=== design 1 ===
design_1/final_clocks.png
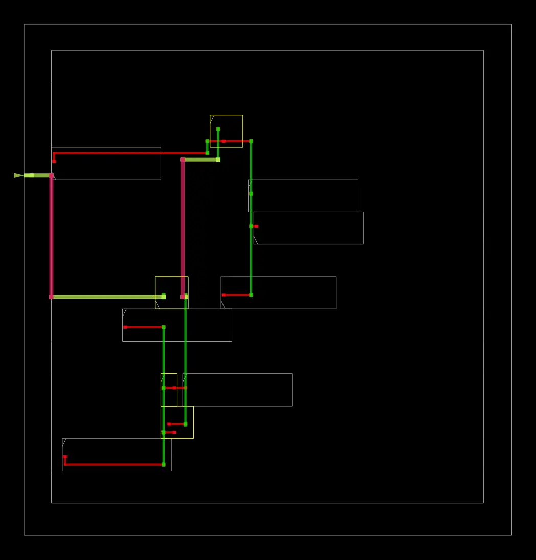
design_1/density.png
Drawn at 8 px/µm. The die is cut into 8 by 9 equal tiles; white is low, dark blue is high, 0 to 100% covered.
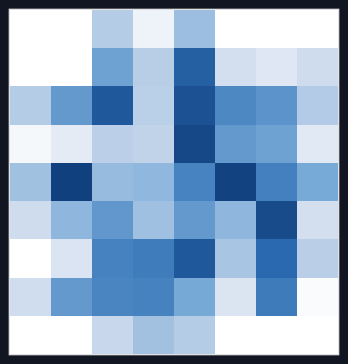
design_1/met3.png
Drawn at 12 px/µm. Cells faint in the background.
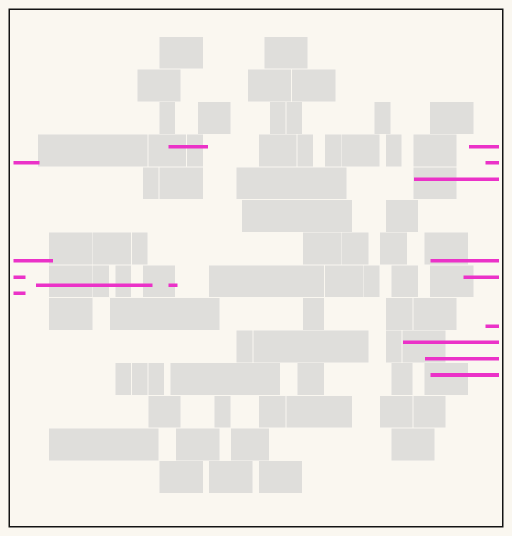
**config.mk**
```make
export PLATFORM = sky130hd
export DESIGN_NAME = mux_arb
export DESIGN_NICKNAME = d
export VERILOG_FILES = /design/src/rtl/mux_arb.sv
export SDC_FILE = /design/constraint.sdc
export NUM_CORES = 1
export LEC_CHECK = 0
export CAP_MARGIN = 20
export CORE_AREA = 2 2 39 41
export DETAILED_ROUTE_END_ITERATION = 8
export DIE_AREA = 0 0 41 43
export PLACE_DENSITY = 0.64
export SYNTH_ARGS = -nofsm -noshare
export SYNTH_HDL_FRONTEND = slang
export SYNTH_SLANG_ARGS = --single-unit
```
**constraint.sdc**
```tcl
create_clock -name clk -period 3.4 [get_ports clk]
set_clock_uncertainty 0.2 [all_clocks]
set_input_delay 0.51 -clock clk [delete_from_list [all_inputs] [get_ports clk]]
set_output_delay 0.51 -clock clk [all_outputs]
set_load 0.01 [all_outputs]
```
**src/rtl/mux_arb.sv**
```systemverilog
// Multi-channel mux with fixed-select or round-robin arbitration feeding a
// single registered output stage with valid/ready handshaking.
module mux_arb #(
  parameter int unsigned WIDTH    = 4,
  parameter int unsigned CHANNELS = 2,
  parameter int unsigned SW       = ($clog2(CHANNELS) > 1) ? $clog2(CHANNELS) : 1
) (
  input  logic                      clk,
  input  logic                      rst,
  input  logic                      mode,
  input  logic [SW-1:0]             sel,
  input  logic [CHANNELS-1:0]       in_valid,
  input  logic [CHANNELS*WIDTH-1:0] in_data,
  output logic [CHANNELS-1:0]       in_ready,
  output logic                      out_valid,
  output logic [WIDTH-1:0]          out_data,
  output logic [SW-1:0]             out_chan,
  input  logic                      out_ready
);

  logic                can_load;
  logic                xfer;
  logic                found;
  logic [CHANNELS-1:0] grant;
  logic [SW-1:0]       gidx;
  logic [SW:0]         cand;
  logic [WIDTH-1:0]    gdata;
  logic [SW-1:0]       ptr;

  // Grant: one channel from sel in mode 0, first valid after ptr in mode 1.
  always_comb begin
    grant = '0;
    gidx  = '0;
    found = 1'b0;
    cand  = '0;
    if (mode == 1'b0) begin
      for (int unsigned i = 0; i < CHANNELS; i++) begin
        if (32'(sel) == i) begin
          grant[i] = 1'b1;
          gidx     = sel;
        end
      end
    end else begin
      for (int unsigned k = 1; k <= CHANNELS; k++) begin
        cand = {1'b0, ptr} + (SW+1)'(k);
        if (cand >= (SW+1)'(CHANNELS)) cand = cand - (SW+1)'(CHANNELS);
        if (!found && in_valid[cand[SW-1:0]]) begin
          found                = 1'b1;
          grant[cand[SW-1:0]] = 1'b1;
          gidx                 = cand[SW-1:0];
        end
      end
    end
  end

  always_comb begin
    gdata = '0;
    for (int unsigned i = 0; i < CHANNELS; i++) begin
      if (grant[i]) gdata = in_data[i*WIDTH +: WIDTH];
    end
  end

  assign can_load = !out_valid || out_ready;
  assign in_ready = rst ? '0 : (grant & {CHANNELS{can_load}});
  assign xfer     = |(in_valid & in_ready);

  // Output register stage and round-robin pointer.
  always_ff @(posedge clk or posedge rst) begin
    if (rst) begin
      out_valid <= 1'b0;
      out_data  <= '0;
      out_chan  <= '0;
      ptr       <= SW'(CHANNELS - 1);
    end else begin
      if (xfer) begin
        out_valid <= 1'b1;
        out_data  <= gdata;
        out_chan  <= gidx;
        if (mode) ptr <= gidx;
      end else if (out_ready) begin
        out_valid <= 1'b0;
      end
    end
  end

endmodule

```
==> changes_impl.md <==
### Implementation results

* Status: finished clean
* Yosys simple share at about a quarter
* GPL Wtd Cong at between 0.6 and 0.7
* CP top delay family: buffers and inverters
* Crit-path slowest cell: clkdlybuf4s50_1
* Count of library flops with an enable pin at 0
* ANT nets after route at 0
* Flop area at about 180 µm²
* LEAKAGE at 0.2924 nW
* Top cell area share at 36.25%
* Clock transition at the registers of the reported paths at 0.05 ns
* GR Layer Usage met3 at ~3.1%
* Largest area contributor in the netlist: dfrtp_1
* Largest net degree at the start of global routing at 11
* Sequential Power Share at between 30% and 40%
* Crit-path most repeated cell: clkdlybuf4s50_1
* Synth area leaders: dfrtp_1, nand2_1, o221ai_1, dfstp_2, o2111ai_4
* Overflow after GRT at 0
* Setup slack after layout at 0.6038 ns
* Antenna violations before repair at 0
* Non-clk buf share at 33.33%
* Met1 usage at 17.33%
* Commonest Layout Cell: clkdlybuf4s50_1
* Fin Setup TNS at 0 ns
* CTS tree: done
* Initial core utilization at between 20% and 30%
* Area grow syn2layout at 64.95%
* Vias in the first global route at 377
* Post-CTS Repair Setup Buffers at 0
## Picture notes: design_1/final_clocks.png
clock group power: 76.6 µW
clock sinks: 7
clock buf count: 4
clk ins delay skew pair: 0.25 ns
flop count: 7

## Picture notes: design_1/density.png
13% of the tiles are over 75% full. 18% of the tiles are nearly empty. The mean over all tiles is 38%. The fullest tile reaches 94%.

## Picture notes: design_1/met3.png
The longest straight run is 9.40 µm. The wires run mostly horizontal. The layer holds 6.1% of the routed length. The layer carries 56.5 µm of wire.


=== design 2 ===
design_2/met1.png
Drawn at 2 px/µm. Supply wires on this layer in gray.
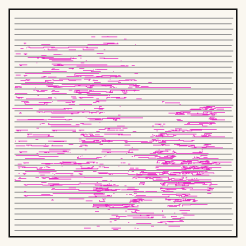
--- src/rtl/uart_tx_fifo_if.sv ---
// Write-port and status bundle for uart_tx_fifo: the controller drives the
// master side, the transmitter implements the slave side.
interface uart_tx_fifo_if #(
  parameter int DATA_W     = 14,
  parameter int FIFO_DEPTH = 4
);
  localparam int LEN_W = $clog2(DATA_W + 1);
  localparam int CNT_W = $clog2(FIFO_DEPTH + 1);

  logic              wr_en;
  logic [DATA_W-1:0] wr_data;
  logic [LEN_W-1:0]  data_len;
  logic              stop2;
  logic              parity_en;
  logic              parity_odd;
  logic              rx_rts;
  logic              full;
  logic [CNT_W-1:0]  count;
  logic [2:0]        state;
  logic              busy;
  logic              done;
  logic              serial_out;

  modport master (
    output wr_en, wr_data, data_len, stop2, parity_en, parity_odd, rx_rts,
    input  full, count, state, busy, done, serial_out
  );

  modport slave (
    input  wr_en, wr_data, data_len, stop2, parity_en, parity_odd, rx_rts,
    output full, count, state, busy, done, serial_out
  );
endinterface

--- src/rtl/uart_tx_fifo.sv ---
// UART transmitter with write FIFO, baud divider, runtime frame length and 1/2 stop bits.
// Parity generation is built only when UART_TX_PARITY_EN is defined.
module uart_tx_fifo #(
  parameter int DATA_W       = 14,
  parameter int FIFO_DEPTH   = 4,
  parameter int CLKS_PER_BIT = 16
) (
  input logic           clk,
  input logic           rst,
  uart_tx_fifo_if.slave bus
);
  localparam int LEN_W  = $clog2(DATA_W + 1);
  localparam int CNT_W  = $clog2(FIFO_DEPTH + 1);
  localparam int PTR_W  = $clog2(FIFO_DEPTH);
  localparam int BAUD_W = $clog2(CLKS_PER_BIT);

  typedef enum logic [2:0] {
    S_IDLE   = 3'd0,
    S_START  = 3'd1,
    S_DATA   = 3'd2,
    S_PARITY = 3'd3,
    S_STOP   = 3'd4
  } state_t;

  logic [DATA_W-1:0] mem_q [FIFO_DEPTH];
  logic [PTR_W-1:0]  wr_ptr_q, rd_ptr_q;
  logic [CNT_W-1:0]  count_q, count_d;
  logic              full_q, full_d;

  state_t            state_q;
  logic [BAUD_W-1:0] baud_q;
  logic [LEN_W-1:0]  bit_q;
  logic [DATA_W-1:0] shreg_q;
  logic [LEN_W-1:0]  len_q, len_d;
  logic              stop2_q, par_en_q, par_odd_q, par_acc_q;
  logic              ser_q, done_q, busy_q;

  logic push, pop, baud_last, last_stop, stop_end;

  assign push      = bus.wr_en && !full_q;
  assign baud_last = (baud_q == BAUD_W'(CLKS_PER_BIT - 1));
  assign last_stop = (bit_q == (stop2_q ? LEN_W'(1) : LEN_W'(0)));
  assign stop_end  = (state_q == S_STOP) && baud_last && last_stop;
  // A pending word may start straight out of the final stop bit, so frames chain with no gap.
  assign pop       = (count_q != '0) && bus.rx_rts && ((state_q == S_IDLE) || stop_end);

  always_comb begin
    len_d = bus.data_len;
    if (bus.data_len == '0 || bus.data_len > LEN_W'(DATA_W)) len_d = LEN_W'(DATA_W);
  end

  always_comb begin
    count_d = count_q;
    case ({push, pop})
      2'b10:   count_d = count_q + CNT_W'(1);
      2'b01:   count_d = count_q - CNT_W'(1);
      default: count_d = count_q;
    endcase
    full_d = (count_d == CNT_W'(FIFO_DEPTH));
  end

  always_ff @(posedge clk) begin
    if (push) mem_q[wr_ptr_q] <= bus.wr_data;
  end

  always_ff @(posedge clk or posedge rst) begin
    if (rst) begin
      wr_ptr_q <= '0;
      rd_ptr_q <= '0;
      count_q  <= '0;
      full_q   <= 1'b0;
    end else begin
      if (push) wr_ptr_q <= wr_ptr_q + PTR_W'(1);
      if (pop)  rd_ptr_q <= rd_ptr_q + PTR_W'(1);
      count_q <= count_d;
      full_q  <= full_d;
    end
  end

  always_ff @(posedge clk or posedge rst) begin
    if (rst) begin
      state_q   <= S_IDLE;
      baud_q    <= '0;
      bit_q     <= '0;
      len_q     <= '0;
      stop2_q   <= 1'b0;
      par_en_q  <= 1'b0;
      par_odd_q <= 1'b0;
      par_acc_q <= 1'b0;
      ser_q     <= 1'b1;
      done_q    <= 1'b0;
      busy_q    <= 1'b0;
    end else begin
      // done is raised on the edge entering the last cycle of the final stop bit.
      done_q <= (state_q == S_STOP) && last_stop && (baud_q == BAUD_W'(CLKS_PER_BIT - 2));
      if (pop) begin
        state_q   <= S_START;
        baud_q    <= '0;
        bit_q     <= '0;
        shreg_q   <= mem_q[rd_ptr_q];
        len_q     <= len_d;
        stop2_q   <= bus.stop2;
`ifdef UART_TX_PARITY_EN
        par_en_q  <= bus.parity_en;
`else
        par_en_q  <= 1'b0;
`endif
        par_odd_q <= bus.parity_odd;
        par_acc_q <= 1'b0;
        ser_q     <= 1'b0;
        busy_q    <= 1'b1;
      end else if (state_q != S_IDLE && !baud_last) begin
        baud_q <= baud_q + BAUD_W'(1);
      end else begin
        baud_q <= '0;
        case (state_q)
          S_IDLE: ser_q <= 1'b1;
          S_START: begin
            state_q   <= S_DATA;
            ser_q     <= shreg_q[DATA_W-1];
            par_acc_q <= par_acc_q ^ shreg_q[DATA_W-1];
            shreg_q   <= shreg_q << 1;
          end
          S_DATA: begin
            if (bit_q == len_q - LEN_W'(1)) begin
              bit_q <= '0;
              if (par_en_q) begin
                state_q <= S_PARITY;
                ser_q   <= par_acc_q ^ par_odd_q;
              end else begin
                state_q <= S_STOP;
                ser_q   <= 1'b1;
              end
            end else begin
              bit_q     <= bit_q + LEN_W'(1);
              ser_q     <= shreg_q[DATA_W-1];
              par_acc_q <= par_acc_q ^ shreg_q[DATA_W-1];
              shreg_q   <= shreg_q << 1;
            end
          end
          S_PARITY: begin
            state_q <= S_STOP;
            bit_q   <= '0;
            ser_q   <= 1'b1;
          end
          S_STOP: begin
            if (last_stop) begin
              state_q <= S_IDLE;
              busy_q  <= 1'b0;
              bit_q   <= '0;
            end else begin
              bit_q <= bit_q + LEN_W'(1);
            end
          end
          default: begin
            state_q <= S_IDLE;
            busy_q  <= 1'b0;
            ser_q   <= 1'b1;
          end
        endcase
      end
    end
  end

  assign bus.full       = full_q;
  assign bus.count      = count_q;
  assign bus.state      = state_q;
  assign bus.busy       = busy_q;
  assign bus.done       = done_q;
  assign bus.serial_out = ser_q;
endmodule

--- src/flat_wrapper.sv ---
// flat-port wrapper written by rule: the top's interface ports become plain ports
module uart_tx_fifo_flat 
#(
  parameter int DATA_W       = 14,
  parameter int FIFO_DEPTH   = 4,
  parameter int CLKS_PER_BIT = 16
)
  (clk, rst, bus_wr_en, bus_wr_data, bus_data_len, bus_stop2, bus_parity_en, bus_parity_odd, bus_rx_rts, bus_full, bus_count, bus_state, bus_busy, bus_done, bus_serial_out);
  uart_tx_fifo_if #(.DATA_W(DATA_W), .FIFO_DEPTH(FIFO_DEPTH)) bus_i ();
  input logic clk;
  input logic rst;
  input wire logic [$bits(bus_i.wr_en)-1:0] bus_wr_en;
  input wire logic [$bits(bus_i.wr_data)-1:0] bus_wr_data;
  input wire logic [$bits(bus_i.data_len)-1:0] bus_data_len;
  input wire logic [$bits(bus_i.stop2)-1:0] bus_stop2;
  input wire logic [$bits(bus_i.parity_en)-1:0] bus_parity_en;
  input wire logic [$bits(bus_i.parity_odd)-1:0] bus_parity_odd;
  input wire logic [$bits(bus_i.rx_rts)-1:0] bus_rx_rts;
  output wire logic [$bits(bus_i.full)-1:0] bus_full;
  output wire logic [$bits(bus_i.count)-1:0] bus_count;
  output wire logic [$bits(bus_i.state)-1:0] bus_state;
  output wire logic [$bits(bus_i.busy)-1:0] bus_busy;
  output wire logic [$bits(bus_i.done)-1:0] bus_done;
  output wire logic [$bits(bus_i.serial_out)-1:0] bus_serial_out;
  assign bus_i.wr_en = bus_wr_en;
  assign bus_i.wr_data = bus_wr_data;
  assign bus_i.data_len = bus_data_len;
  assign bus_i.stop2 = bus_stop2;
  assign bus_i.parity_en = bus_parity_en;
  assign bus_i.parity_odd = bus_parity_odd;
  assign bus_i.rx_rts = bus_rx_rts;
  assign bus_full = bus_i.full;
  assign bus_count = bus_i.count;
  assign bus_state = bus_i.state;
  assign bus_busy = bus_i.busy;
  assign bus_done = bus_i.done;
  assign bus_serial_out = bus_i.serial_out;
  uart_tx_fifo #(.DATA_W(DATA_W), .FIFO_DEPTH(FIFO_DEPTH), .CLKS_PER_BIT(CLKS_PER_BIT)) u_core (.clk(clk), .rst(rst), .bus(bus_i));
endmodule
--- config.mk ---
export PLATFORM = sky130hd
export DESIGN_NAME = uart_tx_fifo_flat
export DESIGN_NICKNAME = d
export VERILOG_FILES = /design/src/rtl/uart_tx_fifo_if.sv /design/src/rtl/uart_tx_fifo.sv /design/src/flat_wrapper.sv
export SDC_FILE = /design/constraint.sdc
export NUM_CORES = 1
export LEC_CHECK = 0
export CAP_MARGIN = 20
export CORE_MARGIN = 2
export CORE_UTILIZATION = 35
export CTS_CLUSTER_DIAMETER = 40
export DETAILED_ROUTE_END_ITERATION = 8
export GPL_ROUTABILITY_DRIVEN = 0
export GPL_TIMING_DRIVEN = 1
export PLACE_DENSITY = 0.63
export SLEW_MARGIN = 20
export SYNTH_ARGS = -nofsm -noshare
export SYNTH_HDL_FRONTEND = slang
export SYNTH_SLANG_ARGS = --single-unit
--- constraint.sdc ---
create_clock -name clk -period 3.4 [get_ports clk]
set_input_delay 0.68 -clock clk [delete_from_list [all_inputs] [get_ports clk]]
set_output_delay 0.68 -clock clk [all_outputs]
set_load 0.1 [all_outputs]
==> changes_impl.md <==
### Implementation results

* Status: finished, violations left
* Violated checks: DRC
* Commonest Layout Cell: edfxtp_1
* Detail Placement HPWL at 4543 µm
* Global Route Usage Sum at 12.31%
* CTS buffer count at 9
* Max Fclk at 351.1 MHz
* Antenna violations before repair at 0
* Adders+Majority by Area at 3.193%
* Yosys xor share at 3.283%
* Mean post-synth cell area at between 10 and 15 µm²
* Hold path cells at 2
* CTS tree: done
* Asr flop ratio synth at 27.84%
* Core area at 0.01152 mm²
* Logic area at 0.001252 mm²
* Post-CTS Repair Setup Buffers at 0
* Fraction of synthesized area in multiplexers at 7.590%
* Clock share of power at 32.6%
* Drt drc at 1
* CP Depth at 11
* Synth Cell Area at 0.004154 mm²
* Sw Pwr at 842.9 µW
* Sequential Power Share at 50.7%
* Worst path arrival time at a little over 3 ns
* TritonRoute pass-1 iters at 6
Notes on design_2/met1.png above:
332 nets have wire on it. The layer holds 46% of the routed length. The wires run mostly horizontal. The layer carries 3310 µm of wire.


=== design 3 ===
design_3/final_clocks.png
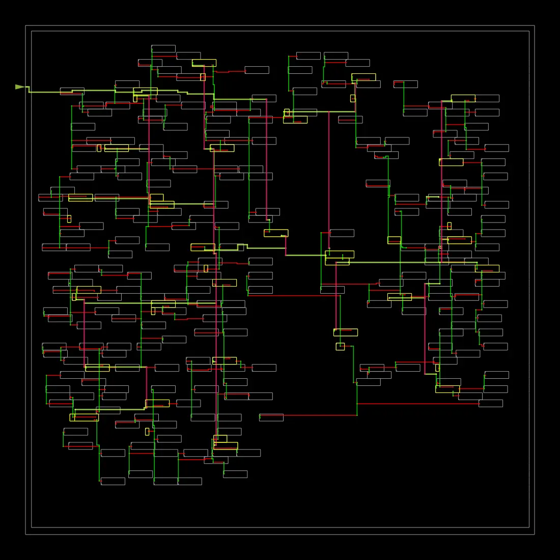
design_3/met1.png
Drawn at 1.5 px/µm. Supply wires on this layer in gray.
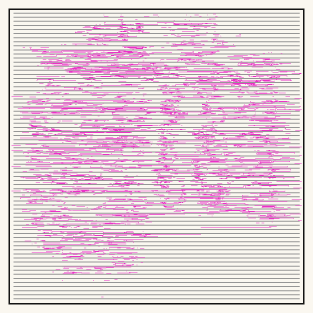
==> config.mk <==
export PLATFORM = sky130hd
export DESIGN_NAME = matrix_mult_seq_ctrl
export DESIGN_NICKNAME = d
export VERILOG_FILES = /design/src/rtl/matrix_mult_seq_ctrl_pkg.sv /design/src/rtl/matrix_mult_seq_ctrl_sadd.sv /design/src/rtl/matrix_mult_seq_ctrl.sv
export SDC_FILE = /design/constraint.sdc
export NUM_CORES = 1
export LEC_CHECK = 0
export CAP_MARGIN = 30
export CORE_MARGIN = 2
export CORE_UTILIZATION = 30
export DETAILED_ROUTE_END_ITERATION = 16
export GPL_TIMING_DRIVEN = 0
export HOLD_SLACK_MARGIN = 0.1
export MAX_ROUTING_LAYER = met4
export PLACE_DENSITY_LB_ADDON = 0.2
export SLEW_MARGIN = 20
export SYNTH_ARGS = -nofsm -noshare
export SYNTH_HDL_FRONTEND = slang
export SYNTH_SLANG_ARGS = --single-unit
==> constraint.sdc <==
create_clock -name clk -period 9.8 [get_ports clk]
set_input_delay 1.96 -clock clk [delete_from_list [all_inputs] [get_ports clk]]
set_output_delay 1.96 -clock clk [all_outputs]
set_load 0.01 [all_outputs]
==> src/rtl/matrix_mult_seq_ctrl_pkg.sv <==
// Shared types, widths and helpers for the time-multiplexed matrix-vector multiplier.
package matrix_mult_pkg;

    typedef enum logic [1:0] {IDLE, RUN, DONE} mm_state_t;

    localparam int MM_N      = 3;
    localparam int MM_IN_W   = 2;
    localparam int MM_COEF_W = 16;
    localparam int MM_OUT_W  = 16;
    localparam int MM_PROD_W = MM_COEF_W + MM_IN_W;
    localparam int MM_IDX_W  = $clog2(MM_N * MM_N);

    function automatic int flat_idx(input int row, input int col, input int n);
        return row * n + col;
    endfunction

endpackage

==> src/rtl/matrix_mult_seq_ctrl_sadd.sv <==
// Combinational shift-and-add multiplier: one shifted copy of a per set bit of b.
module shift_and_add #(
    parameter int A_W = 16,
    parameter int B_W = 2,
    parameter int P_W = A_W + B_W
) (
    input  logic [A_W-1:0] a,
    input  logic [B_W-1:0] b,
    output logic [P_W-1:0] p
);

    always_comb begin
        p = '0;
        for (int i = 0; i < B_W; i++) begin
            if (b[i]) p = p + (P_W'(a) << i);
        end
    end

endmodule

==> src/rtl/matrix_mult_seq_ctrl.sv <==
// Sequenced C = A * B: one shared multiplier walks the N*N coefficient bank,
// one product per cycle, writing each C row as its last column is summed.
module matrix_mult_seq_ctrl
    import matrix_mult_pkg::*;
#(
    parameter  int N      = MM_N,
    parameter  int IN_W   = MM_IN_W,
    parameter  int COEF_W = MM_COEF_W,
    parameter  int OUT_W  = MM_OUT_W,
    localparam int NN     = N * N,
    localparam int IDX_W  = $clog2(NN),
    localparam int PROD_W = COEF_W + IN_W,
    localparam int CNT_W  = (N > 1) ? $clog2(N) : 1
) (
    input  logic                clk,
    input  logic                rst,
    input  logic                cfg_we,
    input  logic [IDX_W-1:0]    cfg_addr,
    input  logic [COEF_W-1:0]   cfg_data,
    input  logic                in_valid,
    output logic                in_ready,
    input  logic [N*IN_W-1:0]   b_vec,
    output logic                out_valid,
    input  logic                out_ready,
    output logic [N*OUT_W-1:0]  c_vec,
    output logic                busy
);

    mm_state_t          state, state_nx;
    logic [CNT_W-1:0]   row, col;
    logic [OUT_W-1:0]   acc, sum;
    logic [COEF_W-1:0]  coef [NN];
    logic [IN_W-1:0]    b_lat [N];
    logic [IDX_W-1:0]   rd_idx;
    logic [PROD_W-1:0]  prod;
    logic               accept, last_col, last_row;

    assign in_ready  = (state == IDLE) && !rst;
    assign out_valid = (state == DONE);
    assign busy      = (state != IDLE);
    assign accept    = in_valid && in_ready;
    assign last_col  = (int'(col) == N - 1);
    assign last_row  = (int'(row) == N - 1);
    assign rd_idx    = IDX_W'(flat_idx(int'(row), int'(col), N));

    shift_and_add #(.A_W(COEF_W), .B_W(IN_W), .P_W(PROD_W)) u_mul (
        .a (coef[rd_idx]),
        .b (b_lat[col]),
        .p (prod)
    );

    // OUT_W-bit wrap keeps this bit-exact with the truncated full-width sum.
    assign sum = acc + OUT_W'(prod);

    always_ff @(posedge clk or posedge rst) begin
        if (rst) state <= IDLE;
        else     state <= state_nx;
    end

    always_comb begin
        state_nx = state;
        case (state)
            IDLE: if (accept) state_nx = RUN;
            RUN:  if (last_row && last_col) state_nx = DONE;
            DONE: if (out_ready) state_nx = IDLE;
            default: state_nx = IDLE;
        endcase
    end

    always_ff @(posedge clk or posedge rst) begin
        if (rst) begin
            row   <= '0;
            col   <= '0;
            acc   <= '0;
            c_vec <= '0;
            for (int i = 0; i < NN; i++) coef[i] <= '0;
            for (int k = 0; k < N; k++) b_lat[k] <= '0;
        end else begin
            case (state)
                IDLE: begin
                    // Bank only changes here, so a write coinciding with an accept feeds that run.
                    if (cfg_we && int'(cfg_addr) < NN) coef[cfg_addr] <= cfg_data;
                    if (accept) begin
                        for (int k = 0; k < N; k++) b_lat[k] <= b_vec[k*IN_W +: IN_W];
                        acc <= '0;
                        row <= '0;
                        col <= '0;
                    end
                end
                RUN: begin
                    if (last_col) begin
                        c_vec[int'(row)*OUT_W +: OUT_W] <= sum;
                        acc <= '0;
                        col <= '0;
                        if (!last_row) row <= row + 1'b1;
                    end else begin
                        acc <= sum;
                        col <= col + 1'b1;
                    end
                end
                default: ;
            endcase
        end
    end

endmodule

==> changes_impl.md <==
### Implementation results

* Status: finished clean
* Hold Buf Count CTS at 0
* Yosys cell count at 844
* Logic area at between 0.005 and 0.006 mm²
* Clock group power at 903 µW
* Min Hold Slack at between 0.4 and 0.5 ns
* Flop area at 0.005505 mm²
* Synth Seq Share at 50.17%
* Vias in the first global route at 7436
* GPL Wtd Cong at 0.7573
* Clock share of power at 16.7%
* Fillers at between 3000 and 4000
* Syn nets at 917
* Clock transition at the registers of the reported paths at 0.06 ns
* Initial drt markers at ~260
* Post-Place Cell Area at 0.01241 mm²
* Multi-In Gates at 569
* Io pins at 82
* Layout cells sized above 1 at 26.42%
* Crit-path slowest cell: fa_1
* Combinational power at approximately 3.1 mW
* YS warnings at 0
* HP Class: reg2reg
* Final nets at slightly above 1000
* Top cell area share at ~50%
* Top cells by count: dfrtp_1, mux2_2, a22o_1
* Die X at about 200 µm
* CP endpoint: c_vec[31]
* Top cells excl fill/tap: dfrtp_1, mux2_2, clkdlybuf4s50_1, a22o_1, nand2_1
* WP data required at between 10 and 15 ns
* Largest area contributor in the netlist: dfrtp_1
* Synth Cell Area at between 0.01 and 0.015 mm²
* Switching share of power at 40.48%
* PwrDens at 409.5 mW/mm²
Notes on design_3/final_clocks.png above:
clk_skew: 0.02487 ns
clock sinks: 220
CTS buffer count: 26
clock buf count: 38
flop count: 220

Notes on design_3/met1.png above:
The wires run mostly horizontal. The layer carries 12600 µm of wire. 951 nets have wire on it. The layer holds 47% of the routed length.


=== design 4 ===
design_4/density.png
Drawn at 2 px/µm. The die is cut into 15 by 15 equal tiles; white is low, dark blue is high, 0 to 100% covered.
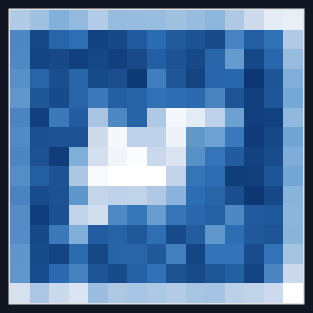
design_4/final_clocks.png
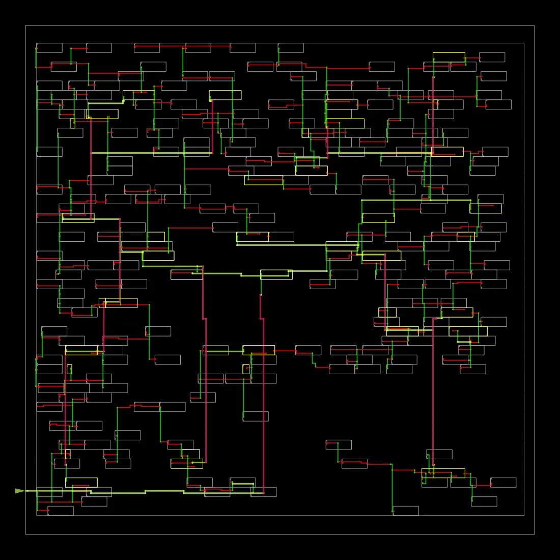
design_4/met3.png
Drawn at 3 px/µm. Cells faint in the background.
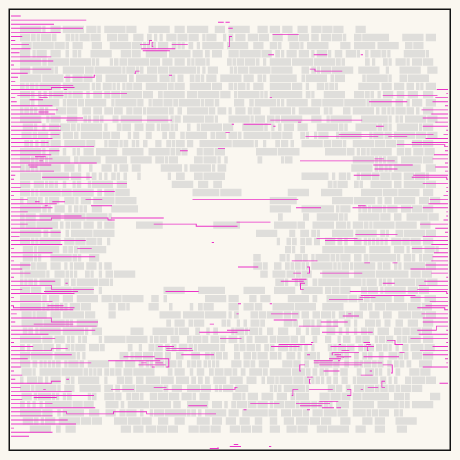
--- src/rtl/write_back.sv ---
// rtl/write_back.sv - final pipeline stage: register/flags writeback and store handshake
module write_back #(
    parameter int REG_BITS    = 5,
    parameter int MEM_TIMEOUT = 64
) (
    input  logic                clock,
    input  logic                reset,
    input  logic                in_is_valid,
    input  logic [31:0]         in_pc,
    input  logic [REG_BITS-1:0] in_destination_register,
    input  logic                in_is_writing_memory,
    input  logic [3:0]          in_flags,
    input  logic [31:0]         in_destination_value,
    input  logic [31:0]         in_adjustment_value,
    input  logic                in_has_flushed,
    output logic                in_hold,
    input  logic [31:0]         address_base,
    output logic                rf_write_enable,
    output logic [REG_BITS-1:0] rf_write_index,
    output logic [31:0]         rf_write_value,
    output logic                flags_write_enable,
    output logic [3:0]          flags_value,
    output logic                mem_request,
    output logic [31:0]         mem_address,
    output logic [31:0]         mem_data,
    input  logic                mem_ready,
    output logic                mem_error,
    output logic [31:0]         retired_count,
    output logic [31:0]         retired_pc
);
    localparam logic S_IDLE     = 1'b0;
    localparam logic S_MEM_WAIT = 1'b1;

    localparam int TW = $clog2(MEM_TIMEOUT + 1);
    localparam logic [TW-1:0] TIMER_LAST = TW'(MEM_TIMEOUT - 1);

    logic                r_state;
    logic [TW-1:0]       r_timer;
    logic                r_rf_write_enable;
    logic [REG_BITS-1:0] r_rf_write_index;
    logic [31:0]         r_rf_write_value;
    logic                r_flags_write_enable;
    logic [3:0]          r_flags_value;
    logic                r_mem_request;
    logic [31:0]         r_mem_address;
    logic [31:0]         r_mem_data;
    logic                r_mem_error;
    logic [31:0]         r_retired_count;
    logic [31:0]         r_retired_pc;
    logic [3:0]          r_store_flags;
    logic [31:0]         r_store_pc;

    logic [31:0]         w_store_address;
    logic                w_accept;

    assign w_store_address = address_base + in_adjustment_value;
    assign w_accept        = (r_state == S_IDLE) && in_is_valid && !in_has_flushed;

    always_ff @(posedge clock) begin
        if (reset) begin
            r_state              <= S_IDLE;
            r_timer              <= '0;
            r_rf_write_enable    <= 1'b0;
            r_rf_write_index     <= '0;
            r_rf_write_value     <= '0;
            r_flags_write_enable <= 1'b0;
            r_flags_value        <= '0;
            r_mem_request        <= 1'b0;
            r_mem_address        <= '0;
            r_mem_data           <= '0;
            r_mem_error          <= 1'b0;
            r_retired_count      <= '0;
            r_retired_pc         <= '0;
            r_store_flags        <= '0;
            r_store_pc           <= '0;
        end else begin
            r_rf_write_enable    <= 1'b0;
            r_flags_write_enable <= 1'b0;
            if (r_state == S_IDLE) begin
                if (w_accept && in_is_writing_memory) begin
                    r_mem_address <= w_store_address;
                    r_mem_data    <= in_destination_value;
                    r_store_flags <= in_flags;
                    r_store_pc    <= in_pc;
                    r_mem_request <= 1'b1;
                    r_timer       <= '0;
                    r_state       <= S_MEM_WAIT;
                end else if (w_accept) begin
                    r_flags_write_enable <= 1'b1;
                    r_flags_value        <= in_flags;
                    if (in_destination_register != '0) begin
                        r_rf_write_enable <= 1'b1;
                        r_rf_write_index  <= in_destination_register;
                        r_rf_write_value  <= in_destination_value;
                    end
                    r_retired_count <= r_retired_count + 32'd1;
                    r_retired_pc    <= in_pc;
                end
            end else begin
                // mem_ready wins over the timeout on the final wait cycle
                if (mem_ready) begin
                    r_mem_request        <= 1'b0;
                    r_flags_write_enable <= 1'b1;
                    r_flags_value        <= r_store_flags;
                    r_retired_count      <= r_retired_count + 32'd1;
                    r_retired_pc         <= r_store_pc;
                    r_timer              <= '0;
                    r_state              <= S_IDLE;
                end else if (r_timer == TIMER_LAST) begin
                    r_mem_error   <= 1'b1;
                    r_mem_request <= 1'b0;
                    r_timer       <= '0;
                    r_state       <= S_IDLE;
                end else begin
                    r_timer <= r_timer + TW'(1);
                end
            end
        end
    end

    assign in_hold            = (r_state == S_MEM_WAIT);
    assign rf_write_enable    = r_rf_write_enable;
    assign rf_write_index     = r_rf_write_index;
    assign rf_write_value     = r_rf_write_value;
    assign flags_write_enable = r_flags_write_enable;
    assign flags_value        = r_flags_value;
    assign mem_request        = r_mem_request;
    assign mem_address        = r_mem_address;
    assign mem_data           = r_mem_data;
    assign mem_error          = r_mem_error;
    assign retired_count      = r_retired_count;
    assign retired_pc         = r_retired_pc;
endmodule

--- config.mk ---
export PLATFORM = sky130hd
export DESIGN_NAME = write_back
export DESIGN_NICKNAME = d
export VERILOG_FILES = /design/src/rtl/write_back.sv
export SDC_FILE = /design/constraint.sdc
export NUM_CORES = 1
export LEC_CHECK = 0
export CAP_MARGIN = 10
export CORE_MARGIN = 3
export CORE_UTILIZATION = 50
export DETAILED_ROUTE_END_ITERATION = 8
export PLACE_DENSITY = 0.92
export SYNTH_ARGS = -nofsm -noshare
export SYNTH_HDL_FRONTEND = slang
export SYNTH_SLANG_ARGS = --single-unit
--- constraint.sdc ---
create_clock -name clock -period 7.85 [get_ports clock]
set_clock_uncertainty 0.15 [all_clocks]
set_input_delay 1.57 -clock clock [delete_from_list [all_inputs] [get_ports clock]]
set_output_delay 1.57 -clock clock [all_outputs]
set_load 0.02 [all_outputs]
==> changes_impl.md <==
### Implementation results

* Status: finished clean
* Die height at approximately 150 µm
* Post-CTS Repair Setup Buffers at 0
* Dominant synthesized flop cell: dfxtp_1
* WP data required at approximately 8 ns
* Startpoint types: input pin
* CTS max path bufs at 3
* GR peak layer: met2
* DIE AREA at 0.02147 mm²
* Mean post-synth cell area at 8.119 µm²
* Power Total at 2.762 mW
* Drt drc at 0
* Setup slack after layout at 3.317 ns
* RR Startpoint: in_hold
* Top sig layer: met4
* Fin. max-slew vios at 0
* Final-layout clock-cell area share at 5.675%
* Final nets at 1663
* Global Route Usage Sum at between 20% and 30%
* Top cell area share at 44.00%
* Yosys xor share at approximately 4.2%
* Antenna violations before repair at 0
* Fin Setup TNS at 0 ns
* Hold Buf Count CTS at 0
* Yosys simple share at 21.85%
* Vias in the first global route at 9781
* YS chip area at 0.009873 mm²
* Fraction of synthesized area in multiplexers at 3.954%
* Largest net degree at the start of global routing at between 100 and 150
* Yosys reg bits at 217
* GPL Wtd Cong at roughly 0.90
* Via density per instance at 5.614
* GR Layer Usage met3 at 8.628%
* Core area at 0.01908 mm²
* Synth Cell Area at 0.009873 mm²
* Worst slack, placed at 2.855 ns
* Fraction of area in registers at 31.23%
* Sw Pwr at 705.6 µW
* Hold path cells at 2
* Top cells by count: nand2_1, dfxtp_1, a21oi_1
* Root Buffer: clkbuf_16
* Comb power frac at 16.6%
* Tap cell instance count at 260
## Picture notes: design_4/density.png
The mean over all tiles is 63%. The emptiest ninth of the die: middle. 47% of the tiles are over 75% full. The fullest tile reaches 97%.

## Picture notes: design_4/final_clocks.png
clock group power: 1.14 mW
clk ins delay skew pair: 0.50 ns
clock sinks: 217
flop count: 217

## Picture notes: design_4/met3.png
270 nets have wire on it. The layer holds 9.7% of the routed length. The layer carries 2970 µm of wire.


=== design 5 ===
[src/rtl/controle_id_rf.sv]
// ID/RF stage sequencer: register-bank port owner, writeback arbiter, pending-register scoreboard and EX issue register.
// Optional stall statistics (stall_hazard_cnt, stall_wb_cnt) are built when CONTROLE_STATS_EN is defined.
module controle_id_rf #(
    parameter int NUM_REGS = 8
`ifdef CONTROLE_STATS_EN
    , parameter logic [15:0] SAT_MAX = 16'hFFFF
`endif
) (
    input  logic                clock,
    input  logic                reset,
    input  logic                id_valid,
    output logic                id_ready,
    input  logic [2:0]          id_rd,
    input  logic [2:0]          id_rt,
    input  logic                id_usa_rt,
    input  logic                id_escreve,
    input  logic                id_fonte,
    output logic                ex_valid,
    input  logic                ex_ready,
    output logic [2:0]          ex_rd,
    output logic                ex_fonte,
    input  logic                flush,
    input  logic                wb_ula_req,
    input  logic [2:0]          wb_ula_rd,
    input  logic                wb_md_req,
    input  logic [2:0]          wb_md_rd,
    output logic                wb_ula_gnt,
    output logic                wb_md_gnt,
    output logic [2:0]          BR_Sel_E_SA,
    output logic [2:0]          BR_Sel_SB,
    output logic                BR_Hab_Escrita,
    output logic                controle,
    output logic [NUM_REGS-1:0] pendentes,
    output logic                erro_wb
`ifdef CONTROLE_STATS_EN
    ,
    output logic [15:0]         stall_hazard_cnt,
    output logic [15:0]         stall_wb_cnt
`endif
);

    typedef enum logic {
        DECODE  = 1'b0,
        ESCRITA = 1'b1
    } modo_t;

    logic                r_ex_valid;
    logic [2:0]          r_ex_rd;
    logic                r_ex_fonte;
    logic                r_ex_escreve;
    logic [NUM_REGS-1:0] r_pendentes;
    logic                r_erro_wb;
    logic                r_prio_md;

    modo_t               w_modo;
    logic                w_gnt_ula;
    logic                w_gnt_md;
    logic [2:0]          w_wb_rd;
    logic                w_hazard;
    logic                w_slot_livre;
    logic                w_accept;
    logic                w_flush_hit;
    logic [NUM_REGS-1:0] w_pend_nxt;

    // NOTE: every signal written here gets a default first, so no path leaves it unassigned and no latch is inferred.
    always_comb begin
        w_modo       = (wb_ula_req | wb_md_req) ? ESCRITA : DECODE;
        // r_prio_md only matters when both sides request at once.
        w_gnt_md     = wb_md_req & (!wb_ula_req | r_prio_md);
        w_gnt_ula    = wb_ula_req & (!wb_md_req | !r_prio_md);
        w_wb_rd      = w_gnt_md ? wb_md_rd : wb_ula_rd;
        w_hazard     = r_pendentes[id_rd] | (id_usa_rt & r_pendentes[id_rt]);
        w_slot_livre = !r_ex_valid | ex_ready;
        w_accept     = (w_modo == DECODE) & id_valid & !w_hazard & w_slot_livre & !flush;
        w_flush_hit  = flush & r_ex_valid & !ex_ready;

        w_pend_nxt = r_pendentes;
        if (w_modo == ESCRITA) begin
            w_pend_nxt[w_wb_rd] = 1'b0;
        end
        if (w_flush_hit && r_ex_escreve) begin
            w_pend_nxt[r_ex_rd] = 1'b0;
        end
        if (w_accept && id_escreve) begin
            w_pend_nxt[id_rd] = 1'b1;
        end
    end

    // NOTE: state registers use non-blocking assignments so every flop samples pre-edge values regardless of block order.
    always_ff @(posedge clock or posedge reset) begin
        if (reset) begin
            r_ex_valid   <= 1'b0;
            r_ex_rd      <= 3'd0;
            r_ex_fonte   <= 1'b0;
            r_ex_escreve <= 1'b0;
            r_pendentes  <= '0;
            r_erro_wb    <= 1'b0;
            r_prio_md    <= 1'b0;
        end else begin
            r_pendentes <= w_pend_nxt;
            if (w_accept) begin
                r_ex_valid   <= 1'b1;
                r_ex_rd      <= id_rd;
                r_ex_fonte   <= id_fonte;
                r_ex_escreve <= id_escreve;
            end else if (ex_ready || w_flush_hit) begin
                r_ex_valid <= 1'b0;
            end
            if (w_modo == ESCRITA && !r_pendentes[w_wb_rd]) begin
                r_erro_wb <= 1'b1;
            end
            // The pointer moves only on contested cycles; a lone request does not consume a turn.
            if (wb_ula_req && wb_md_req) begin
                r_prio_md <= w_gnt_ula;
            end
        end
    end

`ifdef CONTROLE_STATS_EN
    logic [15:0] r_stall_hazard_cnt;
    logic [15:0] r_stall_wb_cnt;

    always_ff @(posedge clock or posedge reset) begin
        if (reset) begin
            r_stall_hazard_cnt <= 16'd0;
            r_stall_wb_cnt     <= 16'd0;
        end else begin
            if (w_modo == DECODE && id_valid && w_hazard && !flush && r_stall_hazard_cnt != SAT_MAX) begin
                r_stall_hazard_cnt <= r_stall_hazard_cnt + 16'd1;
            end
            if (w_modo == ESCRITA && id_valid && r_stall_wb_cnt != SAT_MAX) begin
                r_stall_wb_cnt <= r_stall_wb_cnt + 16'd1;
            end
        end
    end

    assign stall_hazard_cnt = r_stall_hazard_cnt;
    assign stall_wb_cnt     = r_stall_wb_cnt;
`endif

    assign id_ready       = w_accept;
    assign ex_valid       = r_ex_valid;
    assign ex_rd          = r_ex_rd;
    assign ex_fonte       = r_ex_fonte;
    assign wb_ula_gnt     = w_gnt_ula;
    assign wb_md_gnt      = w_gnt_md;
    assign BR_Hab_Escrita = (w_modo == ESCRITA);
    assign BR_Sel_E_SA    = (w_modo == ESCRITA) ? w_wb_rd : id_rd;
    assign BR_Sel_SB      = id_rt;
    assign controle       = w_gnt_md;
    assign pendentes      = r_pendentes;
    assign erro_wb        = r_erro_wb;

endmodule

[config.mk]
export PLATFORM = sky130hd
export DESIGN_NAME = controle_id_rf
export DESIGN_NICKNAME = d
export VERILOG_FILES = /design/src/rtl/controle_id_rf.sv
export SDC_FILE = /design/constraint.sdc
export NUM_CORES = 1
export LEC_CHECK = 0
export ABC_AREA = 1
export CORE_ASPECT_RATIO = 1.4
export CORE_UTILIZATION = 30
export CTS_CLUSTER_DIAMETER = 40
export CTS_CLUSTER_SIZE = 40
export DETAILED_ROUTE_END_ITERATION = 8
export GPL_TIMING_DRIVEN = 0
export PLACE_DENSITY_LB_ADDON = 0.05
export SLEW_MARGIN = 20
export SYNTH_ARGS = -nofsm -noshare
export SYNTH_HDL_FRONTEND = slang
export SYNTH_SLANG_ARGS = --single-unit
export TNS_END_PERCENT = 1
[constraint.sdc]
create_clock -name clock -period 3.6 [get_ports clock]
set_clock_uncertainty 0.1 [all_clocks]
set_input_delay 0.72 -clock clock [delete_from_list [all_inputs] [get_ports clock]]
set_output_delay 0.72 -clock clock [all_outputs]
set_load 0.02 [all_outputs]
design_5/met1.png
Drawn at 3 px/µm. Supply wires on this layer in gray.
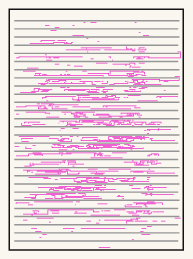
236 nets have wire on it. The longest straight run is 23.0 µm. The wires run mostly horizontal. The layer carries 1630 µm of wire. The layer holds 42% of the routed length.

design_5/met3.png
Drawn at 6 px/µm. Cells faint in the background.
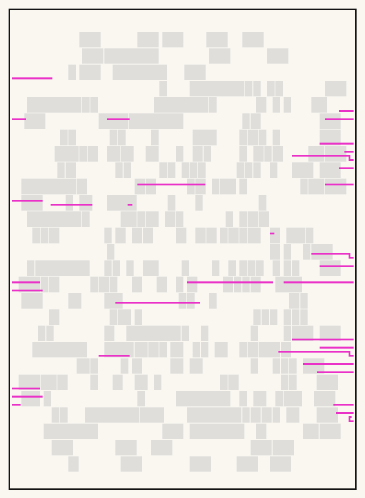
30 nets have wire on it. The layer carries 191 µm of wire. The longest straight run is 14.0 µm.

==> changes_impl.md <==
### Implementation results

* Final instance area at 0.001841 mm²
* Drt drc at 5
* Clock sinks at 16
* CP Class: in2out
* Largest net degree at the start of global routing at 17
* Fraction of area in registers at 21.75%
* GPL Wtd Cong at 0.8269
* Layout cells sized above 1 at 8.494%
* Worst-path cell chain: clkdlybuf4s50_1 -> buf_4 -> inv_2 -> nand4_1 -> nand2_1 -> nor2_1 -> nand3_1 -> nor2_4 -> nand2_2 -> inv_1 -> dlygate4sd2_1
* Clock buf count at 3
* # H-tree levels at 1
* Seq power at 224 µW
* Commonest Layout Cell: nand2_1
* HP Class: reg2reg
* Top cells by count: nand2_1, inv_1, nand3_1
* Overflow after GRT at 0
* Yosys reg bits at 16
* Sequential Power Share at approximately 38%
* Max-cap violation count at 0
* Multi-In Gates at about 150
* Largest area contributor in the netlist: dfrtp_1
* Global Route Usage Sum at 18.68%
* Synth Cell Area at ~0.0013 mm²
* Top cell area share at 30.92%
* CTS buffer count at 3
* Final-layout clock-cell area share at approximately 2.2%
* Vias in the first global route at 1485
* GR peak layer: met2
* Via density per instance at 4.921
* Status: finished, violations left
* Power Total at around 600 µW
* Yosys xor share at 0%
* Period utilisation layout at between 90% and 100%
* GR Layer Usage met3 at 1.945%
* DIE AREA at 0.004587 mm²
* Yosys simple share at 43.57%
* Count of library flops with an enable pin at 0
* Reg-to-Reg End: pendentes[4]
* Violated checks: DRC
* Final Hold Fails at 0
* Startpoint types: input pin
* Heaviest power group: combinational logic

=== design 6 ===
design_6/final_clocks.png
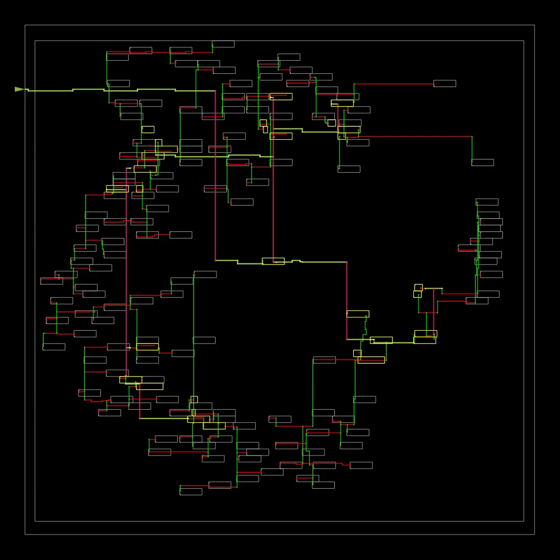
### config.mk
export PLATFORM = sky130hd
export DESIGN_NAME = sobel_window_filter
export DESIGN_NICKNAME = d
export VERILOG_FILES = /design/src/rtl/sobel_window_filter.sv
export SDC_FILE = /design/constraint.sdc
export NUM_CORES = 1
export LEC_CHECK = 0
export CORE_MARGIN = 4
export CORE_UTILIZATION = 25
export DETAILED_ROUTE_END_ITERATION = 16
export PLACE_DENSITY = 0.46
export RECOVER_POWER = 25
export SYNTH_ARGS = -nofsm -noshare
export SYNTH_HDL_FRONTEND = slang
export SYNTH_SLANG_ARGS = --single-unit
### constraint.sdc
create_clock -name clk -period 8.05 [get_ports clk]
set_clock_uncertainty 0.2 [all_clocks]
set_input_delay 1.61 -clock clk [delete_from_list [all_inputs] [get_ports clk]]
set_output_delay 1.61 -clock clk [all_outputs]
set_load 0.01 [all_outputs]
### src/rtl/sobel_window_filter.sv
// Sobel gradient magnitude over a 3x3 window built from three-row columns.
// Optional SOBEL_THRESH_EN binarises the output against THRESHOLD.
module sobel_window_filter #(
  parameter int unsigned           DATA_WIDTH = 12,
  parameter int unsigned           IMG_WIDTH  = 640,
  parameter logic [DATA_WIDTH-1:0] THRESHOLD  = 12'd1024
) (
  input  logic                  clk,
  input  logic                  rst,
  input  logic [DATA_WIDTH-1:0] row0_pixel,
  input  logic [DATA_WIDTH-1:0] row1_pixel,
  input  logic [DATA_WIDTH-1:0] row2_pixel,
  input  logic                  row1_pixel_edge,
  input  logic                  row1_pixel_valid,
  output logic [DATA_WIDTH-1:0] edge_pixel,
  output logic                  edge_pixel_valid,
  output logic                  edge_pixel_sol,
  output logic                  line_overrun
);

  localparam int unsigned CW = $clog2(IMG_WIDTH) + 1;
  localparam int unsigned GW = DATA_WIDTH + 4;
  localparam logic [CW-1:0] ColLimit = CW'(IMG_WIDTH);
  localparam logic [CW-1:0] ColLast  = CW'(IMG_WIDTH - 1);

  // Index 0 is the newest (rightmost) column, index 2 the oldest (leftmost).
  logic [2:0][DATA_WIDTH-1:0] top_q, top_d, mid_q, mid_d, bot_q, bot_d;
  logic [CW-1:0]              col_q, col_d, pix_col;
  logic [1:0]                 lc_q, lc_d;
  logic                       ovr_q, ovr_d;
  logic                       s0_valid_q, s0_valid_d, s0_sol_q, s0_sol_d;
  logic [DATA_WIDTH-1:0]      pix_q, pix_d;
  logic                       valid_q, valid_d, sol_q, sol_d;

  logic signed [GW-1:0] gx, gy;
  logic [GW-1:0]        abs_x, abs_y, mag;
  logic [DATA_WIDTH-1:0] mag_out;

  function automatic logic signed [GW-1:0] ext(input logic [DATA_WIDTH-1:0] px);
    return $signed(GW'(px));
  endfunction

  always_comb begin
    top_d      = top_q;
    mid_d      = mid_q;
    bot_d      = bot_q;
    col_d      = col_q;
    lc_d       = lc_q;
    ovr_d      = ovr_q;
    s0_valid_d = 1'b0;
    s0_sol_d   = 1'b0;
    pix_col    = row1_pixel_edge ? '0 : col_q;
    if (row1_pixel_valid) begin
      top_d = {top_q[1], top_q[0], row2_pixel};
      mid_d = {mid_q[1], mid_q[0], row1_pixel};
      bot_d = {bot_q[1], bot_q[0], row0_pixel};
      if (row1_pixel_edge) begin
        col_d = CW'(1);
        lc_d  = (lc_q == 2'd3) ? lc_q : lc_q + 2'd1;
      end else if (col_q == ColLimit) begin
        ovr_d = 1'b1;
      end else begin
        col_d = col_q + CW'(1);
      end
      s0_valid_d = (lc_d == 2'd3) && (pix_col >= CW'(2)) && (pix_col <= ColLast);
      s0_sol_d   = s0_valid_d && (pix_col == CW'(2));
    end
  end

  // Gradients are taken from the window as it stood after the qualifying accept;
  // later accepts only change it at the end of this cycle, so gaps do not matter.
  always_comb begin
    gx = (ext(top_q[0]) + ext(mid_q[0]) + ext(mid_q[0]) + ext(bot_q[0]))
       - (ext(top_q[2]) + ext(mid_q[2]) + ext(mid_q[2]) + ext(bot_q[2]));
    gy = (ext(bot_q[2]) + ext(bot_q[1]) + ext(bot_q[1]) + ext(bot_q[0]))
       - (ext(top_q[2]) + ext(top_q[1]) + ext(top_q[1]) + ext(top_q[0]));
    abs_x = gx[GW-1] ? GW'(-gx) : GW'(gx);
    abs_y = gy[GW-1] ? GW'(-gy) : GW'(gy);
    mag   = abs_x + abs_y;
  end

`ifdef SOBEL_THRESH_EN
  assign mag_out = (mag > GW'(THRESHOLD)) ? '1 : '0;
`else
  assign mag_out = (|mag[GW-1:DATA_WIDTH]) ? '1 : mag[DATA_WIDTH-1:0];
  logic unused_thresh;
  assign unused_thresh = ^THRESHOLD;
`endif

  always_comb begin
    valid_d = s0_valid_q;
    sol_d   = s0_sol_q;
    pix_d   = s0_valid_q ? mag_out : '0;
  end

  always_ff @(posedge clk or posedge rst) begin
    if (rst) begin
      top_q      <= '0;
      mid_q      <= '0;
      bot_q      <= '0;
      col_q      <= '0;
      lc_q       <= '0;
      ovr_q      <= 1'b0;
      s0_valid_q <= 1'b0;
      s0_sol_q   <= 1'b0;
      pix_q      <= '0;
      valid_q    <= 1'b0;
      sol_q      <= 1'b0;
    end else begin
      top_q      <= top_d;
      mid_q      <= mid_d;
      bot_q      <= bot_d;
      col_q      <= col_d;
      lc_q       <= lc_d;
      ovr_q      <= ovr_d;
      s0_valid_q <= s0_valid_d;
      s0_sol_q   <= s0_sol_d;
      pix_q      <= pix_d;
      valid_q    <= valid_d;
      sol_q      <= sol_d;
    end
  end

  assign edge_pixel       = pix_q;
  assign edge_pixel_valid = valid_q;
  assign edge_pixel_sol   = sol_q;
  assign line_overrun     = ovr_q;

endmodule

==> changes_impl.md <==
### Implementation results

* Status: finished, violations left
* Routed wire length at 21310 µm
* Number of library cell types mapped by synthesis at between 60 and 70
* Io pins at 55
* Actual slew at the worst max-slew pin at 3.642 ns
* Yosys reg bits at around 140
* CTS max path bufs at 2
* Final instance area at 0.01197 mm²
* Max_slew headroom at -142.8%
* Met2 WL at 9297 µm
* Multi-In Gates at roughly 660
* Period utilisation layout at 91.36%
* Input/output buffers at 54
* Global Route Usage Sum at about a tenth
* DIE AREA at around 0.044 mm²
* Yosys xor share at 5.590%
* Fin Setup TNS at 0 ns
* Fin. max-slew vios at ~160
* CP Depth at 25
* Violated checks: capacitance limit, slew limit
* Met3 routed WL at 662 µm
* Worst Setup SP: top_q[8]
* Yosys cell count at 986
* Max-cap violation count at 2
* Clock buf count at 19
* Aoi share at 10.89%
* ANT nets after route at 0
* Largest area contributor in the netlist: dfrtp_1
* Plain + repair buffers at between 50 and 60
* RR Startpoint: top_q[8]
* Largest cell class: multi-input combinational cells
* Reg2Reg Setup Slack at 0.70 ns
## Picture notes: design_6/final_clocks.png
CTS buffer count: 17
flop count: 138


=== design 7 ===
--- config.mk ---
export PLATFORM = sky130hd
export DESIGN_NAME = alu_arbiter
export DESIGN_NICKNAME = d
export VERILOG_FILES = /design/src/rtl/alu_arbiter.sv
export SDC_FILE = /design/constraint.sdc
export NUM_CORES = 1
export LEC_CHECK = 0
export ABC_AREA = 1
export CORE_UTILIZATION = 45
export DETAILED_ROUTE_END_ITERATION = 10
export GPL_ROUTABILITY_DRIVEN = 0
export PLACE_DENSITY = 0.69
export SLEW_MARGIN = 40
export SYNTH_ARGS = -nofsm -noshare
export SYNTH_HDL_FRONTEND = slang
export SYNTH_SLANG_ARGS = --single-unit
--- constraint.sdc ---
create_clock -name clk -period 3.6 [get_ports clk]
set_clock_uncertainty 0.2 [all_clocks]
set_input_delay 0.36 -clock clk [delete_from_list [all_inputs] [get_ports clk]]
set_output_delay 0.36 -clock clk [all_outputs]
set_load 0.02 [all_outputs]
--- src/rtl/alu_arbiter.sv ---
// Two-requester arbiter in front of one shared 32-bit ALU (IDLE -> EXEC -> RESP).
// Define ALU_ARB_RR_EN for round-robin arbitration; otherwise requester 0 has fixed priority.
module alu_arbiter (
  input  logic        clk,
  input  logic        reset,
  input  logic        req0_valid,
  output logic        req0_ready,
  input  logic [31:0] req0_a,
  input  logic [31:0] req0_b,
  input  logic [2:0]  req0_ctl,
  input  logic        req1_valid,
  output logic        req1_ready,
  input  logic [31:0] req1_a,
  input  logic [31:0] req1_b,
  input  logic [2:0]  req1_ctl,
  output logic        rsp_valid,
  input  logic        rsp_ready,
  output logic        rsp_id,
  output logic [31:0] rsp_result,
  output logic        rsp_zero
);

  typedef enum logic [1:0] {StIdle, StExec, StResp} state_e;

  state_e      state_q, state_d;
  logic        grant0, grant1;
  logic        prio0;
  logic [31:0] a_q, b_q;
  logic [2:0]  ctl_q;
  logic        id_q;
  logic        rsp_valid_q, rsp_id_q, rsp_zero_q;
  logic [31:0] rsp_result_q;
  logic [31:0] alu_res, diff;
  logic        ovf;

`ifdef ALU_ARB_RR_EN
  // Holds the index granted last; reset value 1 lets requester 0 win the first contention.
  logic last_q;

  always_ff @(posedge clk) begin
    if (reset) begin
      last_q <= 1'b1;
    end else if (grant0 || grant1) begin
      last_q <= grant1;
    end
  end

  assign prio0 = last_q;
`else
  assign prio0 = 1'b1;
`endif

  always_comb begin
    state_d = state_q;
    grant0  = 1'b0;
    grant1  = 1'b0;
    unique case (state_q)
      StIdle: begin
        if (!reset) begin
          grant0 = req0_valid && (prio0 || !req1_valid);
          grant1 = req1_valid && !grant0;
        end
        if (grant0 || grant1) state_d = StExec;
      end
      StExec: state_d = StResp;
      StResp: if (rsp_ready) state_d = StIdle;
      default: state_d = StIdle;
    endcase
  end

  always_ff @(posedge clk) begin
    if (reset) begin
      state_q <= StIdle;
    end else begin
      state_q <= state_d;
    end
  end

  // Operands are captured only on the grant cycle.
  always_ff @(posedge clk) begin
    if (reset) begin
      a_q   <= '0;
      b_q   <= '0;
      ctl_q <= '0;
      id_q  <= 1'b0;
    end else if (grant0) begin
      a_q   <= req0_a;
      b_q   <= req0_b;
      ctl_q <= req0_ctl;
      id_q  <= 1'b0;
    end else if (grant1) begin
      a_q   <= req1_a;
      b_q   <= req1_b;
      ctl_q <= req1_ctl;
      id_q  <= 1'b1;
    end
  end

  always_comb begin
    diff = a_q + ~b_q + 32'd1;
    ovf  = (a_q[31] != b_q[31]) && (diff[31] != a_q[31]);
    case (ctl_q)
      3'b000:  alu_res = a_q + b_q;
      3'b001:  alu_res = diff;
      3'b010:  alu_res = a_q & b_q;
      3'b011:  alu_res = a_q | b_q;
      3'b101:  alu_res = {31'b0, diff[31] ^ ovf};
      default: alu_res = '0;
    endcase
  end

  always_ff @(posedge clk) begin
    if (reset) begin
      rsp_valid_q  <= 1'b0;
      rsp_result_q <= '0;
      rsp_id_q     <= 1'b0;
      rsp_zero_q   <= 1'b1;
    end else if (state_q == StExec) begin
      rsp_valid_q  <= 1'b1;
      rsp_result_q <= alu_res;
      rsp_id_q     <= id_q;
      rsp_zero_q   <= (alu_res == 32'd0);
    end else if (state_q == StResp && rsp_ready) begin
      rsp_valid_q  <= 1'b0;
    end
  end

  assign req0_ready = grant0;
  assign req1_ready = grant1;
  assign rsp_valid  = rsp_valid_q;
  assign rsp_result = rsp_result_q;
  assign rsp_id     = rsp_id_q;
  assign rsp_zero   = rsp_zero_q;

endmodule

design_7/density.png
Drawn at 2 px/µm. The die is cut into 15 by 15 equal tiles; white is low, dark blue is high, 0 to 100% covered.
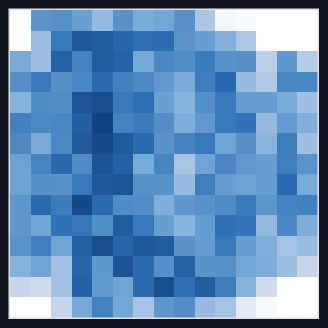
The mean over all tiles is 56%. 6.2% of the tiles are nearly empty. The fullest tile reaches 93%. 19% of the tiles are over 75% full.

design_7/met1.png
Drawn at 2 px/µm. Supply wires on this layer in gray.
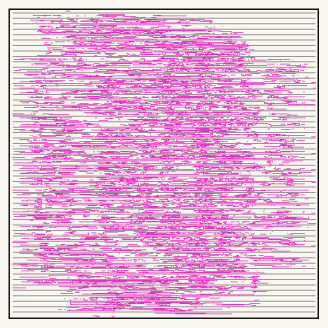
The layer carries 17000 µm of wire. The longest straight run is 52.6 µm. The wires run mostly horizontal. 2053 nets have wire on it. The layer holds 46% of the routed length.

design_7/clock_map.png
Drawn at 2 px/µm.
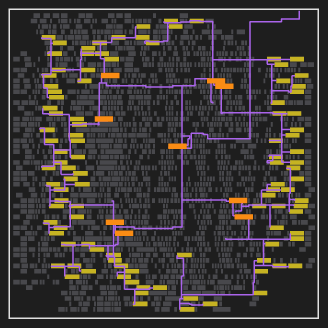
Purple shows clock wires, length 1500 µm. Yellow shows flip-flops, count 105. Orange shows cells driving clock nets, count 9.
There are 10 routed clock nets. Position of the flops: all over the die.

==> changes_impl.md <==
### Implementation results

* Status: finished clean
* Aoi share at 16.71%
* CTS tree: done
* YS chip area at 0.01036 mm²
* Fraction of area in registers at 15.75%
* Max Fclk at slightly below 300 MHz
* Met3 routed WL at 4445 µm
* Vias in the first global route at 10841
* Final instance area at 0.01362 mm²
* Max-cap violation count at 0
* Clock sinks at 105
* WP buf/inv at 1
* Fraction of synthesized area in multiplexers at 0%
* Top cells by count: nand2_1, inv_1, nor2_1
* Sequential Power Share at 24.3%
* Worst-path cell chain: inv_1 -> ha_1 -> nor2_1 -> nand2_1 -> nor2_4 -> nand3_2 -> nand2_2 -> nand2_2 -> nand2_2 -> a21oi_2 -> fa_2 -> nand4_1 -> nand4_1 -> nor2_1 -> nand2_1 -> nor2_1 -> nand3_1 -> nor2_1 -> nand3_1 -> nor2_1 -> nand2_1 -> nor2_1 -> nand3_1 -> nand2_1
* WP data required at between 3 and 4 ns
* Dominant synthesized flop cell: dfxtp_1
* DIE AREA at 0.02364 mm²
* Max_slew headroom at 58.01%
* Worst slack, placed at -0.04426 ns
* Worst Hold Path EP: rsp_valid
* Top cells excl fill/tap: nand2_1, inv_1, nor2_1, clkdlybuf4s50_1, nand3_1
* Setup slack after layout at 0.2087 ns
* Yosys xor share at 0.08450%
* Syn nets at 2039
* Area grow syn2layout at 31.45%
* Fin crit period at 3.391 ns
* Fin. max-slew vios at 0
* Worst Setup SP: a_q[25]
* GR peak layer: met1
* Largest cell class: multi-input combinational cells
* Mean post-synth cell area at 5.752 µm²
* Fin cells at around 2300
* Yosys reg bits at 105
* WL/cell at 15.91 µm

=== design 8 ===
design_8/density.png
Drawn at 4 px/µm. The die is cut into 10 by 11 equal tiles; white is low, dark blue is high, 0 to 100% covered.
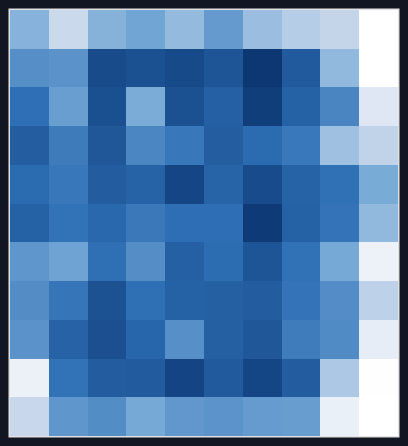
File: src/rtl/gfx_pkg.sv
// Shared types for the rectangle-fill engine: FSM state encoding and the
// normalised rectangle bounds carried from the clip stage into the emitter.
package gfx_pkg;

  localparam int COORD_BITS = 16;

  typedef enum logic [1:0] {
    ST_IDLE  = 2'd0,
    ST_SETUP = 2'd1,
    ST_EMIT  = 2'd2,
    ST_DONE  = 2'd3
  } fill_state_e;

  typedef struct packed {
    logic [COORD_BITS-1:0] xmin;
    logic [COORD_BITS-1:0] xmax;
    logic [COORD_BITS-1:0] ymin;
    logic [COORD_BITS-1:0] ymax;
  } rect_t;

endpackage

File: src/rtl/gfx_rect_fill_if.sv
// Pixel-beat stream from the fill engine to the framebuffer writer
// (valid/ready handshake with coordinate, colour and end-of-rectangle marker).
interface gfx_rect_fill_if #(
  parameter int X_BITS     = 10,
  parameter int Y_BITS     = 9,
  parameter int PIXEL_BITS = 12
);
  logic                  pixel_valid;
  logic                  pixel_ready;
  logic [X_BITS-1:0]     pixel_x;
  logic [Y_BITS-1:0]     pixel_y;
  logic [PIXEL_BITS-1:0] pixel_color;
  logic                  pixel_last;

  modport master (
    output pixel_valid, pixel_x, pixel_y, pixel_color, pixel_last,
    input  pixel_ready
  );

  modport slave (
    input  pixel_valid, pixel_x, pixel_y, pixel_color, pixel_last,
    output pixel_ready
  );
endinterface

File: src/rtl/gfx_rect_clip.sv
// Combinational bounds normalisation. With GFX_RECT_FILL_CLIP_EN defined the
// corners are swapped into order and clamped to the framebuffer; otherwise
// they pass through verbatim and reversed bounds flag an empty rectangle.
module gfx_rect_clip
  import gfx_pkg::*;
#(
  parameter int FB_WIDTH  = 640,
  parameter int FB_HEIGHT = 480,
  parameter int X_BITS    = $clog2(FB_WIDTH),
  parameter int Y_BITS    = $clog2(FB_HEIGHT)
) (
  input  logic [X_BITS-1:0] x0,
  input  logic [X_BITS-1:0] x1,
  input  logic [Y_BITS-1:0] y0,
  input  logic [Y_BITS-1:0] y1,
  output rect_t             rect,
  output logic              empty
);

`ifdef GFX_RECT_FILL_CLIP_EN
  localparam logic [X_BITS-1:0] X_LIM = X_BITS'(FB_WIDTH - 1);
  localparam logic [Y_BITS-1:0] Y_LIM = Y_BITS'(FB_HEIGHT - 1);

  logic [X_BITS-1:0] xlo, xhi;
  logic [Y_BITS-1:0] ylo, yhi;

  always_comb begin
    xlo = (x0 > x1) ? x1 : x0;
    xhi = (x0 > x1) ? x0 : x1;
    ylo = (y0 > y1) ? y1 : y0;
    yhi = (y0 > y1) ? y0 : y1;
    // Clamping after the swap keeps lo <= hi, so a clipped rectangle is never empty.
    if (xlo > X_LIM) xlo = X_LIM;
    if (xhi > X_LIM) xhi = X_LIM;
    if (ylo > Y_LIM) ylo = Y_LIM;
    if (yhi > Y_LIM) yhi = Y_LIM;
  end

  assign rect.xmin = COORD_BITS'(xlo);
  assign rect.xmax = COORD_BITS'(xhi);
  assign rect.ymin = COORD_BITS'(ylo);
  assign rect.ymax = COORD_BITS'(yhi);
  assign empty     = 1'b0;
`else
  assign rect.xmin = COORD_BITS'(x0);
  assign rect.xmax = COORD_BITS'(x1);
  assign rect.ymin = COORD_BITS'(y0);
  assign rect.ymax = COORD_BITS'(y1);
  assign empty     = (x0 > x1) || (y0 > y1);
`endif

endmodule

File: src/rtl/gfx_rect_fill.sv
// Rectangle fill engine: accepts a fill command, then streams every pixel of
// the rectangle in raster order over a valid/ready beat interface.
// Optional clipping is enabled with the GFX_RECT_FILL_CLIP_EN macro.
module gfx_rect_fill
  import gfx_pkg::*;
#(
  parameter  int FB_WIDTH   = 640,
  parameter  int FB_HEIGHT  = 480,
  parameter  int PIXEL_BITS = 12,
  localparam int X_BITS     = $clog2(FB_WIDTH),
  localparam int Y_BITS     = $clog2(FB_HEIGHT)
) (
  input  logic                  clk,
  input  logic                  reset_n,
  input  logic                  start,
  input  logic [X_BITS-1:0]     x0,
  input  logic [X_BITS-1:0]     x1,
  input  logic [Y_BITS-1:0]     y0,
  input  logic [Y_BITS-1:0]     y1,
  input  logic [PIXEL_BITS-1:0] color,
  output logic                  busy,
  output logic                  done,
  gfx_rect_fill_if.master       pix
);

  fill_state_e state, state_nx;

  logic [X_BITS-1:0]     x0_q, x1_q, cur_x;
  logic [Y_BITS-1:0]     y0_q, y1_q, cur_y;
  logic [PIXEL_BITS-1:0] color_q;
  rect_t                 rect_c, rect_q;
  logic                  empty_c;
  logic                  xmax_hit, ymax_hit, beat;

  gfx_rect_clip #(
    .FB_WIDTH  (FB_WIDTH),
    .FB_HEIGHT (FB_HEIGHT),
    .X_BITS    (X_BITS),
    .Y_BITS    (Y_BITS)
  ) u_clip (
    .x0    (x0_q),
    .x1    (x1_q),
    .y0    (y0_q),
    .y1    (y1_q),
    .rect  (rect_c),
    .empty (empty_c)
  );

  assign xmax_hit = (cur_x == rect_q.xmax[X_BITS-1:0]);
  assign ymax_hit = (cur_y == rect_q.ymax[Y_BITS-1:0]);
  assign beat     = (state == ST_EMIT) && pix.pixel_ready;

  always_comb begin
    // NOTE: default first so every path assigns state_nx and no latch is inferred.
    state_nx = state;
    case (state)
      ST_IDLE:  if (start) state_nx = ST_SETUP;
      ST_SETUP: state_nx = empty_c ? ST_DONE : ST_EMIT;
      ST_EMIT:  if (beat && xmax_hit && ymax_hit) state_nx = ST_DONE;
      ST_DONE:  state_nx = ST_IDLE;
      default:  state_nx = ST_IDLE;
    endcase
  end

  // NOTE: sequential state uses non-blocking assignments only, so every flop
  // samples the pre-edge value of its neighbours.
  always_ff @(posedge clk or negedge reset_n) begin
    if (!reset_n) state <= ST_IDLE;
    else          state <= state_nx;
  end

  always_ff @(posedge clk or negedge reset_n) begin
    if (!reset_n) begin
      x0_q    <= '0;
      x1_q    <= '0;
      y0_q    <= '0;
      y1_q    <= '0;
      color_q <= '0;
      rect_q  <= '0;
      cur_x   <= '0;
      cur_y   <= '0;
    end else begin
      if (state == ST_IDLE && start) begin
        x0_q    <= x0;
        x1_q    <= x1;
        y0_q    <= y0;
        y1_q    <= y1;
        color_q <= color;
      end
      if (state == ST_SETUP) begin
        rect_q <= rect_c;
        cur_x  <= rect_c.xmin[X_BITS-1:0];
        cur_y  <= rect_c.ymin[Y_BITS-1:0];
      end
      // The final beat leaves the counters parked on (xmax, ymax).
      if (beat) begin
        if (!xmax_hit) begin
          cur_x <= cur_x + 1'b1;
        end else if (!ymax_hit) begin
          cur_x <= rect_q.xmin[X_BITS-1:0];
          cur_y <= cur_y + 1'b1;
        end
      end
    end
  end

  assign busy            = (state != ST_IDLE);
  assign done            = (state == ST_DONE);
  assign pix.pixel_valid = (state == ST_EMIT);
  assign pix.pixel_last  = (state == ST_EMIT) && xmax_hit && ymax_hit;
  assign pix.pixel_x     = cur_x;
  assign pix.pixel_y     = cur_y;
  assign pix.pixel_color = color_q;

endmodule

File: src/flat_wrapper.sv
// flat-port wrapper written by rule: the top's interface ports become plain ports
module gfx_rect_fill_flat import gfx_pkg::*;
#(
  parameter  int FB_WIDTH   = 640,
  parameter  int FB_HEIGHT  = 480,
  parameter  int PIXEL_BITS = 12,
  localparam int X_BITS     = $clog2(FB_WIDTH),
  localparam int Y_BITS     = $clog2(FB_HEIGHT)
)
  (clk, reset_n, start, x0, x1, y0, y1, color, busy, done, pix_pixel_valid, pix_pixel_x, pix_pixel_y, pix_pixel_color, pix_pixel_last, pix_pixel_ready);
  gfx_rect_fill_if #(.X_BITS((10)), .Y_BITS((9)), .PIXEL_BITS(PIXEL_BITS)) pix_i ();
  input  logic clk;
  input  logic reset_n;
  input  logic start;
  input  logic [X_BITS-1:0] x0;
  input  logic [X_BITS-1:0] x1;
  input  logic [Y_BITS-1:0] y0;
  input  logic [Y_BITS-1:0] y1;
  input  logic [PIXEL_BITS-1:0] color;
  output logic busy;
  output logic done;
  output wire logic [$bits(pix_i.pixel_valid)-1:0] pix_pixel_valid;
  output wire logic [$bits(pix_i.pixel_x)-1:0] pix_pixel_x;
  output wire logic [$bits(pix_i.pixel_y)-1:0] pix_pixel_y;
  output wire logic [$bits(pix_i.pixel_color)-1:0] pix_pixel_color;
  output wire logic [$bits(pix_i.pixel_last)-1:0] pix_pixel_last;
  input wire logic [$bits(pix_i.pixel_ready)-1:0] pix_pixel_ready;
  assign pix_pixel_valid = pix_i.pixel_valid;
  assign pix_pixel_x = pix_i.pixel_x;
  assign pix_pixel_y = pix_i.pixel_y;
  assign pix_pixel_color = pix_i.pixel_color;
  assign pix_pixel_last = pix_i.pixel_last;
  assign pix_i.pixel_ready = pix_pixel_ready;
  gfx_rect_fill #(.FB_WIDTH(FB_WIDTH), .FB_HEIGHT(FB_HEIGHT), .PIXEL_BITS(PIXEL_BITS)) u_core (.clk(clk), .reset_n(reset_n), .start(start), .x0(x0), .x1(x1), .y0(y0), .y1(y1), .color(color), .busy(busy), .done(done), .pix(pix_i));
endmodule
File: config.mk
export PLATFORM = sky130hd
export DESIGN_NAME = gfx_rect_fill_flat
export DESIGN_NICKNAME = d
export VERILOG_FILES = /design/src/rtl/gfx_pkg.sv /design/src/rtl/gfx_rect_fill_if.sv /design/src/rtl/gfx_rect_clip.sv /design/src/rtl/gfx_rect_fill.sv /design/src/flat_wrapper.sv
export SDC_FILE = /design/constraint.sdc
export NUM_CORES = 1
export LEC_CHECK = 0
export CAP_MARGIN = 25
export CORE_ASPECT_RATIO = 1.1
export CORE_UTILIZATION = 54
export DETAILED_ROUTE_END_ITERATION = 7
export GPL_ROUTABILITY_DRIVEN = 1
export GPL_TIMING_DRIVEN = 0
export MAX_ROUTING_LAYER = met4
export PLACE_DENSITY = 0.8
export SLEW_MARGIN = 20
export SYNTH_ARGS = -nofsm -noshare
export SYNTH_HDL_FRONTEND = slang
export SYNTH_HIERARCHICAL = 1
export SYNTH_SLANG_ARGS = --single-unit
File: constraint.sdc
create_clock -name clk -period 2.44 [get_ports clk]
set_input_delay 0.244 -clock clk [delete_from_list [all_inputs] [get_ports clk]]
set_output_delay 0.244 -clock clk [all_outputs]
set_load 0.02 [all_outputs]
==> changes_impl.md <==
### Implementation results

* Status: finished clean
* RR Startpoint: u_core/x1_q[3]
* Die X at around 97 µm
* Power Total at 9.342 mW
* Fin util at 70.67%
* Crit-path max FO at 7
* RSZ-0062 raised after global routing: true
* ANT nets after route at 0
* Crit-path slowest cell: dfrtp_1
* Finish-stage setup viols at 0
* Hold Buf Count CTS at 1
* Layout cells sized above 1 at 28.30%
* Plain + repair buffers at 153
* Detail Placement HPWL at approximately 8600 µm
* CP endpoint: pix_pixel_last
## Picture notes: design_8/density.png
The mean over all tiles is 64%. 42% of the tiles are over 75% full. 3.6% of the tiles are nearly empty.


=== design 9 ===
design_9/density.png
Drawn at 1.5 px/µm. The die is cut into 26 by 26 equal tiles; white is low, dark blue is high, 0 to 100% covered.
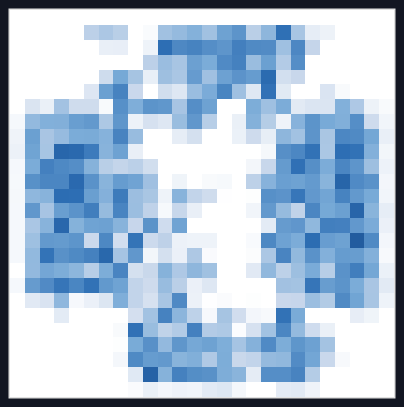
design_9/met3.png
Drawn at 2 px/µm. Cells faint in the background.
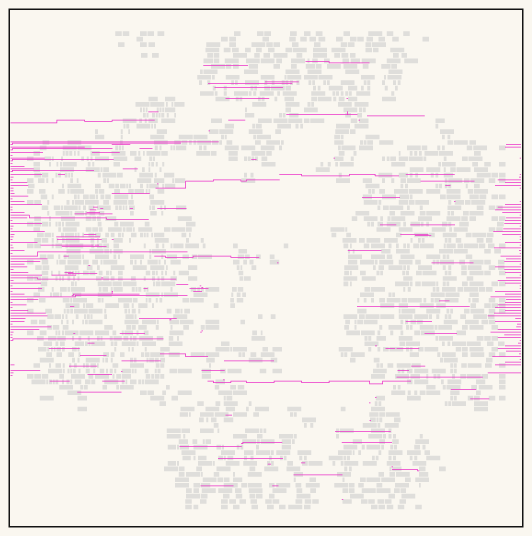
design_9/met1.png
Drawn at 1 px/µm. Supply wires on this layer in gray.
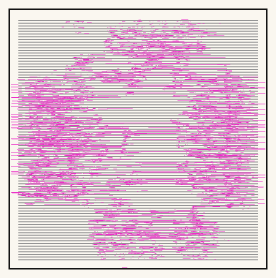
===== src/rtl/tetris_pkg.sv =====
// Shared board geometry, cell word type and row-fetch FSM encoding.
// Used by the row fetcher, its overlay helper and its interface.
package tetris_pkg;
  localparam int BOARD_W = 10;
  localparam int BOARD_H = 20;
  localparam int CELL_W  = 16;
  localparam int ADDR_W  = 8;
  localparam int ROW_W   = 8;
  localparam int COL_W   = 4;
  localparam int NBLK    = 4;

  typedef logic [CELL_W-1:0] cell_t;

  typedef enum logic [1:0] {IDLE, FETCH, DRAIN, SWAP} fetch_state_t;

  typedef struct packed {
    logic                       valid;
    cell_t                      color;
    logic [NBLK-1:0][COL_W-1:0] x;
    logic [NBLK-1:0][4:0]       y;
  } piece_t;

  // First RAM address of a row: row*10, wrapped to the address width.
  function automatic logic [ADDR_W-1:0] row_base(input logic [ROW_W-1:0] r);
    logic [ROW_W+2:0] s;
    s = {r, 3'b000} + {2'b00, r, 1'b0};
    return s[ADDR_W-1:0];
  endfunction
endpackage


===== src/rtl/board_row_fetcher_if.sv =====
// Row request / row result bundle between the colour mapper and the row fetcher.
// Master is the mapper side, slave is the fetcher side.
interface board_row_fetcher_if;
  import tetris_pkg::*;

  logic             LD_Row;
  logic [ROW_W-1:0] rowNum;
  cell_t            Row [BOARD_W];
  logic             rowReady;
  logic             busy;
  logic             overrun;

  modport master (output LD_Row, rowNum, input Row, rowReady, busy, overrun);
  modport slave  (input LD_Row, rowNum, output Row, rowReady, busy, overrun);
endinterface


===== src/rtl/board_row_fetcher_overlay.sv =====
// Combinational: final cell word for one captured RAM word, painting the piece
// snapshot over it and blanking rows that lie off the board.
module cell_overlay
  import tetris_pkg::*;
(
  input  cell_t            raw_i,
  input  logic [COL_W-1:0] col_i,
  input  logic [ROW_W-1:0] row_i,
  input  piece_t           piece_i,
  output cell_t            cell_o
);
  logic hit;

  always_comb begin
    hit = 1'b0;
    for (int k = 0; k < NBLK; k++) begin
      if (piece_i.x[k] == col_i && {3'b000, piece_i.y[k]} == row_i) hit = 1'b1;
    end
    cell_o = raw_i;
    if (piece_i.valid && hit) cell_o = piece_i.color;
    if (row_i >= ROW_W'(BOARD_H)) cell_o = '0;
  end
endmodule


===== src/rtl/board_row_fetcher.sv =====
// Fetches one board row (RAM + piece overlay) into a back buffer, then swaps it whole
// into Row; fixed 13-cycle request-to-rowReady latency, requests while busy are dropped and flag overrun.
module board_row_fetcher
  import tetris_pkg::*;
(
  input  logic                  Clk,
  input  logic                  reset,
  board_row_fetcher_if.slave    fif,
  output logic [ADDR_W-1:0]     mem_addr,
  input  cell_t                 mem_rdata,
  input  logic [COL_W-1:0]      piece_x [NBLK],
  input  logic [4:0]            piece_y [NBLK],
  input  cell_t                 piece_color,
  input  logic                  piece_valid
);
  fetch_state_t      state_q, state_d;
  logic              ld_q, ld_d;
  logic [ROW_W-1:0]  row_q, row_d;
  logic [ADDR_W-1:0] base_q, base_d;
  logic [ADDR_W-1:0] addr_q, addr_d;
  logic [COL_W-1:0]  col_q, col_d;
  logic [COL_W-1:0]  cap_col_q, cap_col_d;
  logic              cap_vld_q, cap_vld_d;
  piece_t            piece_q, piece_d, piece_in;
  cell_t             back_q [BOARD_W];
  cell_t             back_d [BOARD_W];
  cell_t             front_q [BOARD_W];
  cell_t             front_d [BOARD_W];
  logic              rdy_q, rdy_d;
  logic              busy_q, busy_d;
  logic              ovr_q, ovr_d;
  logic              rise;
  cell_t             cap_cell;

  cell_overlay u_overlay (
    .raw_i   (mem_rdata),
    .col_i   (cap_col_q),
    .row_i   (row_q),
    .piece_i (piece_q),
    .cell_o  (cap_cell)
  );

  always_comb begin
    piece_in       = '0;
    piece_in.valid = piece_valid;
    piece_in.color = piece_color;
    for (int k = 0; k < NBLK; k++) begin
      piece_in.x[k] = piece_x[k];
      piece_in.y[k] = piece_y[k];
    end
  end

  assign rise = fif.LD_Row & ~ld_q;

  always_comb begin
    state_d   = state_q;
    ld_d      = fif.LD_Row;
    row_d     = row_q;
    base_d    = base_q;
    addr_d    = addr_q;
    col_d     = col_q;
    cap_col_d = cap_col_q;
    cap_vld_d = 1'b0;
    piece_d   = piece_q;
    back_d    = back_q;
    front_d   = front_q;
    rdy_d     = 1'b0;
    ovr_d     = ovr_q;

    // Capture trails the address by one cycle to cover the RAM read latency.
    if (cap_vld_q) back_d[cap_col_q] = cap_cell;

    case (state_q)
      IDLE: begin
        if (rise) begin
          row_d   = fif.rowNum;
          piece_d = piece_in;
          base_d  = row_base(fif.rowNum);
          addr_d  = row_base(fif.rowNum);
          col_d   = '0;
          state_d = FETCH;
        end
      end
      FETCH: begin
        cap_vld_d = 1'b1;
        cap_col_d = col_q;
        col_d     = col_q + COL_W'(1);
        if (col_q == COL_W'(BOARD_W - 1)) begin
          state_d = DRAIN;
        end else begin
          addr_d = base_q + ADDR_W'(col_q) + ADDR_W'(1);
        end
      end
      DRAIN: state_d = SWAP;
      SWAP: begin
        front_d = back_q;
        rdy_d   = 1'b1;
        state_d = IDLE;
      end
      default: state_d = IDLE;
    endcase

    if (rise && state_q != IDLE) ovr_d = 1'b1;
    busy_d = (state_d != IDLE);
  end

  always_ff @(posedge Clk) begin
    if (reset) begin
      state_q   <= IDLE;
      ld_q      <= 1'b0;
      row_q     <= '0;
      base_q    <= '0;
      addr_q    <= '0;
      col_q     <= '0;
      cap_col_q <= '0;
      cap_vld_q <= 1'b0;
      piece_q   <= '0;
      back_q    <= '{default: '0};
      front_q   <= '{default: '0};
      rdy_q     <= 1'b0;
      busy_q    <= 1'b0;
      ovr_q     <= 1'b0;
    end else begin
      state_q   <= state_d;
      ld_q      <= ld_d;
      row_q     <= row_d;
      base_q    <= base_d;
      addr_q    <= addr_d;
      col_q     <= col_d;
      cap_col_q <= cap_col_d;
      cap_vld_q <= cap_vld_d;
      piece_q   <= piece_d;
      back_q    <= back_d;
      front_q   <= front_d;
      rdy_q     <= rdy_d;
      busy_q    <= busy_d;
      ovr_q     <= ovr_d;
    end
  end

  assign mem_addr     = addr_q;
  assign fif.Row      = front_q;
  assign fif.rowReady = rdy_q;
  assign fif.busy     = busy_q;
  assign fif.overrun  = ovr_q;
endmodule


===== src/flat_wrapper.sv =====
// flat-port wrapper written by rule: the top's interface ports become plain ports
module board_row_fetcher_flat import tetris_pkg::*;
  (Clk, reset, mem_addr, mem_rdata, piece_x, piece_y, piece_color, piece_valid, fif_LD_Row, fif_rowNum, fif_Row, fif_rowReady, fif_busy, fif_overrun);
  board_row_fetcher_if fif_i ();
  input  logic Clk;
  input  logic reset;
  output logic [ADDR_W-1:0] mem_addr;
  input  cell_t mem_rdata;
  input  logic [COL_W-1:0] piece_x[NBLK];
  input  logic [4:0] piece_y[NBLK];
  input  cell_t piece_color;
  input  logic piece_valid;
  input wire logic [$bits(fif_i.LD_Row)-1:0] fif_LD_Row;
  input wire logic [$bits(fif_i.rowNum)-1:0] fif_rowNum;
  output wire logic [$bits(fif_i.Row)-1:0] fif_Row;
  output wire logic [$bits(fif_i.rowReady)-1:0] fif_rowReady;
  output wire logic [$bits(fif_i.busy)-1:0] fif_busy;
  output wire logic [$bits(fif_i.overrun)-1:0] fif_overrun;
  assign fif_i.LD_Row = fif_LD_Row;
  assign fif_i.rowNum = fif_rowNum;
  assign fif_Row = {>>{fif_i.Row}};
  assign fif_rowReady = fif_i.rowReady;
  assign fif_busy = fif_i.busy;
  assign fif_overrun = fif_i.overrun;
  board_row_fetcher u_core (.Clk(Clk), .reset(reset), .fif(fif_i), .mem_addr(mem_addr), .mem_rdata(mem_rdata), .piece_x(piece_x), .piece_y(piece_y), .piece_color(piece_color), .piece_valid(piece_valid));
endmodule

===== config.mk =====
export PLATFORM = sky130hd
export DESIGN_NAME = board_row_fetcher_flat
export DESIGN_NICKNAME = d
export VERILOG_FILES = /design/src/rtl/tetris_pkg.sv /design/src/rtl/board_row_fetcher_if.sv /design/src/rtl/board_row_fetcher_overlay.sv /design/src/rtl/board_row_fetcher.sv /design/src/flat_wrapper.sv
export SDC_FILE = /design/constraint.sdc
export NUM_CORES = 1
export LEC_CHECK = 0
export CORE_AREA = 8 8 248 250
export CTS_BUF_LIST = sky130_fd_sc_hd__clkbuf_8
export DETAILED_ROUTE_END_ITERATION = 7
export DIE_AREA = 0 0 256 258
export PLACE_DENSITY = 0.54
export SYNTH_ARGS = -nofsm -noshare
export SYNTH_HDL_FRONTEND = slang
export SYNTH_SLANG_ARGS = --single-unit

===== constraint.sdc =====
create_clock -name Clk -period 3.25 [get_ports Clk]
set_clock_uncertainty 0.05 [all_clocks]
set_input_delay 0.65 -clock Clk [delete_from_list [all_inputs] [get_ports Clk]]
set_output_delay 0.65 -clock Clk [all_outputs]
set_load 0.02 [all_outputs]

==> changes_impl.md <==
### Implementation results

* TritonRoute pass-1 iters at 5
* Top cell area share at 57.51%
* # H-tree levels at 3
* WP buf/inv at 1
* Status: finished clean
* Flop count at 409
* Sw Pwr at about 2.8 mW
* Max incr delay on CP at 0.65 ns
* Io pins at 251
* Fin. max-slew vios at 0
* LEAKAGE at 7.202 nW
* Fillers at 5827
* Clk ins delay skew pair at 0.62 ns
* Die height at around 260 µm
* Sequential Power Share at 48.3%
* Worst-path cell chain: xor2_1 -> nor4_1 -> nand4_1 -> a41oi_2 -> buf_4 -> mux2_4 -> a211oi_1
* Met1 wire length at 21670 µm
* Final Hold Fails at 0
* Initial core utilization at 24.82%
* Via density per instance at 4.560
* VDD IR-drop max at 0.0002070 V
* Fraction of area in registers at 43.22%
* Tool Warnings at 30
* Clock share of power at 43.6%
* Yosys cell count at 1455
* Fin util at 33.03%
* CTS tree: done
* Crit. End Element: register
* Placed instance count at 2369
* Area grow syn2layout at 33.07%
* CP endpoint: u_core.back_q[22]
* Reg2Reg Setup Slack at 0.59 ns
* Synth Cell Area at 0.01424 mm²
* Antenna Cells at 1
* Startpoint types: register
* Met3 routed WL at 3398 µm
* YS warnings at 0
* Worst Hold Path EP: u_core.fif.Row[54]
* Largest area contributor in the netlist: dfxtp_1
* GR Layer Usage met3 at 4.808%
* Combinational fraction of the cell area at between 20% and 30%
* Power Total at 10.71 mW
* Input/output buffers at 250
* Top cells excl fill/tap: dfxtp_1, clkdlybuf4s50_1, a21oi_1, nand2_1, a22o_1
* Aoi share at 25.02%
About design_9/density.png:
The mean over all tiles is 27%. 2.1% of the tiles are over 75% full. 31% of the tiles are nearly empty.

About design_9/met3.png:
The layer carries 3400 µm of wire. The wires run mostly horizontal. 205 nets have wire on it. The longest straight run is 104 µm. The layer holds 7.2% of the routed length.

About design_9/met1.png:
The wires run mostly horizontal. The layer carries 21.7 mm of wire. The layer holds 46% of the routed length. 1654 nets have wire on it. The longest straight run is 91.1 µm.


=== design 10 ===
$ cat config.mk
export PLATFORM = sky130hd
export DESIGN_NAME = nibble_demux
export DESIGN_NICKNAME = d
export VERILOG_FILES = /design/src/rtl/nibble_demux.sv
export SDC_FILE = /design/constraint.sdc
export NUM_CORES = 1
export LEC_CHECK = 0
export CORE_MARGIN = 10
export CORE_UTILIZATION = 35
export DETAILED_ROUTE_END_ITERATION = 8
export GPL_ROUTABILITY_DRIVEN = 0
export PLACE_DENSITY = 0.65
export SYNTH_ARGS = -nofsm -noshare
export SYNTH_HDL_FRONTEND = slang
export SYNTH_SLANG_ARGS = --single-unit
$ cat constraint.sdc
create_clock -name clk -period 2 [get_ports clk]
set_clock_uncertainty 0.15 [all_clocks]
set_input_delay 0.2 -clock clk [delete_from_list [all_inputs] [get_ports clk]]
set_output_delay 0.2 -clock clk [all_outputs]
set_load 0.05 [all_outputs]
$ cat src/rtl/nibble_demux.sv
// Nibble demultiplexer: steers lane-tagged nibbles into four lane registers and presents
// the assembled word on a valid/ready port. Optional partial-word timeout: NIBBLE_DEMUX_TIMEOUT_EN.
module nibble_demux #(
  parameter int NIB_W       = 4,
  parameter int TIMEOUT_CYC = 255
) (
  input  logic               clk,
  input  logic               rst,
  input  logic               in_valid,
  output logic               in_ready,
  input  logic [NIB_W-1:0]   in_data,
  input  logic [1:0]         in_sel,
  output logic               out_valid,
  input  logic               out_ready,
  output logic [4*NIB_W-1:0] out_data,
  output logic [3:0]         lane_mask,
  output logic               dup_err,
  output logic               timeout_err
);

  // state   | meaning
  // COLLECT | accepting nibbles into lane registers, word not yet complete
  // FULL    | all four lanes written, word offered on the output port
  typedef enum logic {COLLECT = 1'b0, FULL = 1'b1} state_t;

  state_t                  state_q, state_d;
  logic [3:0][NIB_W-1:0]   lane_q, lane_d;
  logic [3:0]              mask_q, mask_d;
  logic                    dup_q, dup_d;
  logic                    accept;

  assign in_ready  = (state_q == COLLECT) & ~rst;
  assign out_valid = (state_q == FULL);
  assign accept    = in_valid & in_ready;
  assign out_data  = lane_q;
  assign lane_mask = mask_q;
  assign dup_err   = dup_q;

`ifdef NIBBLE_DEMUX_TIMEOUT_EN
  localparam int CNT_W = $clog2(TIMEOUT_CYC + 1);
  localparam logic [CNT_W-1:0] CNT_LAST = CNT_W'(TIMEOUT_CYC - 1);

  logic [CNT_W-1:0] cnt_q, cnt_d;
  logic             to_q, to_d;

  assign timeout_err = to_q;
`else
  // Feature compiled out; the parameter is still referenced so both builds share one interface.
  assign timeout_err = 1'b0 & (TIMEOUT_CYC != 0);
`endif

  always_comb begin
    state_d = state_q;
    lane_d  = lane_q;
    mask_d  = mask_q;
    dup_d   = 1'b0;
`ifdef NIBBLE_DEMUX_TIMEOUT_EN
    cnt_d   = cnt_q;
    to_d    = 1'b0;
`endif
    case (state_q)
      COLLECT: begin
        if (accept) begin
          lane_d[in_sel] = in_data;
          mask_d[in_sel] = 1'b1;
          dup_d          = mask_q[in_sel];
          if (mask_d == 4'b1111) begin
            state_d = FULL;
          end
`ifdef NIBBLE_DEMUX_TIMEOUT_EN
          cnt_d = '0;
`endif
        end
`ifdef NIBBLE_DEMUX_TIMEOUT_EN
        else if (mask_q != 4'b0000) begin
          if (cnt_q == CNT_LAST) begin
            lane_d = '0;
            mask_d = '0;
            cnt_d  = '0;
            to_d   = 1'b1;
          end else begin
            cnt_d = cnt_q + CNT_W'(1);
          end
        end
`endif
      end
      FULL: begin
        if (out_ready) begin
          lane_d  = '0;
          mask_d  = '0;
          state_d = COLLECT;
`ifdef NIBBLE_DEMUX_TIMEOUT_EN
          cnt_d   = '0;
`endif
        end
      end
      default: begin
        state_d = COLLECT;
        lane_d  = '0;
        mask_d  = '0;
      end
    endcase
  end

  always_ff @(posedge clk or posedge rst) begin
    if (rst) begin
      state_q <= COLLECT;
      lane_q  <= '0;
      mask_q  <= '0;
      dup_q   <= 1'b0;
`ifdef NIBBLE_DEMUX_TIMEOUT_EN
      cnt_q   <= '0;
      to_q    <= 1'b0;
`endif
    end else begin
      state_q <= state_d;
      lane_q  <= lane_d;
      mask_q  <= mask_d;
      dup_q   <= dup_d;
`ifdef NIBBLE_DEMUX_TIMEOUT_EN
      cnt_q   <= cnt_d;
      to_q    <= to_d;
`endif
    end
  end

endmodule

design_10/final_clocks.png
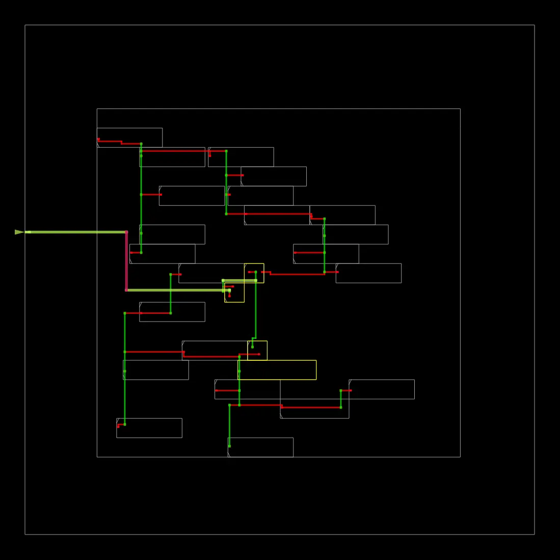
CTS buffer count: 3
flop count: 22

==> changes_impl.md <==
### Implementation results

* Status: finished clean
* Comb power frac at 58.5%
* Root Buffer: clkbuf_4
* Die height at 71.61 µm
* Reg-to-Reg End: out_data[11]
* Met1 wire length at approximately 1100 µm
* Fin util at between 50% and 60%
* RSZ-0062 raised after global routing: false
* Non-clk buf share at approximately 28%
* Clock share of power at 12.1%
* Max_slew headroom at 64.94%
* Power Total at between 2 and 3 mW
* YS warnings at 0
* Post-CTS Repair Setup Buffers at 0
* Plain + repair buffers at 39
* WP data required at 1.65 ns
* Yosys reg bits at 22
* Logic area at 350.3 µm²
design_10/met3.png
Drawn at 6 px/µm. Cells faint in the background.
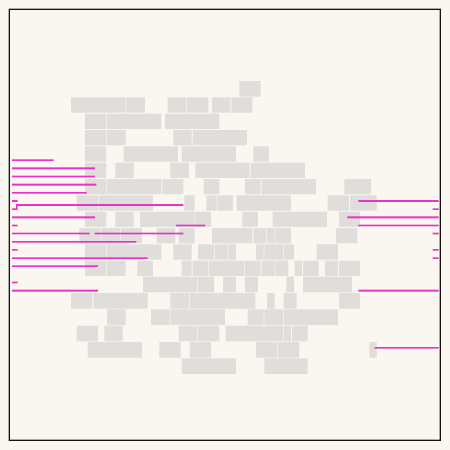
The layer holds 11% of the routed length. The layer carries 275 µm of wire. The longest straight run is 27.6 µm. The wires run mostly horizontal. 26 nets have wire on it.


=== design 11 ===
==> src/rtl/reflex_pkg.sv <==
// rtl/reflex_pkg.sv - shared state encoding and constants for the reflex round tester
package reflex_pkg;

    typedef enum logic [2:0] {
        IDLE,
        ARM,
        GO,
        HOLD,
        DONE
    } state_t;

    localparam logic [13:0] FALSE_START_CODE = 14'h3FFF;
    localparam logic [15:0] LFSR_SEED        = 16'hACE1;
    // Taps 16,14,13,11 expressed as bit positions 15,13,12,10 of the state
    localparam logic [15:0] LFSR_TAPS        = 16'hB400;

endpackage

==> src/rtl/reflex_lfsr.sv <==
// rtl/reflex_lfsr.sv - 16-bit free-running Fibonacci LFSR exposing its low bits
module reflex_lfsr
    import reflex_pkg::*;
#(
    parameter int OUT_BITS = 16
) (
    input  logic                clk,
    input  logic                reset,
    output logic [OUT_BITS-1:0] rnd
);

    logic [15:0] lfsr_q;
    logic        feedback;

    assign feedback = ^(lfsr_q & LFSR_TAPS);
    assign rnd      = lfsr_q[OUT_BITS-1:0];

    // Shift every cycle; the zero check keeps the register out of the lock-up state
    always_ff @(posedge clk or posedge reset) begin
        if (reset) begin
            lfsr_q <= LFSR_SEED;
        end else if (lfsr_q == 16'h0000) begin
            lfsr_q <= LFSR_SEED;
        end else begin
            lfsr_q <= {lfsr_q[14:0], feedback};
        end
    end

endmodule

==> src/rtl/reflex_round_tester.sv <==
// rtl/reflex_round_tester.sv - multi-round reflex tester; REFLEX_FALSE_START_PENALTY_EN scores false starts as rounds
module reflex_round_tester
    import reflex_pkg::*;
#(
    parameter int CLK_HZ       = 100_000_000,
    parameter int ROUNDS       = 4,
    parameter int MIN_DELAY_MS = 1000,
    parameter int DELAY_BITS   = 12,
    parameter int TIMEOUT_MS   = 9999
) (
    input  logic        clk,
    input  logic        reset,
    input  logic        start,
    input  logic        button,
    output logic        led,
    output logic        busy,
    output logic [3:0]  round_idx,
    output logic [13:0] result_ms,
    output logic        result_valid,
    output logic        false_start,
    output logic        timeout,
    output logic [13:0] best_ms,
    output logic [13:0] avg_ms,
    output logic        done
);

    localparam int PRESCALE    = CLK_HZ / 1000;
    localparam int PRESC_W     = (PRESCALE > 1) ? $clog2(PRESCALE) : 1;
    localparam int DELAY_W     = $clog2(MIN_DELAY_MS + (1 << DELAY_BITS));
    localparam int ROUND_SHIFT = $clog2(ROUNDS);

    localparam logic [PRESC_W-1:0] PRESC_LAST  = PRESC_W'(PRESCALE - 1);
    localparam logic [13:0]        TIMEOUT_VAL = 14'(TIMEOUT_MS);
    localparam logic [3:0]         LAST_ROUND  = 4'(ROUNDS - 1);

    state_t state, next_state;

    logic start_r, start_d, button_r, button_d;
    logic start_edge, button_edge;

    logic [PRESC_W-1:0]    presc;
    logic                  tick;
    logic [DELAY_W-1:0]    delay;
    logic [13:0]           react;
    logic [DELAY_BITS-1:0] lfsr_rnd;
    logic [17:0]           sum;
    logic                  counted;

    logic enter_arm, enter_go;
    logic fs_evt, hit_evt, to_evt;
    logic session_clr, round_next, done_evt;
    logic stat_upd;
    logic [13:0] stat_val;

    reflex_lfsr #(
        .OUT_BITS(DELAY_BITS)
    ) u_lfsr (
        .clk  (clk),
        .reset(reset),
        .rnd  (lfsr_rnd)
    );

    assign start_edge  = start_r & ~start_d;
    assign button_edge = button_r & ~button_d;
    assign tick        = (presc == PRESC_LAST);
    assign enter_arm   = (next_state == ARM) && (state != ARM);
    assign enter_go    = (next_state == GO) && (state != GO);
    assign busy        = (state == ARM) || (state == GO) || (state == HOLD);
    assign done        = (state == DONE);

    // Register the debounced levels so edges are detected on clean, local copies
    always_ff @(posedge clk or posedge reset) begin
        if (reset) begin
            start_r  <= 1'b0;
            start_d  <= 1'b0;
            button_r <= 1'b0;
            button_d <= 1'b0;
        end else begin
            start_r  <= start;
            start_d  <= start_r;
            button_r <= button;
            button_d <= button_r;
        end
    end

    // Millisecond prescaler, re-phased whenever a wait or a measurement begins
    always_ff @(posedge clk or posedge reset) begin
        if (reset) begin
            presc <= '0;
        end else if (enter_arm || enter_go || tick) begin
            presc <= '0;
        end else begin
            presc <= presc + PRESC_W'(1);
        end
    end

    // Random pre-LED delay countdown and reaction-time counter
    always_ff @(posedge clk or posedge reset) begin
        if (reset) begin
            delay <= '0;
            react <= '0;
        end else begin
            if (enter_arm) begin
                delay <= DELAY_W'(MIN_DELAY_MS) + DELAY_W'(lfsr_rnd);
            end else if ((state == ARM) && tick && (delay != '0)) begin
                delay <= delay - DELAY_W'(1);
            end
            if (enter_go) begin
                react <= '0;
            end else if ((state == GO) && tick) begin
                react <= react + 14'd1;
            end
        end
    end

    // State register
    always_ff @(posedge clk or posedge reset) begin
        if (reset) begin
            state <= IDLE;
        end else begin
            state <= next_state;
        end
    end

    // Next-state and round events; a button edge always beats delay expiry or timeout
    always_comb begin
        next_state  = state;
        fs_evt      = 1'b0;
        hit_evt     = 1'b0;
        to_evt      = 1'b0;
        session_clr = 1'b0;
        round_next  = 1'b0;
        done_evt    = 1'b0;
        stat_upd    = 1'b0;
        stat_val    = '0;
        case (state)
            IDLE, DONE: begin
                if (start_edge) begin
                    next_state  = ARM;
                    session_clr = 1'b1;
                end
            end
            ARM: begin
                if (button_edge) begin
                    fs_evt     = 1'b1;
                    next_state = HOLD;
`ifdef REFLEX_FALSE_START_PENALTY_EN
                    stat_upd   = 1'b1;
                    stat_val   = TIMEOUT_VAL;
`endif
                end else if (delay == '0) begin
                    next_state = GO;
                end
            end
            GO: begin
                if (button_edge) begin
                    hit_evt    = 1'b1;
                    stat_upd   = 1'b1;
                    stat_val   = react;
                    next_state = HOLD;
                end else if (react == TIMEOUT_VAL) begin
                    to_evt     = 1'b1;
                    stat_upd   = 1'b1;
                    stat_val   = TIMEOUT_VAL;
                    next_state = HOLD;
                end
            end
            HOLD: begin
                if (!button_r) begin
                    if (!counted) begin
                        next_state = ARM;
                    end else if (round_idx == LAST_ROUND) begin
                        next_state = DONE;
                        done_evt   = 1'b1;
                    end else begin
                        next_state = ARM;
                        round_next = 1'b1;
                    end
                end
            end
            default: next_state = IDLE;
        endcase
    end

    // LED, per-round result, flags and session statistics
    always_ff @(posedge clk or posedge reset) begin
        if (reset) begin
            led          <= 1'b0;
            round_idx    <= '0;
            result_ms    <= '0;
            result_valid <= 1'b0;
            false_start  <= 1'b0;
            timeout      <= 1'b0;
            best_ms      <= FALSE_START_CODE;
            avg_ms       <= '0;
            sum          <= '0;
            counted      <= 1'b0;
        end else begin
            result_valid <= fs_evt | hit_evt | to_evt;
            if (enter_go) begin
                led <= 1'b1;
            end else if (hit_evt || to_evt) begin
                led <= 1'b0;
            end
            if (session_clr) begin
                round_idx   <= '0;
                result_ms   <= '0;
                false_start <= 1'b0;
                timeout     <= 1'b0;
                best_ms     <= FALSE_START_CODE;
                avg_ms      <= '0;
                sum         <= '0;
                counted     <= 1'b0;
            end else begin
                if (round_next) begin
                    round_idx <= round_idx + 4'd1;
                end
                if (fs_evt) begin
`ifdef REFLEX_FALSE_START_PENALTY_EN
                    result_ms <= TIMEOUT_VAL;
                    counted   <= 1'b1;
`else
                    result_ms <= FALSE_START_CODE;
                    counted   <= 1'b0;
`endif
                    false_start <= 1'b1;
                    timeout     <= 1'b0;
                end
                if (hit_evt) begin
                    result_ms   <= react;
                    false_start <= 1'b0;
                    timeout     <= 1'b0;
                    counted     <= 1'b1;
                end
                if (to_evt) begin
                    result_ms   <= TIMEOUT_VAL;
                    false_start <= 1'b0;
                    timeout     <= 1'b1;
                    counted     <= 1'b1;
                end
                if (stat_upd) begin
                    sum <= sum + 18'(stat_val);
                    if (stat_val < best_ms) begin
                        best_ms <= stat_val;
                    end
                end
                if (done_evt) begin
                    avg_ms <= 14'(sum >> ROUND_SHIFT);
                end
            end
        end
    end

endmodule

==> config.mk <==
export PLATFORM = sky130hd
export DESIGN_NAME = reflex_round_tester
export DESIGN_NICKNAME = d
export VERILOG_FILES = /design/src/rtl/reflex_pkg.sv /design/src/rtl/reflex_lfsr.sv /design/src/rtl/reflex_round_tester.sv
export SDC_FILE = /design/constraint.sdc
export NUM_CORES = 1
export LEC_CHECK = 0
export CAP_MARGIN = 20
export CORE_MARGIN = 10
export CORE_UTILIZATION = 35
export CTS_CLUSTER_SIZE = 10
export DETAILED_ROUTE_END_ITERATION = 8
export GPL_TIMING_DRIVEN = 0
export REMOVE_ABC_BUFFERS = 1
export SETUP_SLACK_MARGIN = 0.15
export SYNTH_ARGS = -nofsm -noshare
export SYNTH_HDL_FRONTEND = slang
export SYNTH_SLANG_ARGS = --single-unit
==> constraint.sdc <==
create_clock -name clk -period 5.2 [get_ports clk]
set_input_delay 1.04 -clock clk [delete_from_list [all_inputs] [get_ports clk]]
set_output_delay 1.04 -clock clk [all_outputs]
set_load 0.1 [all_outputs]
design_11/clock_map.png
Drawn at 2 px/µm.
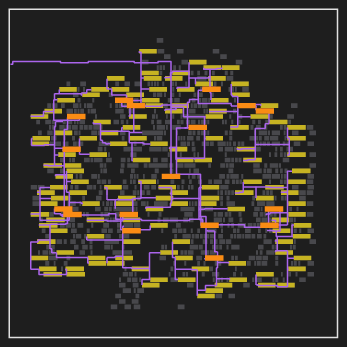
Yellow shows flip-flops, count 134. Purple shows clock wires, length 1900 µm. Orange shows cells driving clock nets, count 17.
There are 18 routed clock nets.

==> changes_impl.md <==
### Implementation results

* Status: finished clean
* Area grow syn2layout at 19.90%
* Via density per instance at 5.135
* Antenna Cells at 0
* Die height at 163.4 µm
* Setup slack after layout at 0.6211 ns
* Finish-stage setup viols at 0
* Clk_skew at 0.007594 ns
* Commonest Layout Cell: dfrtp_1
* Final nets at ~840
* CTS resizes at 0
* Worst Setup SP: react[5]
* GR peak layer: met2
* # H-tree levels at 4
* Worst-case reg-to-reg path depth at 13
* YS chip area at between 0.007 and 0.008 mm²
* Final Hold Fails at 0
* CTS max path bufs at 2
* Adders+Majority by Area at under 10%
* Synth area leaders: dfrtp_1, dfstp_2, ha_1, o21ai_0, nand3_1
* Clock group power at roughly 1.2 mW
* Post-Place Cell Area at 0.008028 mm²
* Input/output buffers at approximately 55
* Fin cells at around 1100
* Met3 routed WL at 786 µm
* Max Fclk at about 220 MHz
* Core area at between 0.02 and 0.025 mm²
* LEAKAGE at 3.853 nW
* Yosys reg bits at 134
* WP buf/inv at 1
* Top sig layer: met4
* Flop count at 134
* Max incr delay on CP at about 0.71 ns
design_11/density.png
Drawn at 2 px/µm. The die is cut into 16 by 16 equal tiles; white is low, dark blue is high, 0 to 100% covered.
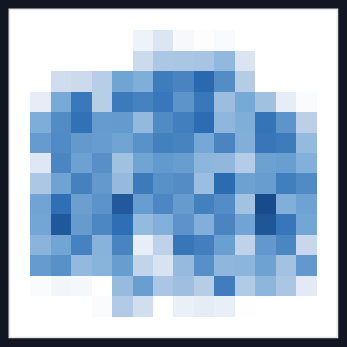
2.7% of the tiles are over 75% full. The densest ninth of the die: middle. The emptiest ninth of the die: top right.


=== design 12 ===
--- config.mk ---
export PLATFORM = sky130hd
export DESIGN_NAME = opb_register_ppc2simulink
export DESIGN_NICKNAME = d
export VERILOG_FILES = /design/src/rtl/opb_reg_pkg.sv /design/src/rtl/opb_slave_ack_fsm.sv /design/src/rtl/opb_register_ppc2simulink.sv
export SDC_FILE = /design/constraint.sdc
export NUM_CORES = 1
export LEC_CHECK = 0
export ABC_AREA = 1
export CAP_MARGIN = 15
export CORE_UTILIZATION = 35
export DETAILED_ROUTE_END_ITERATION = 8
export PLACE_DENSITY = 0.79
export SYNTH_ARGS = -nofsm -noshare
export SYNTH_HDL_FRONTEND = slang
export SYNTH_SLANG_ARGS = --single-unit
--- constraint.sdc ---
create_clock -name OPB_Clk -period 1.61 [get_ports OPB_Clk]
set_input_delay 0.322 -clock OPB_Clk [delete_from_list [all_inputs] [get_ports OPB_Clk]]
set_output_delay 0.322 -clock OPB_Clk [all_outputs]
set_load 0.1 [all_outputs]
--- src/rtl/opb_reg_pkg.sv ---
// rtl/opb_reg_pkg.sv - shared types and OPB/user byte-lane helpers for OPB register slaves
package opb_reg_pkg;

    typedef enum logic {
        IDLE = 1'b0,
        ACK  = 1'b1
    } ack_state_e;

    localparam int OPB_DW  = 32;
    localparam int OPB_BEW = 4;

    // OPB bit 0 is the MSB, so OPB bit i lands on user bit (DW-1-i).
    function automatic logic [OPB_DW-1:0] opb_to_user(input logic [0:OPB_DW-1] d);
        logic [OPB_DW-1:0] u;
        u = '0;
        for (int i = 0; i < OPB_DW; i++) begin
            u[OPB_DW-1-i] = d[i];
        end
        return u;
    endfunction

    function automatic logic [0:OPB_DW-1] user_to_opb(input logic [OPB_DW-1:0] u);
        logic [0:OPB_DW-1] d;
        d = '0;
        for (int i = 0; i < OPB_DW; i++) begin
            d[i] = u[OPB_DW-1-i];
        end
        return d;
    endfunction

    // BE[i] covers OPB byte i, which is user byte (BEW-1-i).
    function automatic logic [OPB_DW-1:0] be_to_mask(input logic [0:OPB_BEW-1] be);
        logic [OPB_DW-1:0] m;
        m = '0;
        for (int i = 0; i < OPB_BEW; i++) begin
            if (be[i]) begin
                m[OPB_DW-1-8*i -: 8] = 8'hFF;
            end
        end
        return m;
    endfunction

endpackage

--- src/rtl/opb_slave_ack_fsm.sv ---
// rtl/opb_slave_ack_fsm.sv - address decode and single-cycle IDLE/ACK handshake for OPB register slaves
module opb_slave_ack_fsm
    import opb_reg_pkg::*;
#(
    parameter int                  C_AWIDTH   = 32,
    parameter logic [C_AWIDTH-1:0] C_BASEADDR = 32'h01000400,
    parameter logic [C_AWIDTH-1:0] C_HIGHADDR = 32'h010004FF
) (
    input  logic                clk,
    input  logic                rst,
    input  logic [0:C_AWIDTH-1] abus,
    input  logic                select,
    input  logic                rnw,
    output logic                accept,
    output logic                rnw_q,
    output logic                xfer_ack
);

    ack_state_e state;
    ack_state_e state_next;
    logic       hit;

    assign hit = select && (abus >= C_BASEADDR) && (abus <= C_HIGHADDR);

    always_ff @(posedge clk or posedge rst) begin
        if (rst) begin
            state <= IDLE;
        end else begin
            state <= state_next;
        end
    end

    // A hit during ACK is deliberately dropped so acks are never back-to-back.
    always_comb begin
        state_next = state;
        accept     = 1'b0;
        case (state)
            IDLE: begin
                if (hit) begin
                    accept     = 1'b1;
                    state_next = ACK;
                end
            end
            ACK: begin
                state_next = IDLE;
            end
            default: begin
                state_next = IDLE;
            end
        endcase
    end

    always_ff @(posedge clk or posedge rst) begin
        if (rst) begin
            rnw_q <= 1'b0;
        end else if (accept) begin
            rnw_q <= rnw;
        end
    end

    assign xfer_ack = (state == ACK);

endmodule

--- src/rtl/opb_register_ppc2simulink.sv ---
// rtl/opb_register_ppc2simulink.sv - OPB-writable 32-bit control register for fabric logic; optional readback via PPC2SIMULINK_READBACK_EN
module opb_register_ppc2simulink
    import opb_reg_pkg::*;
#(
    parameter int                      C_OPB_AWIDTH  = 32,
    parameter int                      C_OPB_DWIDTH  = 32,
    parameter logic [C_OPB_AWIDTH-1:0] C_BASEADDR    = 32'h01000400,
    parameter logic [C_OPB_AWIDTH-1:0] C_HIGHADDR    = 32'h010004FF,
    parameter logic [OPB_DW-1:0]       C_RESET_VALUE = 32'h00000000
) (
    input  logic                    OPB_Clk,
    input  logic                    OPB_Rst,
    input  logic [0:C_OPB_AWIDTH-1] OPB_ABus,
    input  logic [0:OPB_BEW-1]      OPB_BE,
    input  logic [0:C_OPB_DWIDTH-1] OPB_DBus,
    input  logic                    OPB_RNW,
    input  logic                    OPB_select,
    input  logic                    OPB_seqAddr,
    output logic [0:C_OPB_DWIDTH-1] Sl_DBus,
    output logic                    Sl_xferAck,
    output logic                    Sl_errAck,
    output logic                    Sl_retry,
    output logic                    Sl_toutSup,
    output logic [OPB_DW-1:0]       user_data_out,
    output logic                    user_data_valid
);

    logic              accept;
    logic              rnw_q;
    logic              xfer_ack;
    logic              be_any_q;
    logic [OPB_DW-1:0] reg_q;
    logic [OPB_DW-1:0] wr_mask;
    logic              unused_seq_addr;

    opb_slave_ack_fsm #(
        .C_AWIDTH   (C_OPB_AWIDTH),
        .C_BASEADDR (C_BASEADDR),
        .C_HIGHADDR (C_HIGHADDR)
    ) u_ack_fsm (
        .clk      (OPB_Clk),
        .rst      (OPB_Rst),
        .abus     (OPB_ABus),
        .select   (OPB_select),
        .rnw      (OPB_RNW),
        .accept   (accept),
        .rnw_q    (rnw_q),
        .xfer_ack (xfer_ack)
    );

    assign wr_mask = be_to_mask(OPB_BE);

    always_ff @(posedge OPB_Clk or posedge OPB_Rst) begin
        if (OPB_Rst) begin
            reg_q    <= C_RESET_VALUE;
            be_any_q <= 1'b0;
        end else if (accept) begin
            be_any_q <= |OPB_BE;
            if (!OPB_RNW) begin
                reg_q <= (reg_q & ~wr_mask) | (opb_to_user(OPB_DBus) & wr_mask);
            end
        end
    end

    // Strobe rides on the ack cycle, so a reset mid-transfer kills it with the ack.
    assign user_data_valid = xfer_ack & ~rnw_q & be_any_q;
    assign user_data_out   = reg_q;

`ifdef PPC2SIMULINK_READBACK_EN
    assign Sl_DBus = (xfer_ack && rnw_q) ? user_to_opb(reg_q) : '0;
`else
    assign Sl_DBus = '0;
`endif

    assign Sl_xferAck      = xfer_ack;
    assign Sl_errAck       = 1'b0;
    assign Sl_retry        = 1'b0;
    assign Sl_toutSup      = 1'b0;
    assign unused_seq_addr = OPB_seqAddr;

endmodule

design_12/met1.png
Drawn at 4 px/µm. Supply wires on this layer in gray.
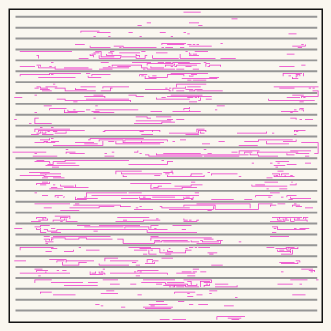
The layer carries 2110 µm of wire. The longest straight run is 26.7 µm. 322 nets have wire on it.

==> changes_impl.md <==
### Implementation results

* Status: finished clean
* Multi-In Gates at between 150 and 200
* Startpoint types: input pin
* Antenna violations before repair at 0
* Clock buf count at 7
* Final instance area at 0.003755 mm²
* GR Layer Usage met3 at 6.824%
* # H-tree levels at 2
* Final nets at around 430
* CP Depth at 11
* Logic area at 958.4 µm²
* Input/output buffers at 105
* Placed instance count at 421
* Max Fclk at 630.8 MHz
* Min Hold Slack at 0.2682 ns
* ANT nets after route at 0
* Fin cells at about 430
* CP Class: in2reg
* Reg2Reg Setup Slack at 0.06 ns

=== design 13 ===
==> config.mk <==
export PLATFORM = sky130hd
export DESIGN_NAME = alu_pipe
export DESIGN_NICKNAME = d
export VERILOG_FILES = /design/src/rtl/alu_pipe.sv
export SDC_FILE = /design/constraint.sdc
export NUM_CORES = 1
export LEC_CHECK = 0
export ABC_AREA = 0
export CAP_MARGIN = 20
export CORE_MARGIN = 3
export CORE_UTILIZATION = 51
export DETAILED_ROUTE_END_ITERATION = 10
export GPL_TIMING_DRIVEN = 0
export PLACE_DENSITY = 0.83
export SLEW_MARGIN = 25
export SYNTH_ARGS = -nofsm -noshare
export SYNTH_HDL_FRONTEND = slang
export SYNTH_SLANG_ARGS = --single-unit
==> constraint.sdc <==
create_clock -name i_clk -period 3.1 [get_ports i_clk]
set_input_delay 0.62 -clock i_clk [delete_from_list [all_inputs] [get_ports i_clk]]
set_output_delay 0.62 -clock i_clk [all_outputs]
set_load 0.01 [all_outputs]
==> src/rtl/alu_pipe.sv <==
// Two-stage pipelined ALU with valid/ready handshakes on both sides.
// Stage 1 captures operands and opcode; stage 2 holds the result and flags.
module alu_pipe #(
  parameter int              N_BUS  = 8,
  parameter int              N_OP   = 6,
  parameter logic [N_OP-1:0] OP_ADD = 6'b100000,
  parameter logic [N_OP-1:0] OP_SUB = 6'b100010,
  parameter logic [N_OP-1:0] OP_AND = 6'b100100,
  parameter logic [N_OP-1:0] OP_OR  = 6'b100101,
  parameter logic [N_OP-1:0] OP_XOR = 6'b100110,
  parameter logic [N_OP-1:0] OP_NOR = 6'b100111,
  parameter logic [N_OP-1:0] OP_SRA = 6'b000011,
  parameter logic [N_OP-1:0] OP_SRL = 6'b000010,
  parameter logic [N_OP-1:0] OP_SLL = 6'b000000
) (
  input  logic             i_clk,
  input  logic             i_reset,
  input  logic             i_valid,
  output logic             o_ready,
  input  logic [N_BUS-1:0] i_A,
  input  logic [N_BUS-1:0] i_B,
  input  logic [N_OP-1:0]  i_OP,
  output logic             o_valid,
  input  logic             i_ready,
  output logic [N_BUS-1:0] o_RES,
  output logic             o_zero,
  output logic             o_neg,
  output logic             o_carry,
  output logic             o_ovf,
  output logic             o_err
);

  typedef struct packed {
    logic [N_BUS-1:0] res;
    logic             carry;
    logic             ovf;
    logic             err;
  } alu_t;

  // Result and carry/overflow/error for one operation. B is read as an
  // unsigned shift amount; amounts of N_BUS or more saturate to a full fill.
  function automatic alu_t alu_eval(input logic signed [N_BUS-1:0] a,
                                    input logic signed [N_BUS-1:0] b,
                                    input logic [N_OP-1:0]         op);
    alu_t           r;
    logic [N_BUS:0] ext;
    logic           big;
    r   = '0;
    ext = '0;
    big = ({32'd0, $unsigned(b)} >= {{N_BUS{1'b0}}, 32'(N_BUS)});
    case (op)
      OP_ADD: begin
        ext     = {1'b0, a} + {1'b0, b};
        r.res   = ext[N_BUS-1:0];
        r.carry = ext[N_BUS];
        r.ovf   = (a[N_BUS-1] == b[N_BUS-1]) && (ext[N_BUS-1] != a[N_BUS-1]);
      end
      OP_SUB: begin
        ext     = {1'b0, a} - {1'b0, b};
        r.res   = ext[N_BUS-1:0];
        r.carry = ext[N_BUS];
        r.ovf   = (a[N_BUS-1] != b[N_BUS-1]) && (ext[N_BUS-1] != a[N_BUS-1]);
      end
      OP_AND: r.res = a & b;
      OP_OR:  r.res = a | b;
      OP_XOR: r.res = a ^ b;
      OP_NOR: r.res = ~(a | b);
      OP_SRA: r.res = big ? {N_BUS{a[N_BUS-1]}} : $unsigned(a >>> $unsigned(b));
      OP_SRL: r.res = big ? '0 : ($unsigned(a) >> $unsigned(b));
      OP_SLL: r.res = big ? '0 : ($unsigned(a) << $unsigned(b));
      default: r.err = 1'b1;
    endcase
    return r;
  endfunction

  logic                    vld_p1;
  logic signed [N_BUS-1:0] a_p1;
  logic signed [N_BUS-1:0] b_p1;
  logic [N_OP-1:0]         op_p1;

  logic                    vld_p2;
  logic [N_BUS-1:0]        res_p2;
  logic                    zero_p2;
  logic                    neg_p2;
  logic                    carry_p2;
  logic                    ovf_p2;
  logic                    err_p2;

  logic                    in_xfer;
  logic                    adv_p2;
  alu_t                    alu_p1;

  assign o_ready = ~vld_p1 | ~vld_p2 | i_ready;
  assign in_xfer = i_valid & o_ready;
  assign adv_p2  = vld_p1 & (~vld_p2 | i_ready);
  assign alu_p1  = alu_eval(a_p1, b_p1, op_p1);

  // ---- stage 1: operand capture ----
  // Stage 1 occupancy: fill on input transfer, empty when it advances alone.
  always_ff @(posedge i_clk or posedge i_reset) begin
    if (i_reset)      vld_p1 <= 1'b0;
    else if (in_xfer) vld_p1 <= 1'b1;
    else if (adv_p2)  vld_p1 <= 1'b0;
  end

  // Stage 1 operands; only meaningful while vld_p1 is set.
  always_ff @(posedge i_clk) begin
    if (in_xfer) begin
      a_p1  <= $signed(i_A);
      b_p1  <= $signed(i_B);
      op_p1 <= i_OP;
    end
  end

  // ---- stage 2: result and flags ----
  // Stage 2 loads from stage 1 when free or draining; holds under back-pressure.
  always_ff @(posedge i_clk or posedge i_reset) begin
    if (i_reset) begin
      vld_p2   <= 1'b0;
      res_p2   <= '0;
      zero_p2  <= 1'b0;
      neg_p2   <= 1'b0;
      carry_p2 <= 1'b0;
      ovf_p2   <= 1'b0;
      err_p2   <= 1'b0;
    end else if (adv_p2) begin
      vld_p2   <= 1'b1;
      res_p2   <= alu_p1.res;
      zero_p2  <= (alu_p1.res == '0);
      neg_p2   <= alu_p1.res[N_BUS-1];
      carry_p2 <= alu_p1.carry;
      ovf_p2   <= alu_p1.ovf;
      err_p2   <= alu_p1.err;
    end else if (i_ready) begin
      vld_p2   <= 1'b0;
    end
  end

  assign o_valid = vld_p2;
  assign o_RES   = res_p2;
  assign o_zero  = zero_p2;
  assign o_neg   = neg_p2;
  assign o_carry = carry_p2;
  assign o_ovf   = ovf_p2;
  assign o_err   = err_p2;

endmodule
design_13/met3.png
Drawn at 6 px/µm. Cells faint in the background.
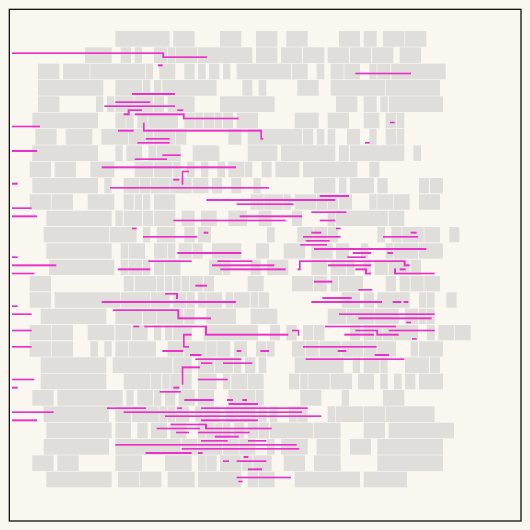
The wires run mostly horizontal. 95 nets have wire on it.

==> changes_impl.md <==
### Implementation results

* Layout cells sized above 1 at 10.77%
* CTS resizes at 5
* Final nets at ~470
* Flop area at 0.001011 mm²
* Sw Pwr at 479.3 µW
* Number of library cell types mapped by synthesis at ~64
* Power Total at 1.421 mW
* VDD IR-drop max at 0.0003398 V
* Status: finished clean
* Fin Setup TNS at 0 ns
* Routed wire length at 9783 µm
* Post-CTS Repair Setup Buffers at 1
* Worst Setup SP: b_p1[1]
* Combinational power at 491 µW
* Worst-path cell chain: buf_6 -> buf_12 -> buf_6 -> inv_1 -> ha_4 -> a21oi_1 -> o2111ai_1 -> a21oi_1 -> o21bai_1 -> a221o_1 -> o21ai_1 -> and3_1 -> a32o_1
* Top cell area share at 20.73%
* Root Buffer: clkbuf_8
* Fin crit period at 2.983 ns
* Plain + repair buffers at ~70
* Largest net degree at the start of global routing at 23
* WP data required at 3.28 ns
* Fin util at 65.31%
* Clock sinks at 36
* Met1 usage at 35.22%
* Min Hold Slack at slightly below 0.5 ns
* Placed instance count at 479
* Heaviest power group: registers
* Dominant synthesized flop cell: edfxtp_1
* Count of library flops with an enable pin at 22
* CTS max path bufs at 2
* YS warnings at 0
* Tap cell instance count at 75
* Max_slew headroom at 44.29%
* Reg2Reg Setup Slack at 0.12 ns
* Overflow after GRT at 0
* Io pins at 41
* Yosys reg bits at 36
* Max incr delay on CP at approximately 0.42 ns
* WL/cell at 19.84 µm
* Hold Buf Count CTS at 0
* Final instance area at 0.003913 mm²
* CTS buffer count at 5
design_13/final_clocks.png
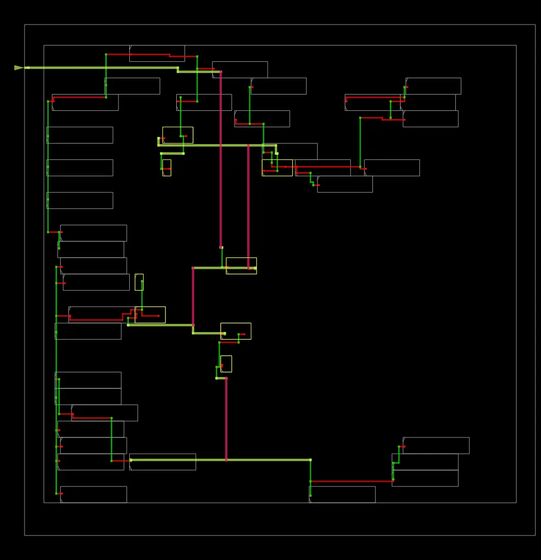
clock buf count: 7
clock group power: 328 µW



==> notes/layouts.md <==
Pictures saved along the way, in no particular order.

Clock wires, drivers and flops.
shot_01.png
Drawn at 2 px/µm.
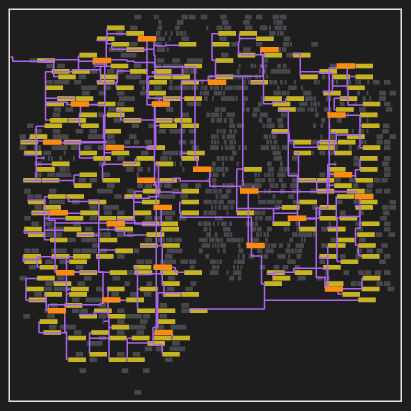
shot_02.png
Drawn at 8 px/µm.
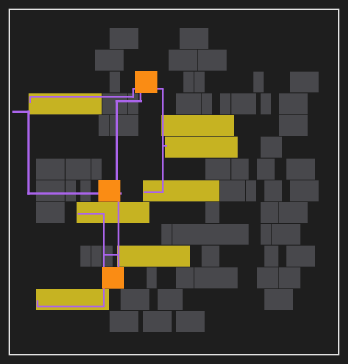
shot_03.png
Drawn at 2 px/µm.
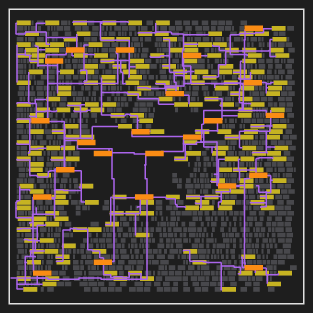
shot_04.png
Drawn at 4 px/µm.
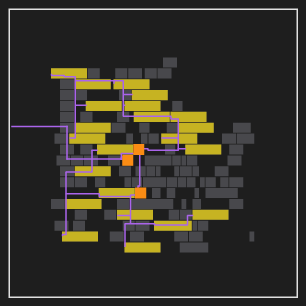
shot_05.png
Drawn at 3 px/µm.
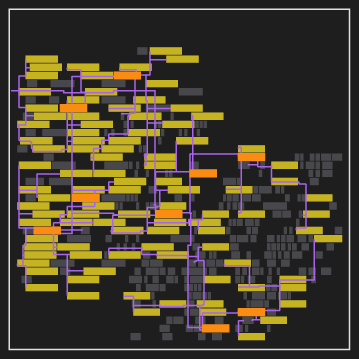
shot_06.png
Drawn at 4 px/µm.
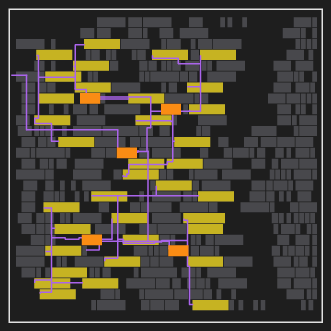
Of these, fewest sequential cells: shot_02.png
- design 10 = shot_04.png
- design 3 = shot_01.png
- design 12 = shot_06.png
- design 4 = shot_03.png
- design 2 = shot_05.png
- design 1 = shot_02.png

Key to shot_06.png:
Yellow shows flip-flops, count 35. Orange shows cells driving clock nets, count 5. Purple shows clock wires, length 436 µm.
There are 6 routed clock nets.


==> notes/layouts.md <==
Pictures saved along the way, in no particular order.

Cell density map.
image #1
Drawn at 2 px/µm. The die is cut into 20 by 20 equal tiles; white is low, dark blue is high, 0 to 100% covered.
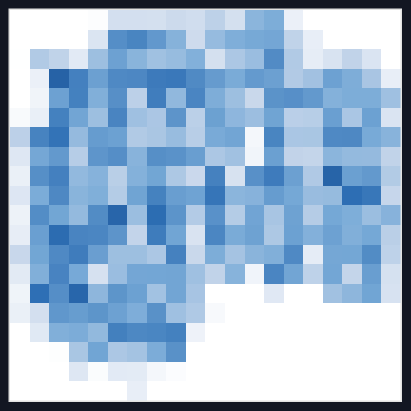
image #2
Drawn at 4 px/µm. The die is cut into 9 by 9 equal tiles; white is low, dark blue is high, 0 to 100% covered.
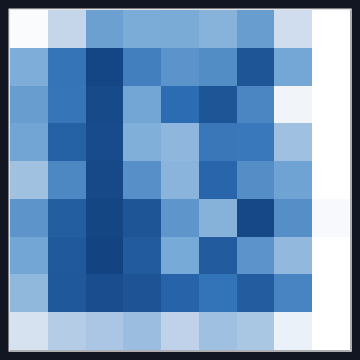
image #3
Drawn at 4 px/µm. The die is cut into 8 by 8 equal tiles; white is low, dark blue is high, 0 to 100% covered.
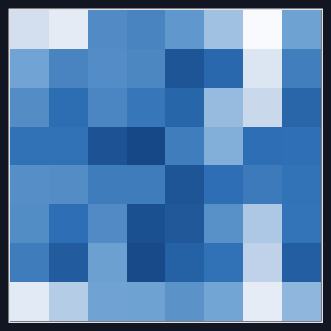
image #4
Drawn at 3 px/µm. The die is cut into 11 by 11 equal tiles; white is low, dark blue is high, 0 to 100% covered.
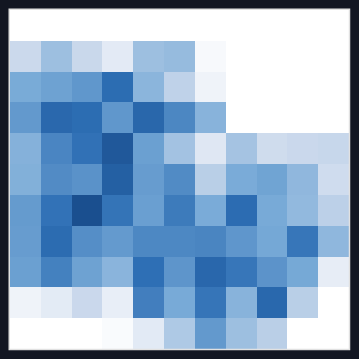
image #5
Drawn at 4 px/µm. The die is cut into 7 by 7 equal tiles; white is low, dark blue is high, 0 to 100% covered.
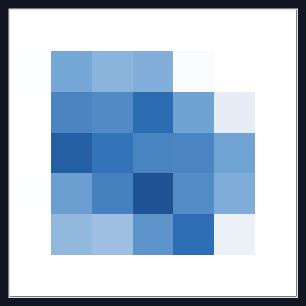
image #6
Drawn at 2 px/µm. The die is cut into 21 by 21 equal tiles; white is low, dark blue is high, 0 to 100% covered.
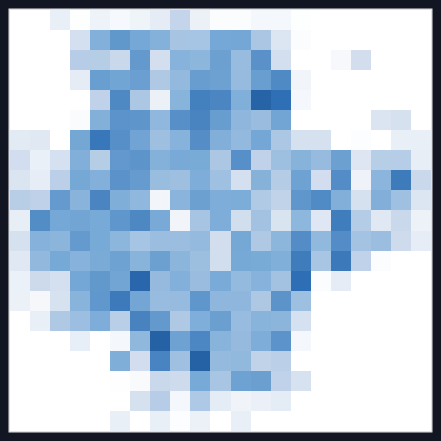
The one with the lowest utilization is image #6.
The one with the largest die is image #6.
design 2: image #4
design 10: image #5
design 3: image #1
design 13: image #2
design 6: image #6
design 12: image #3

Power figures rest on the tool's default switching activity, not on a simulated workload.
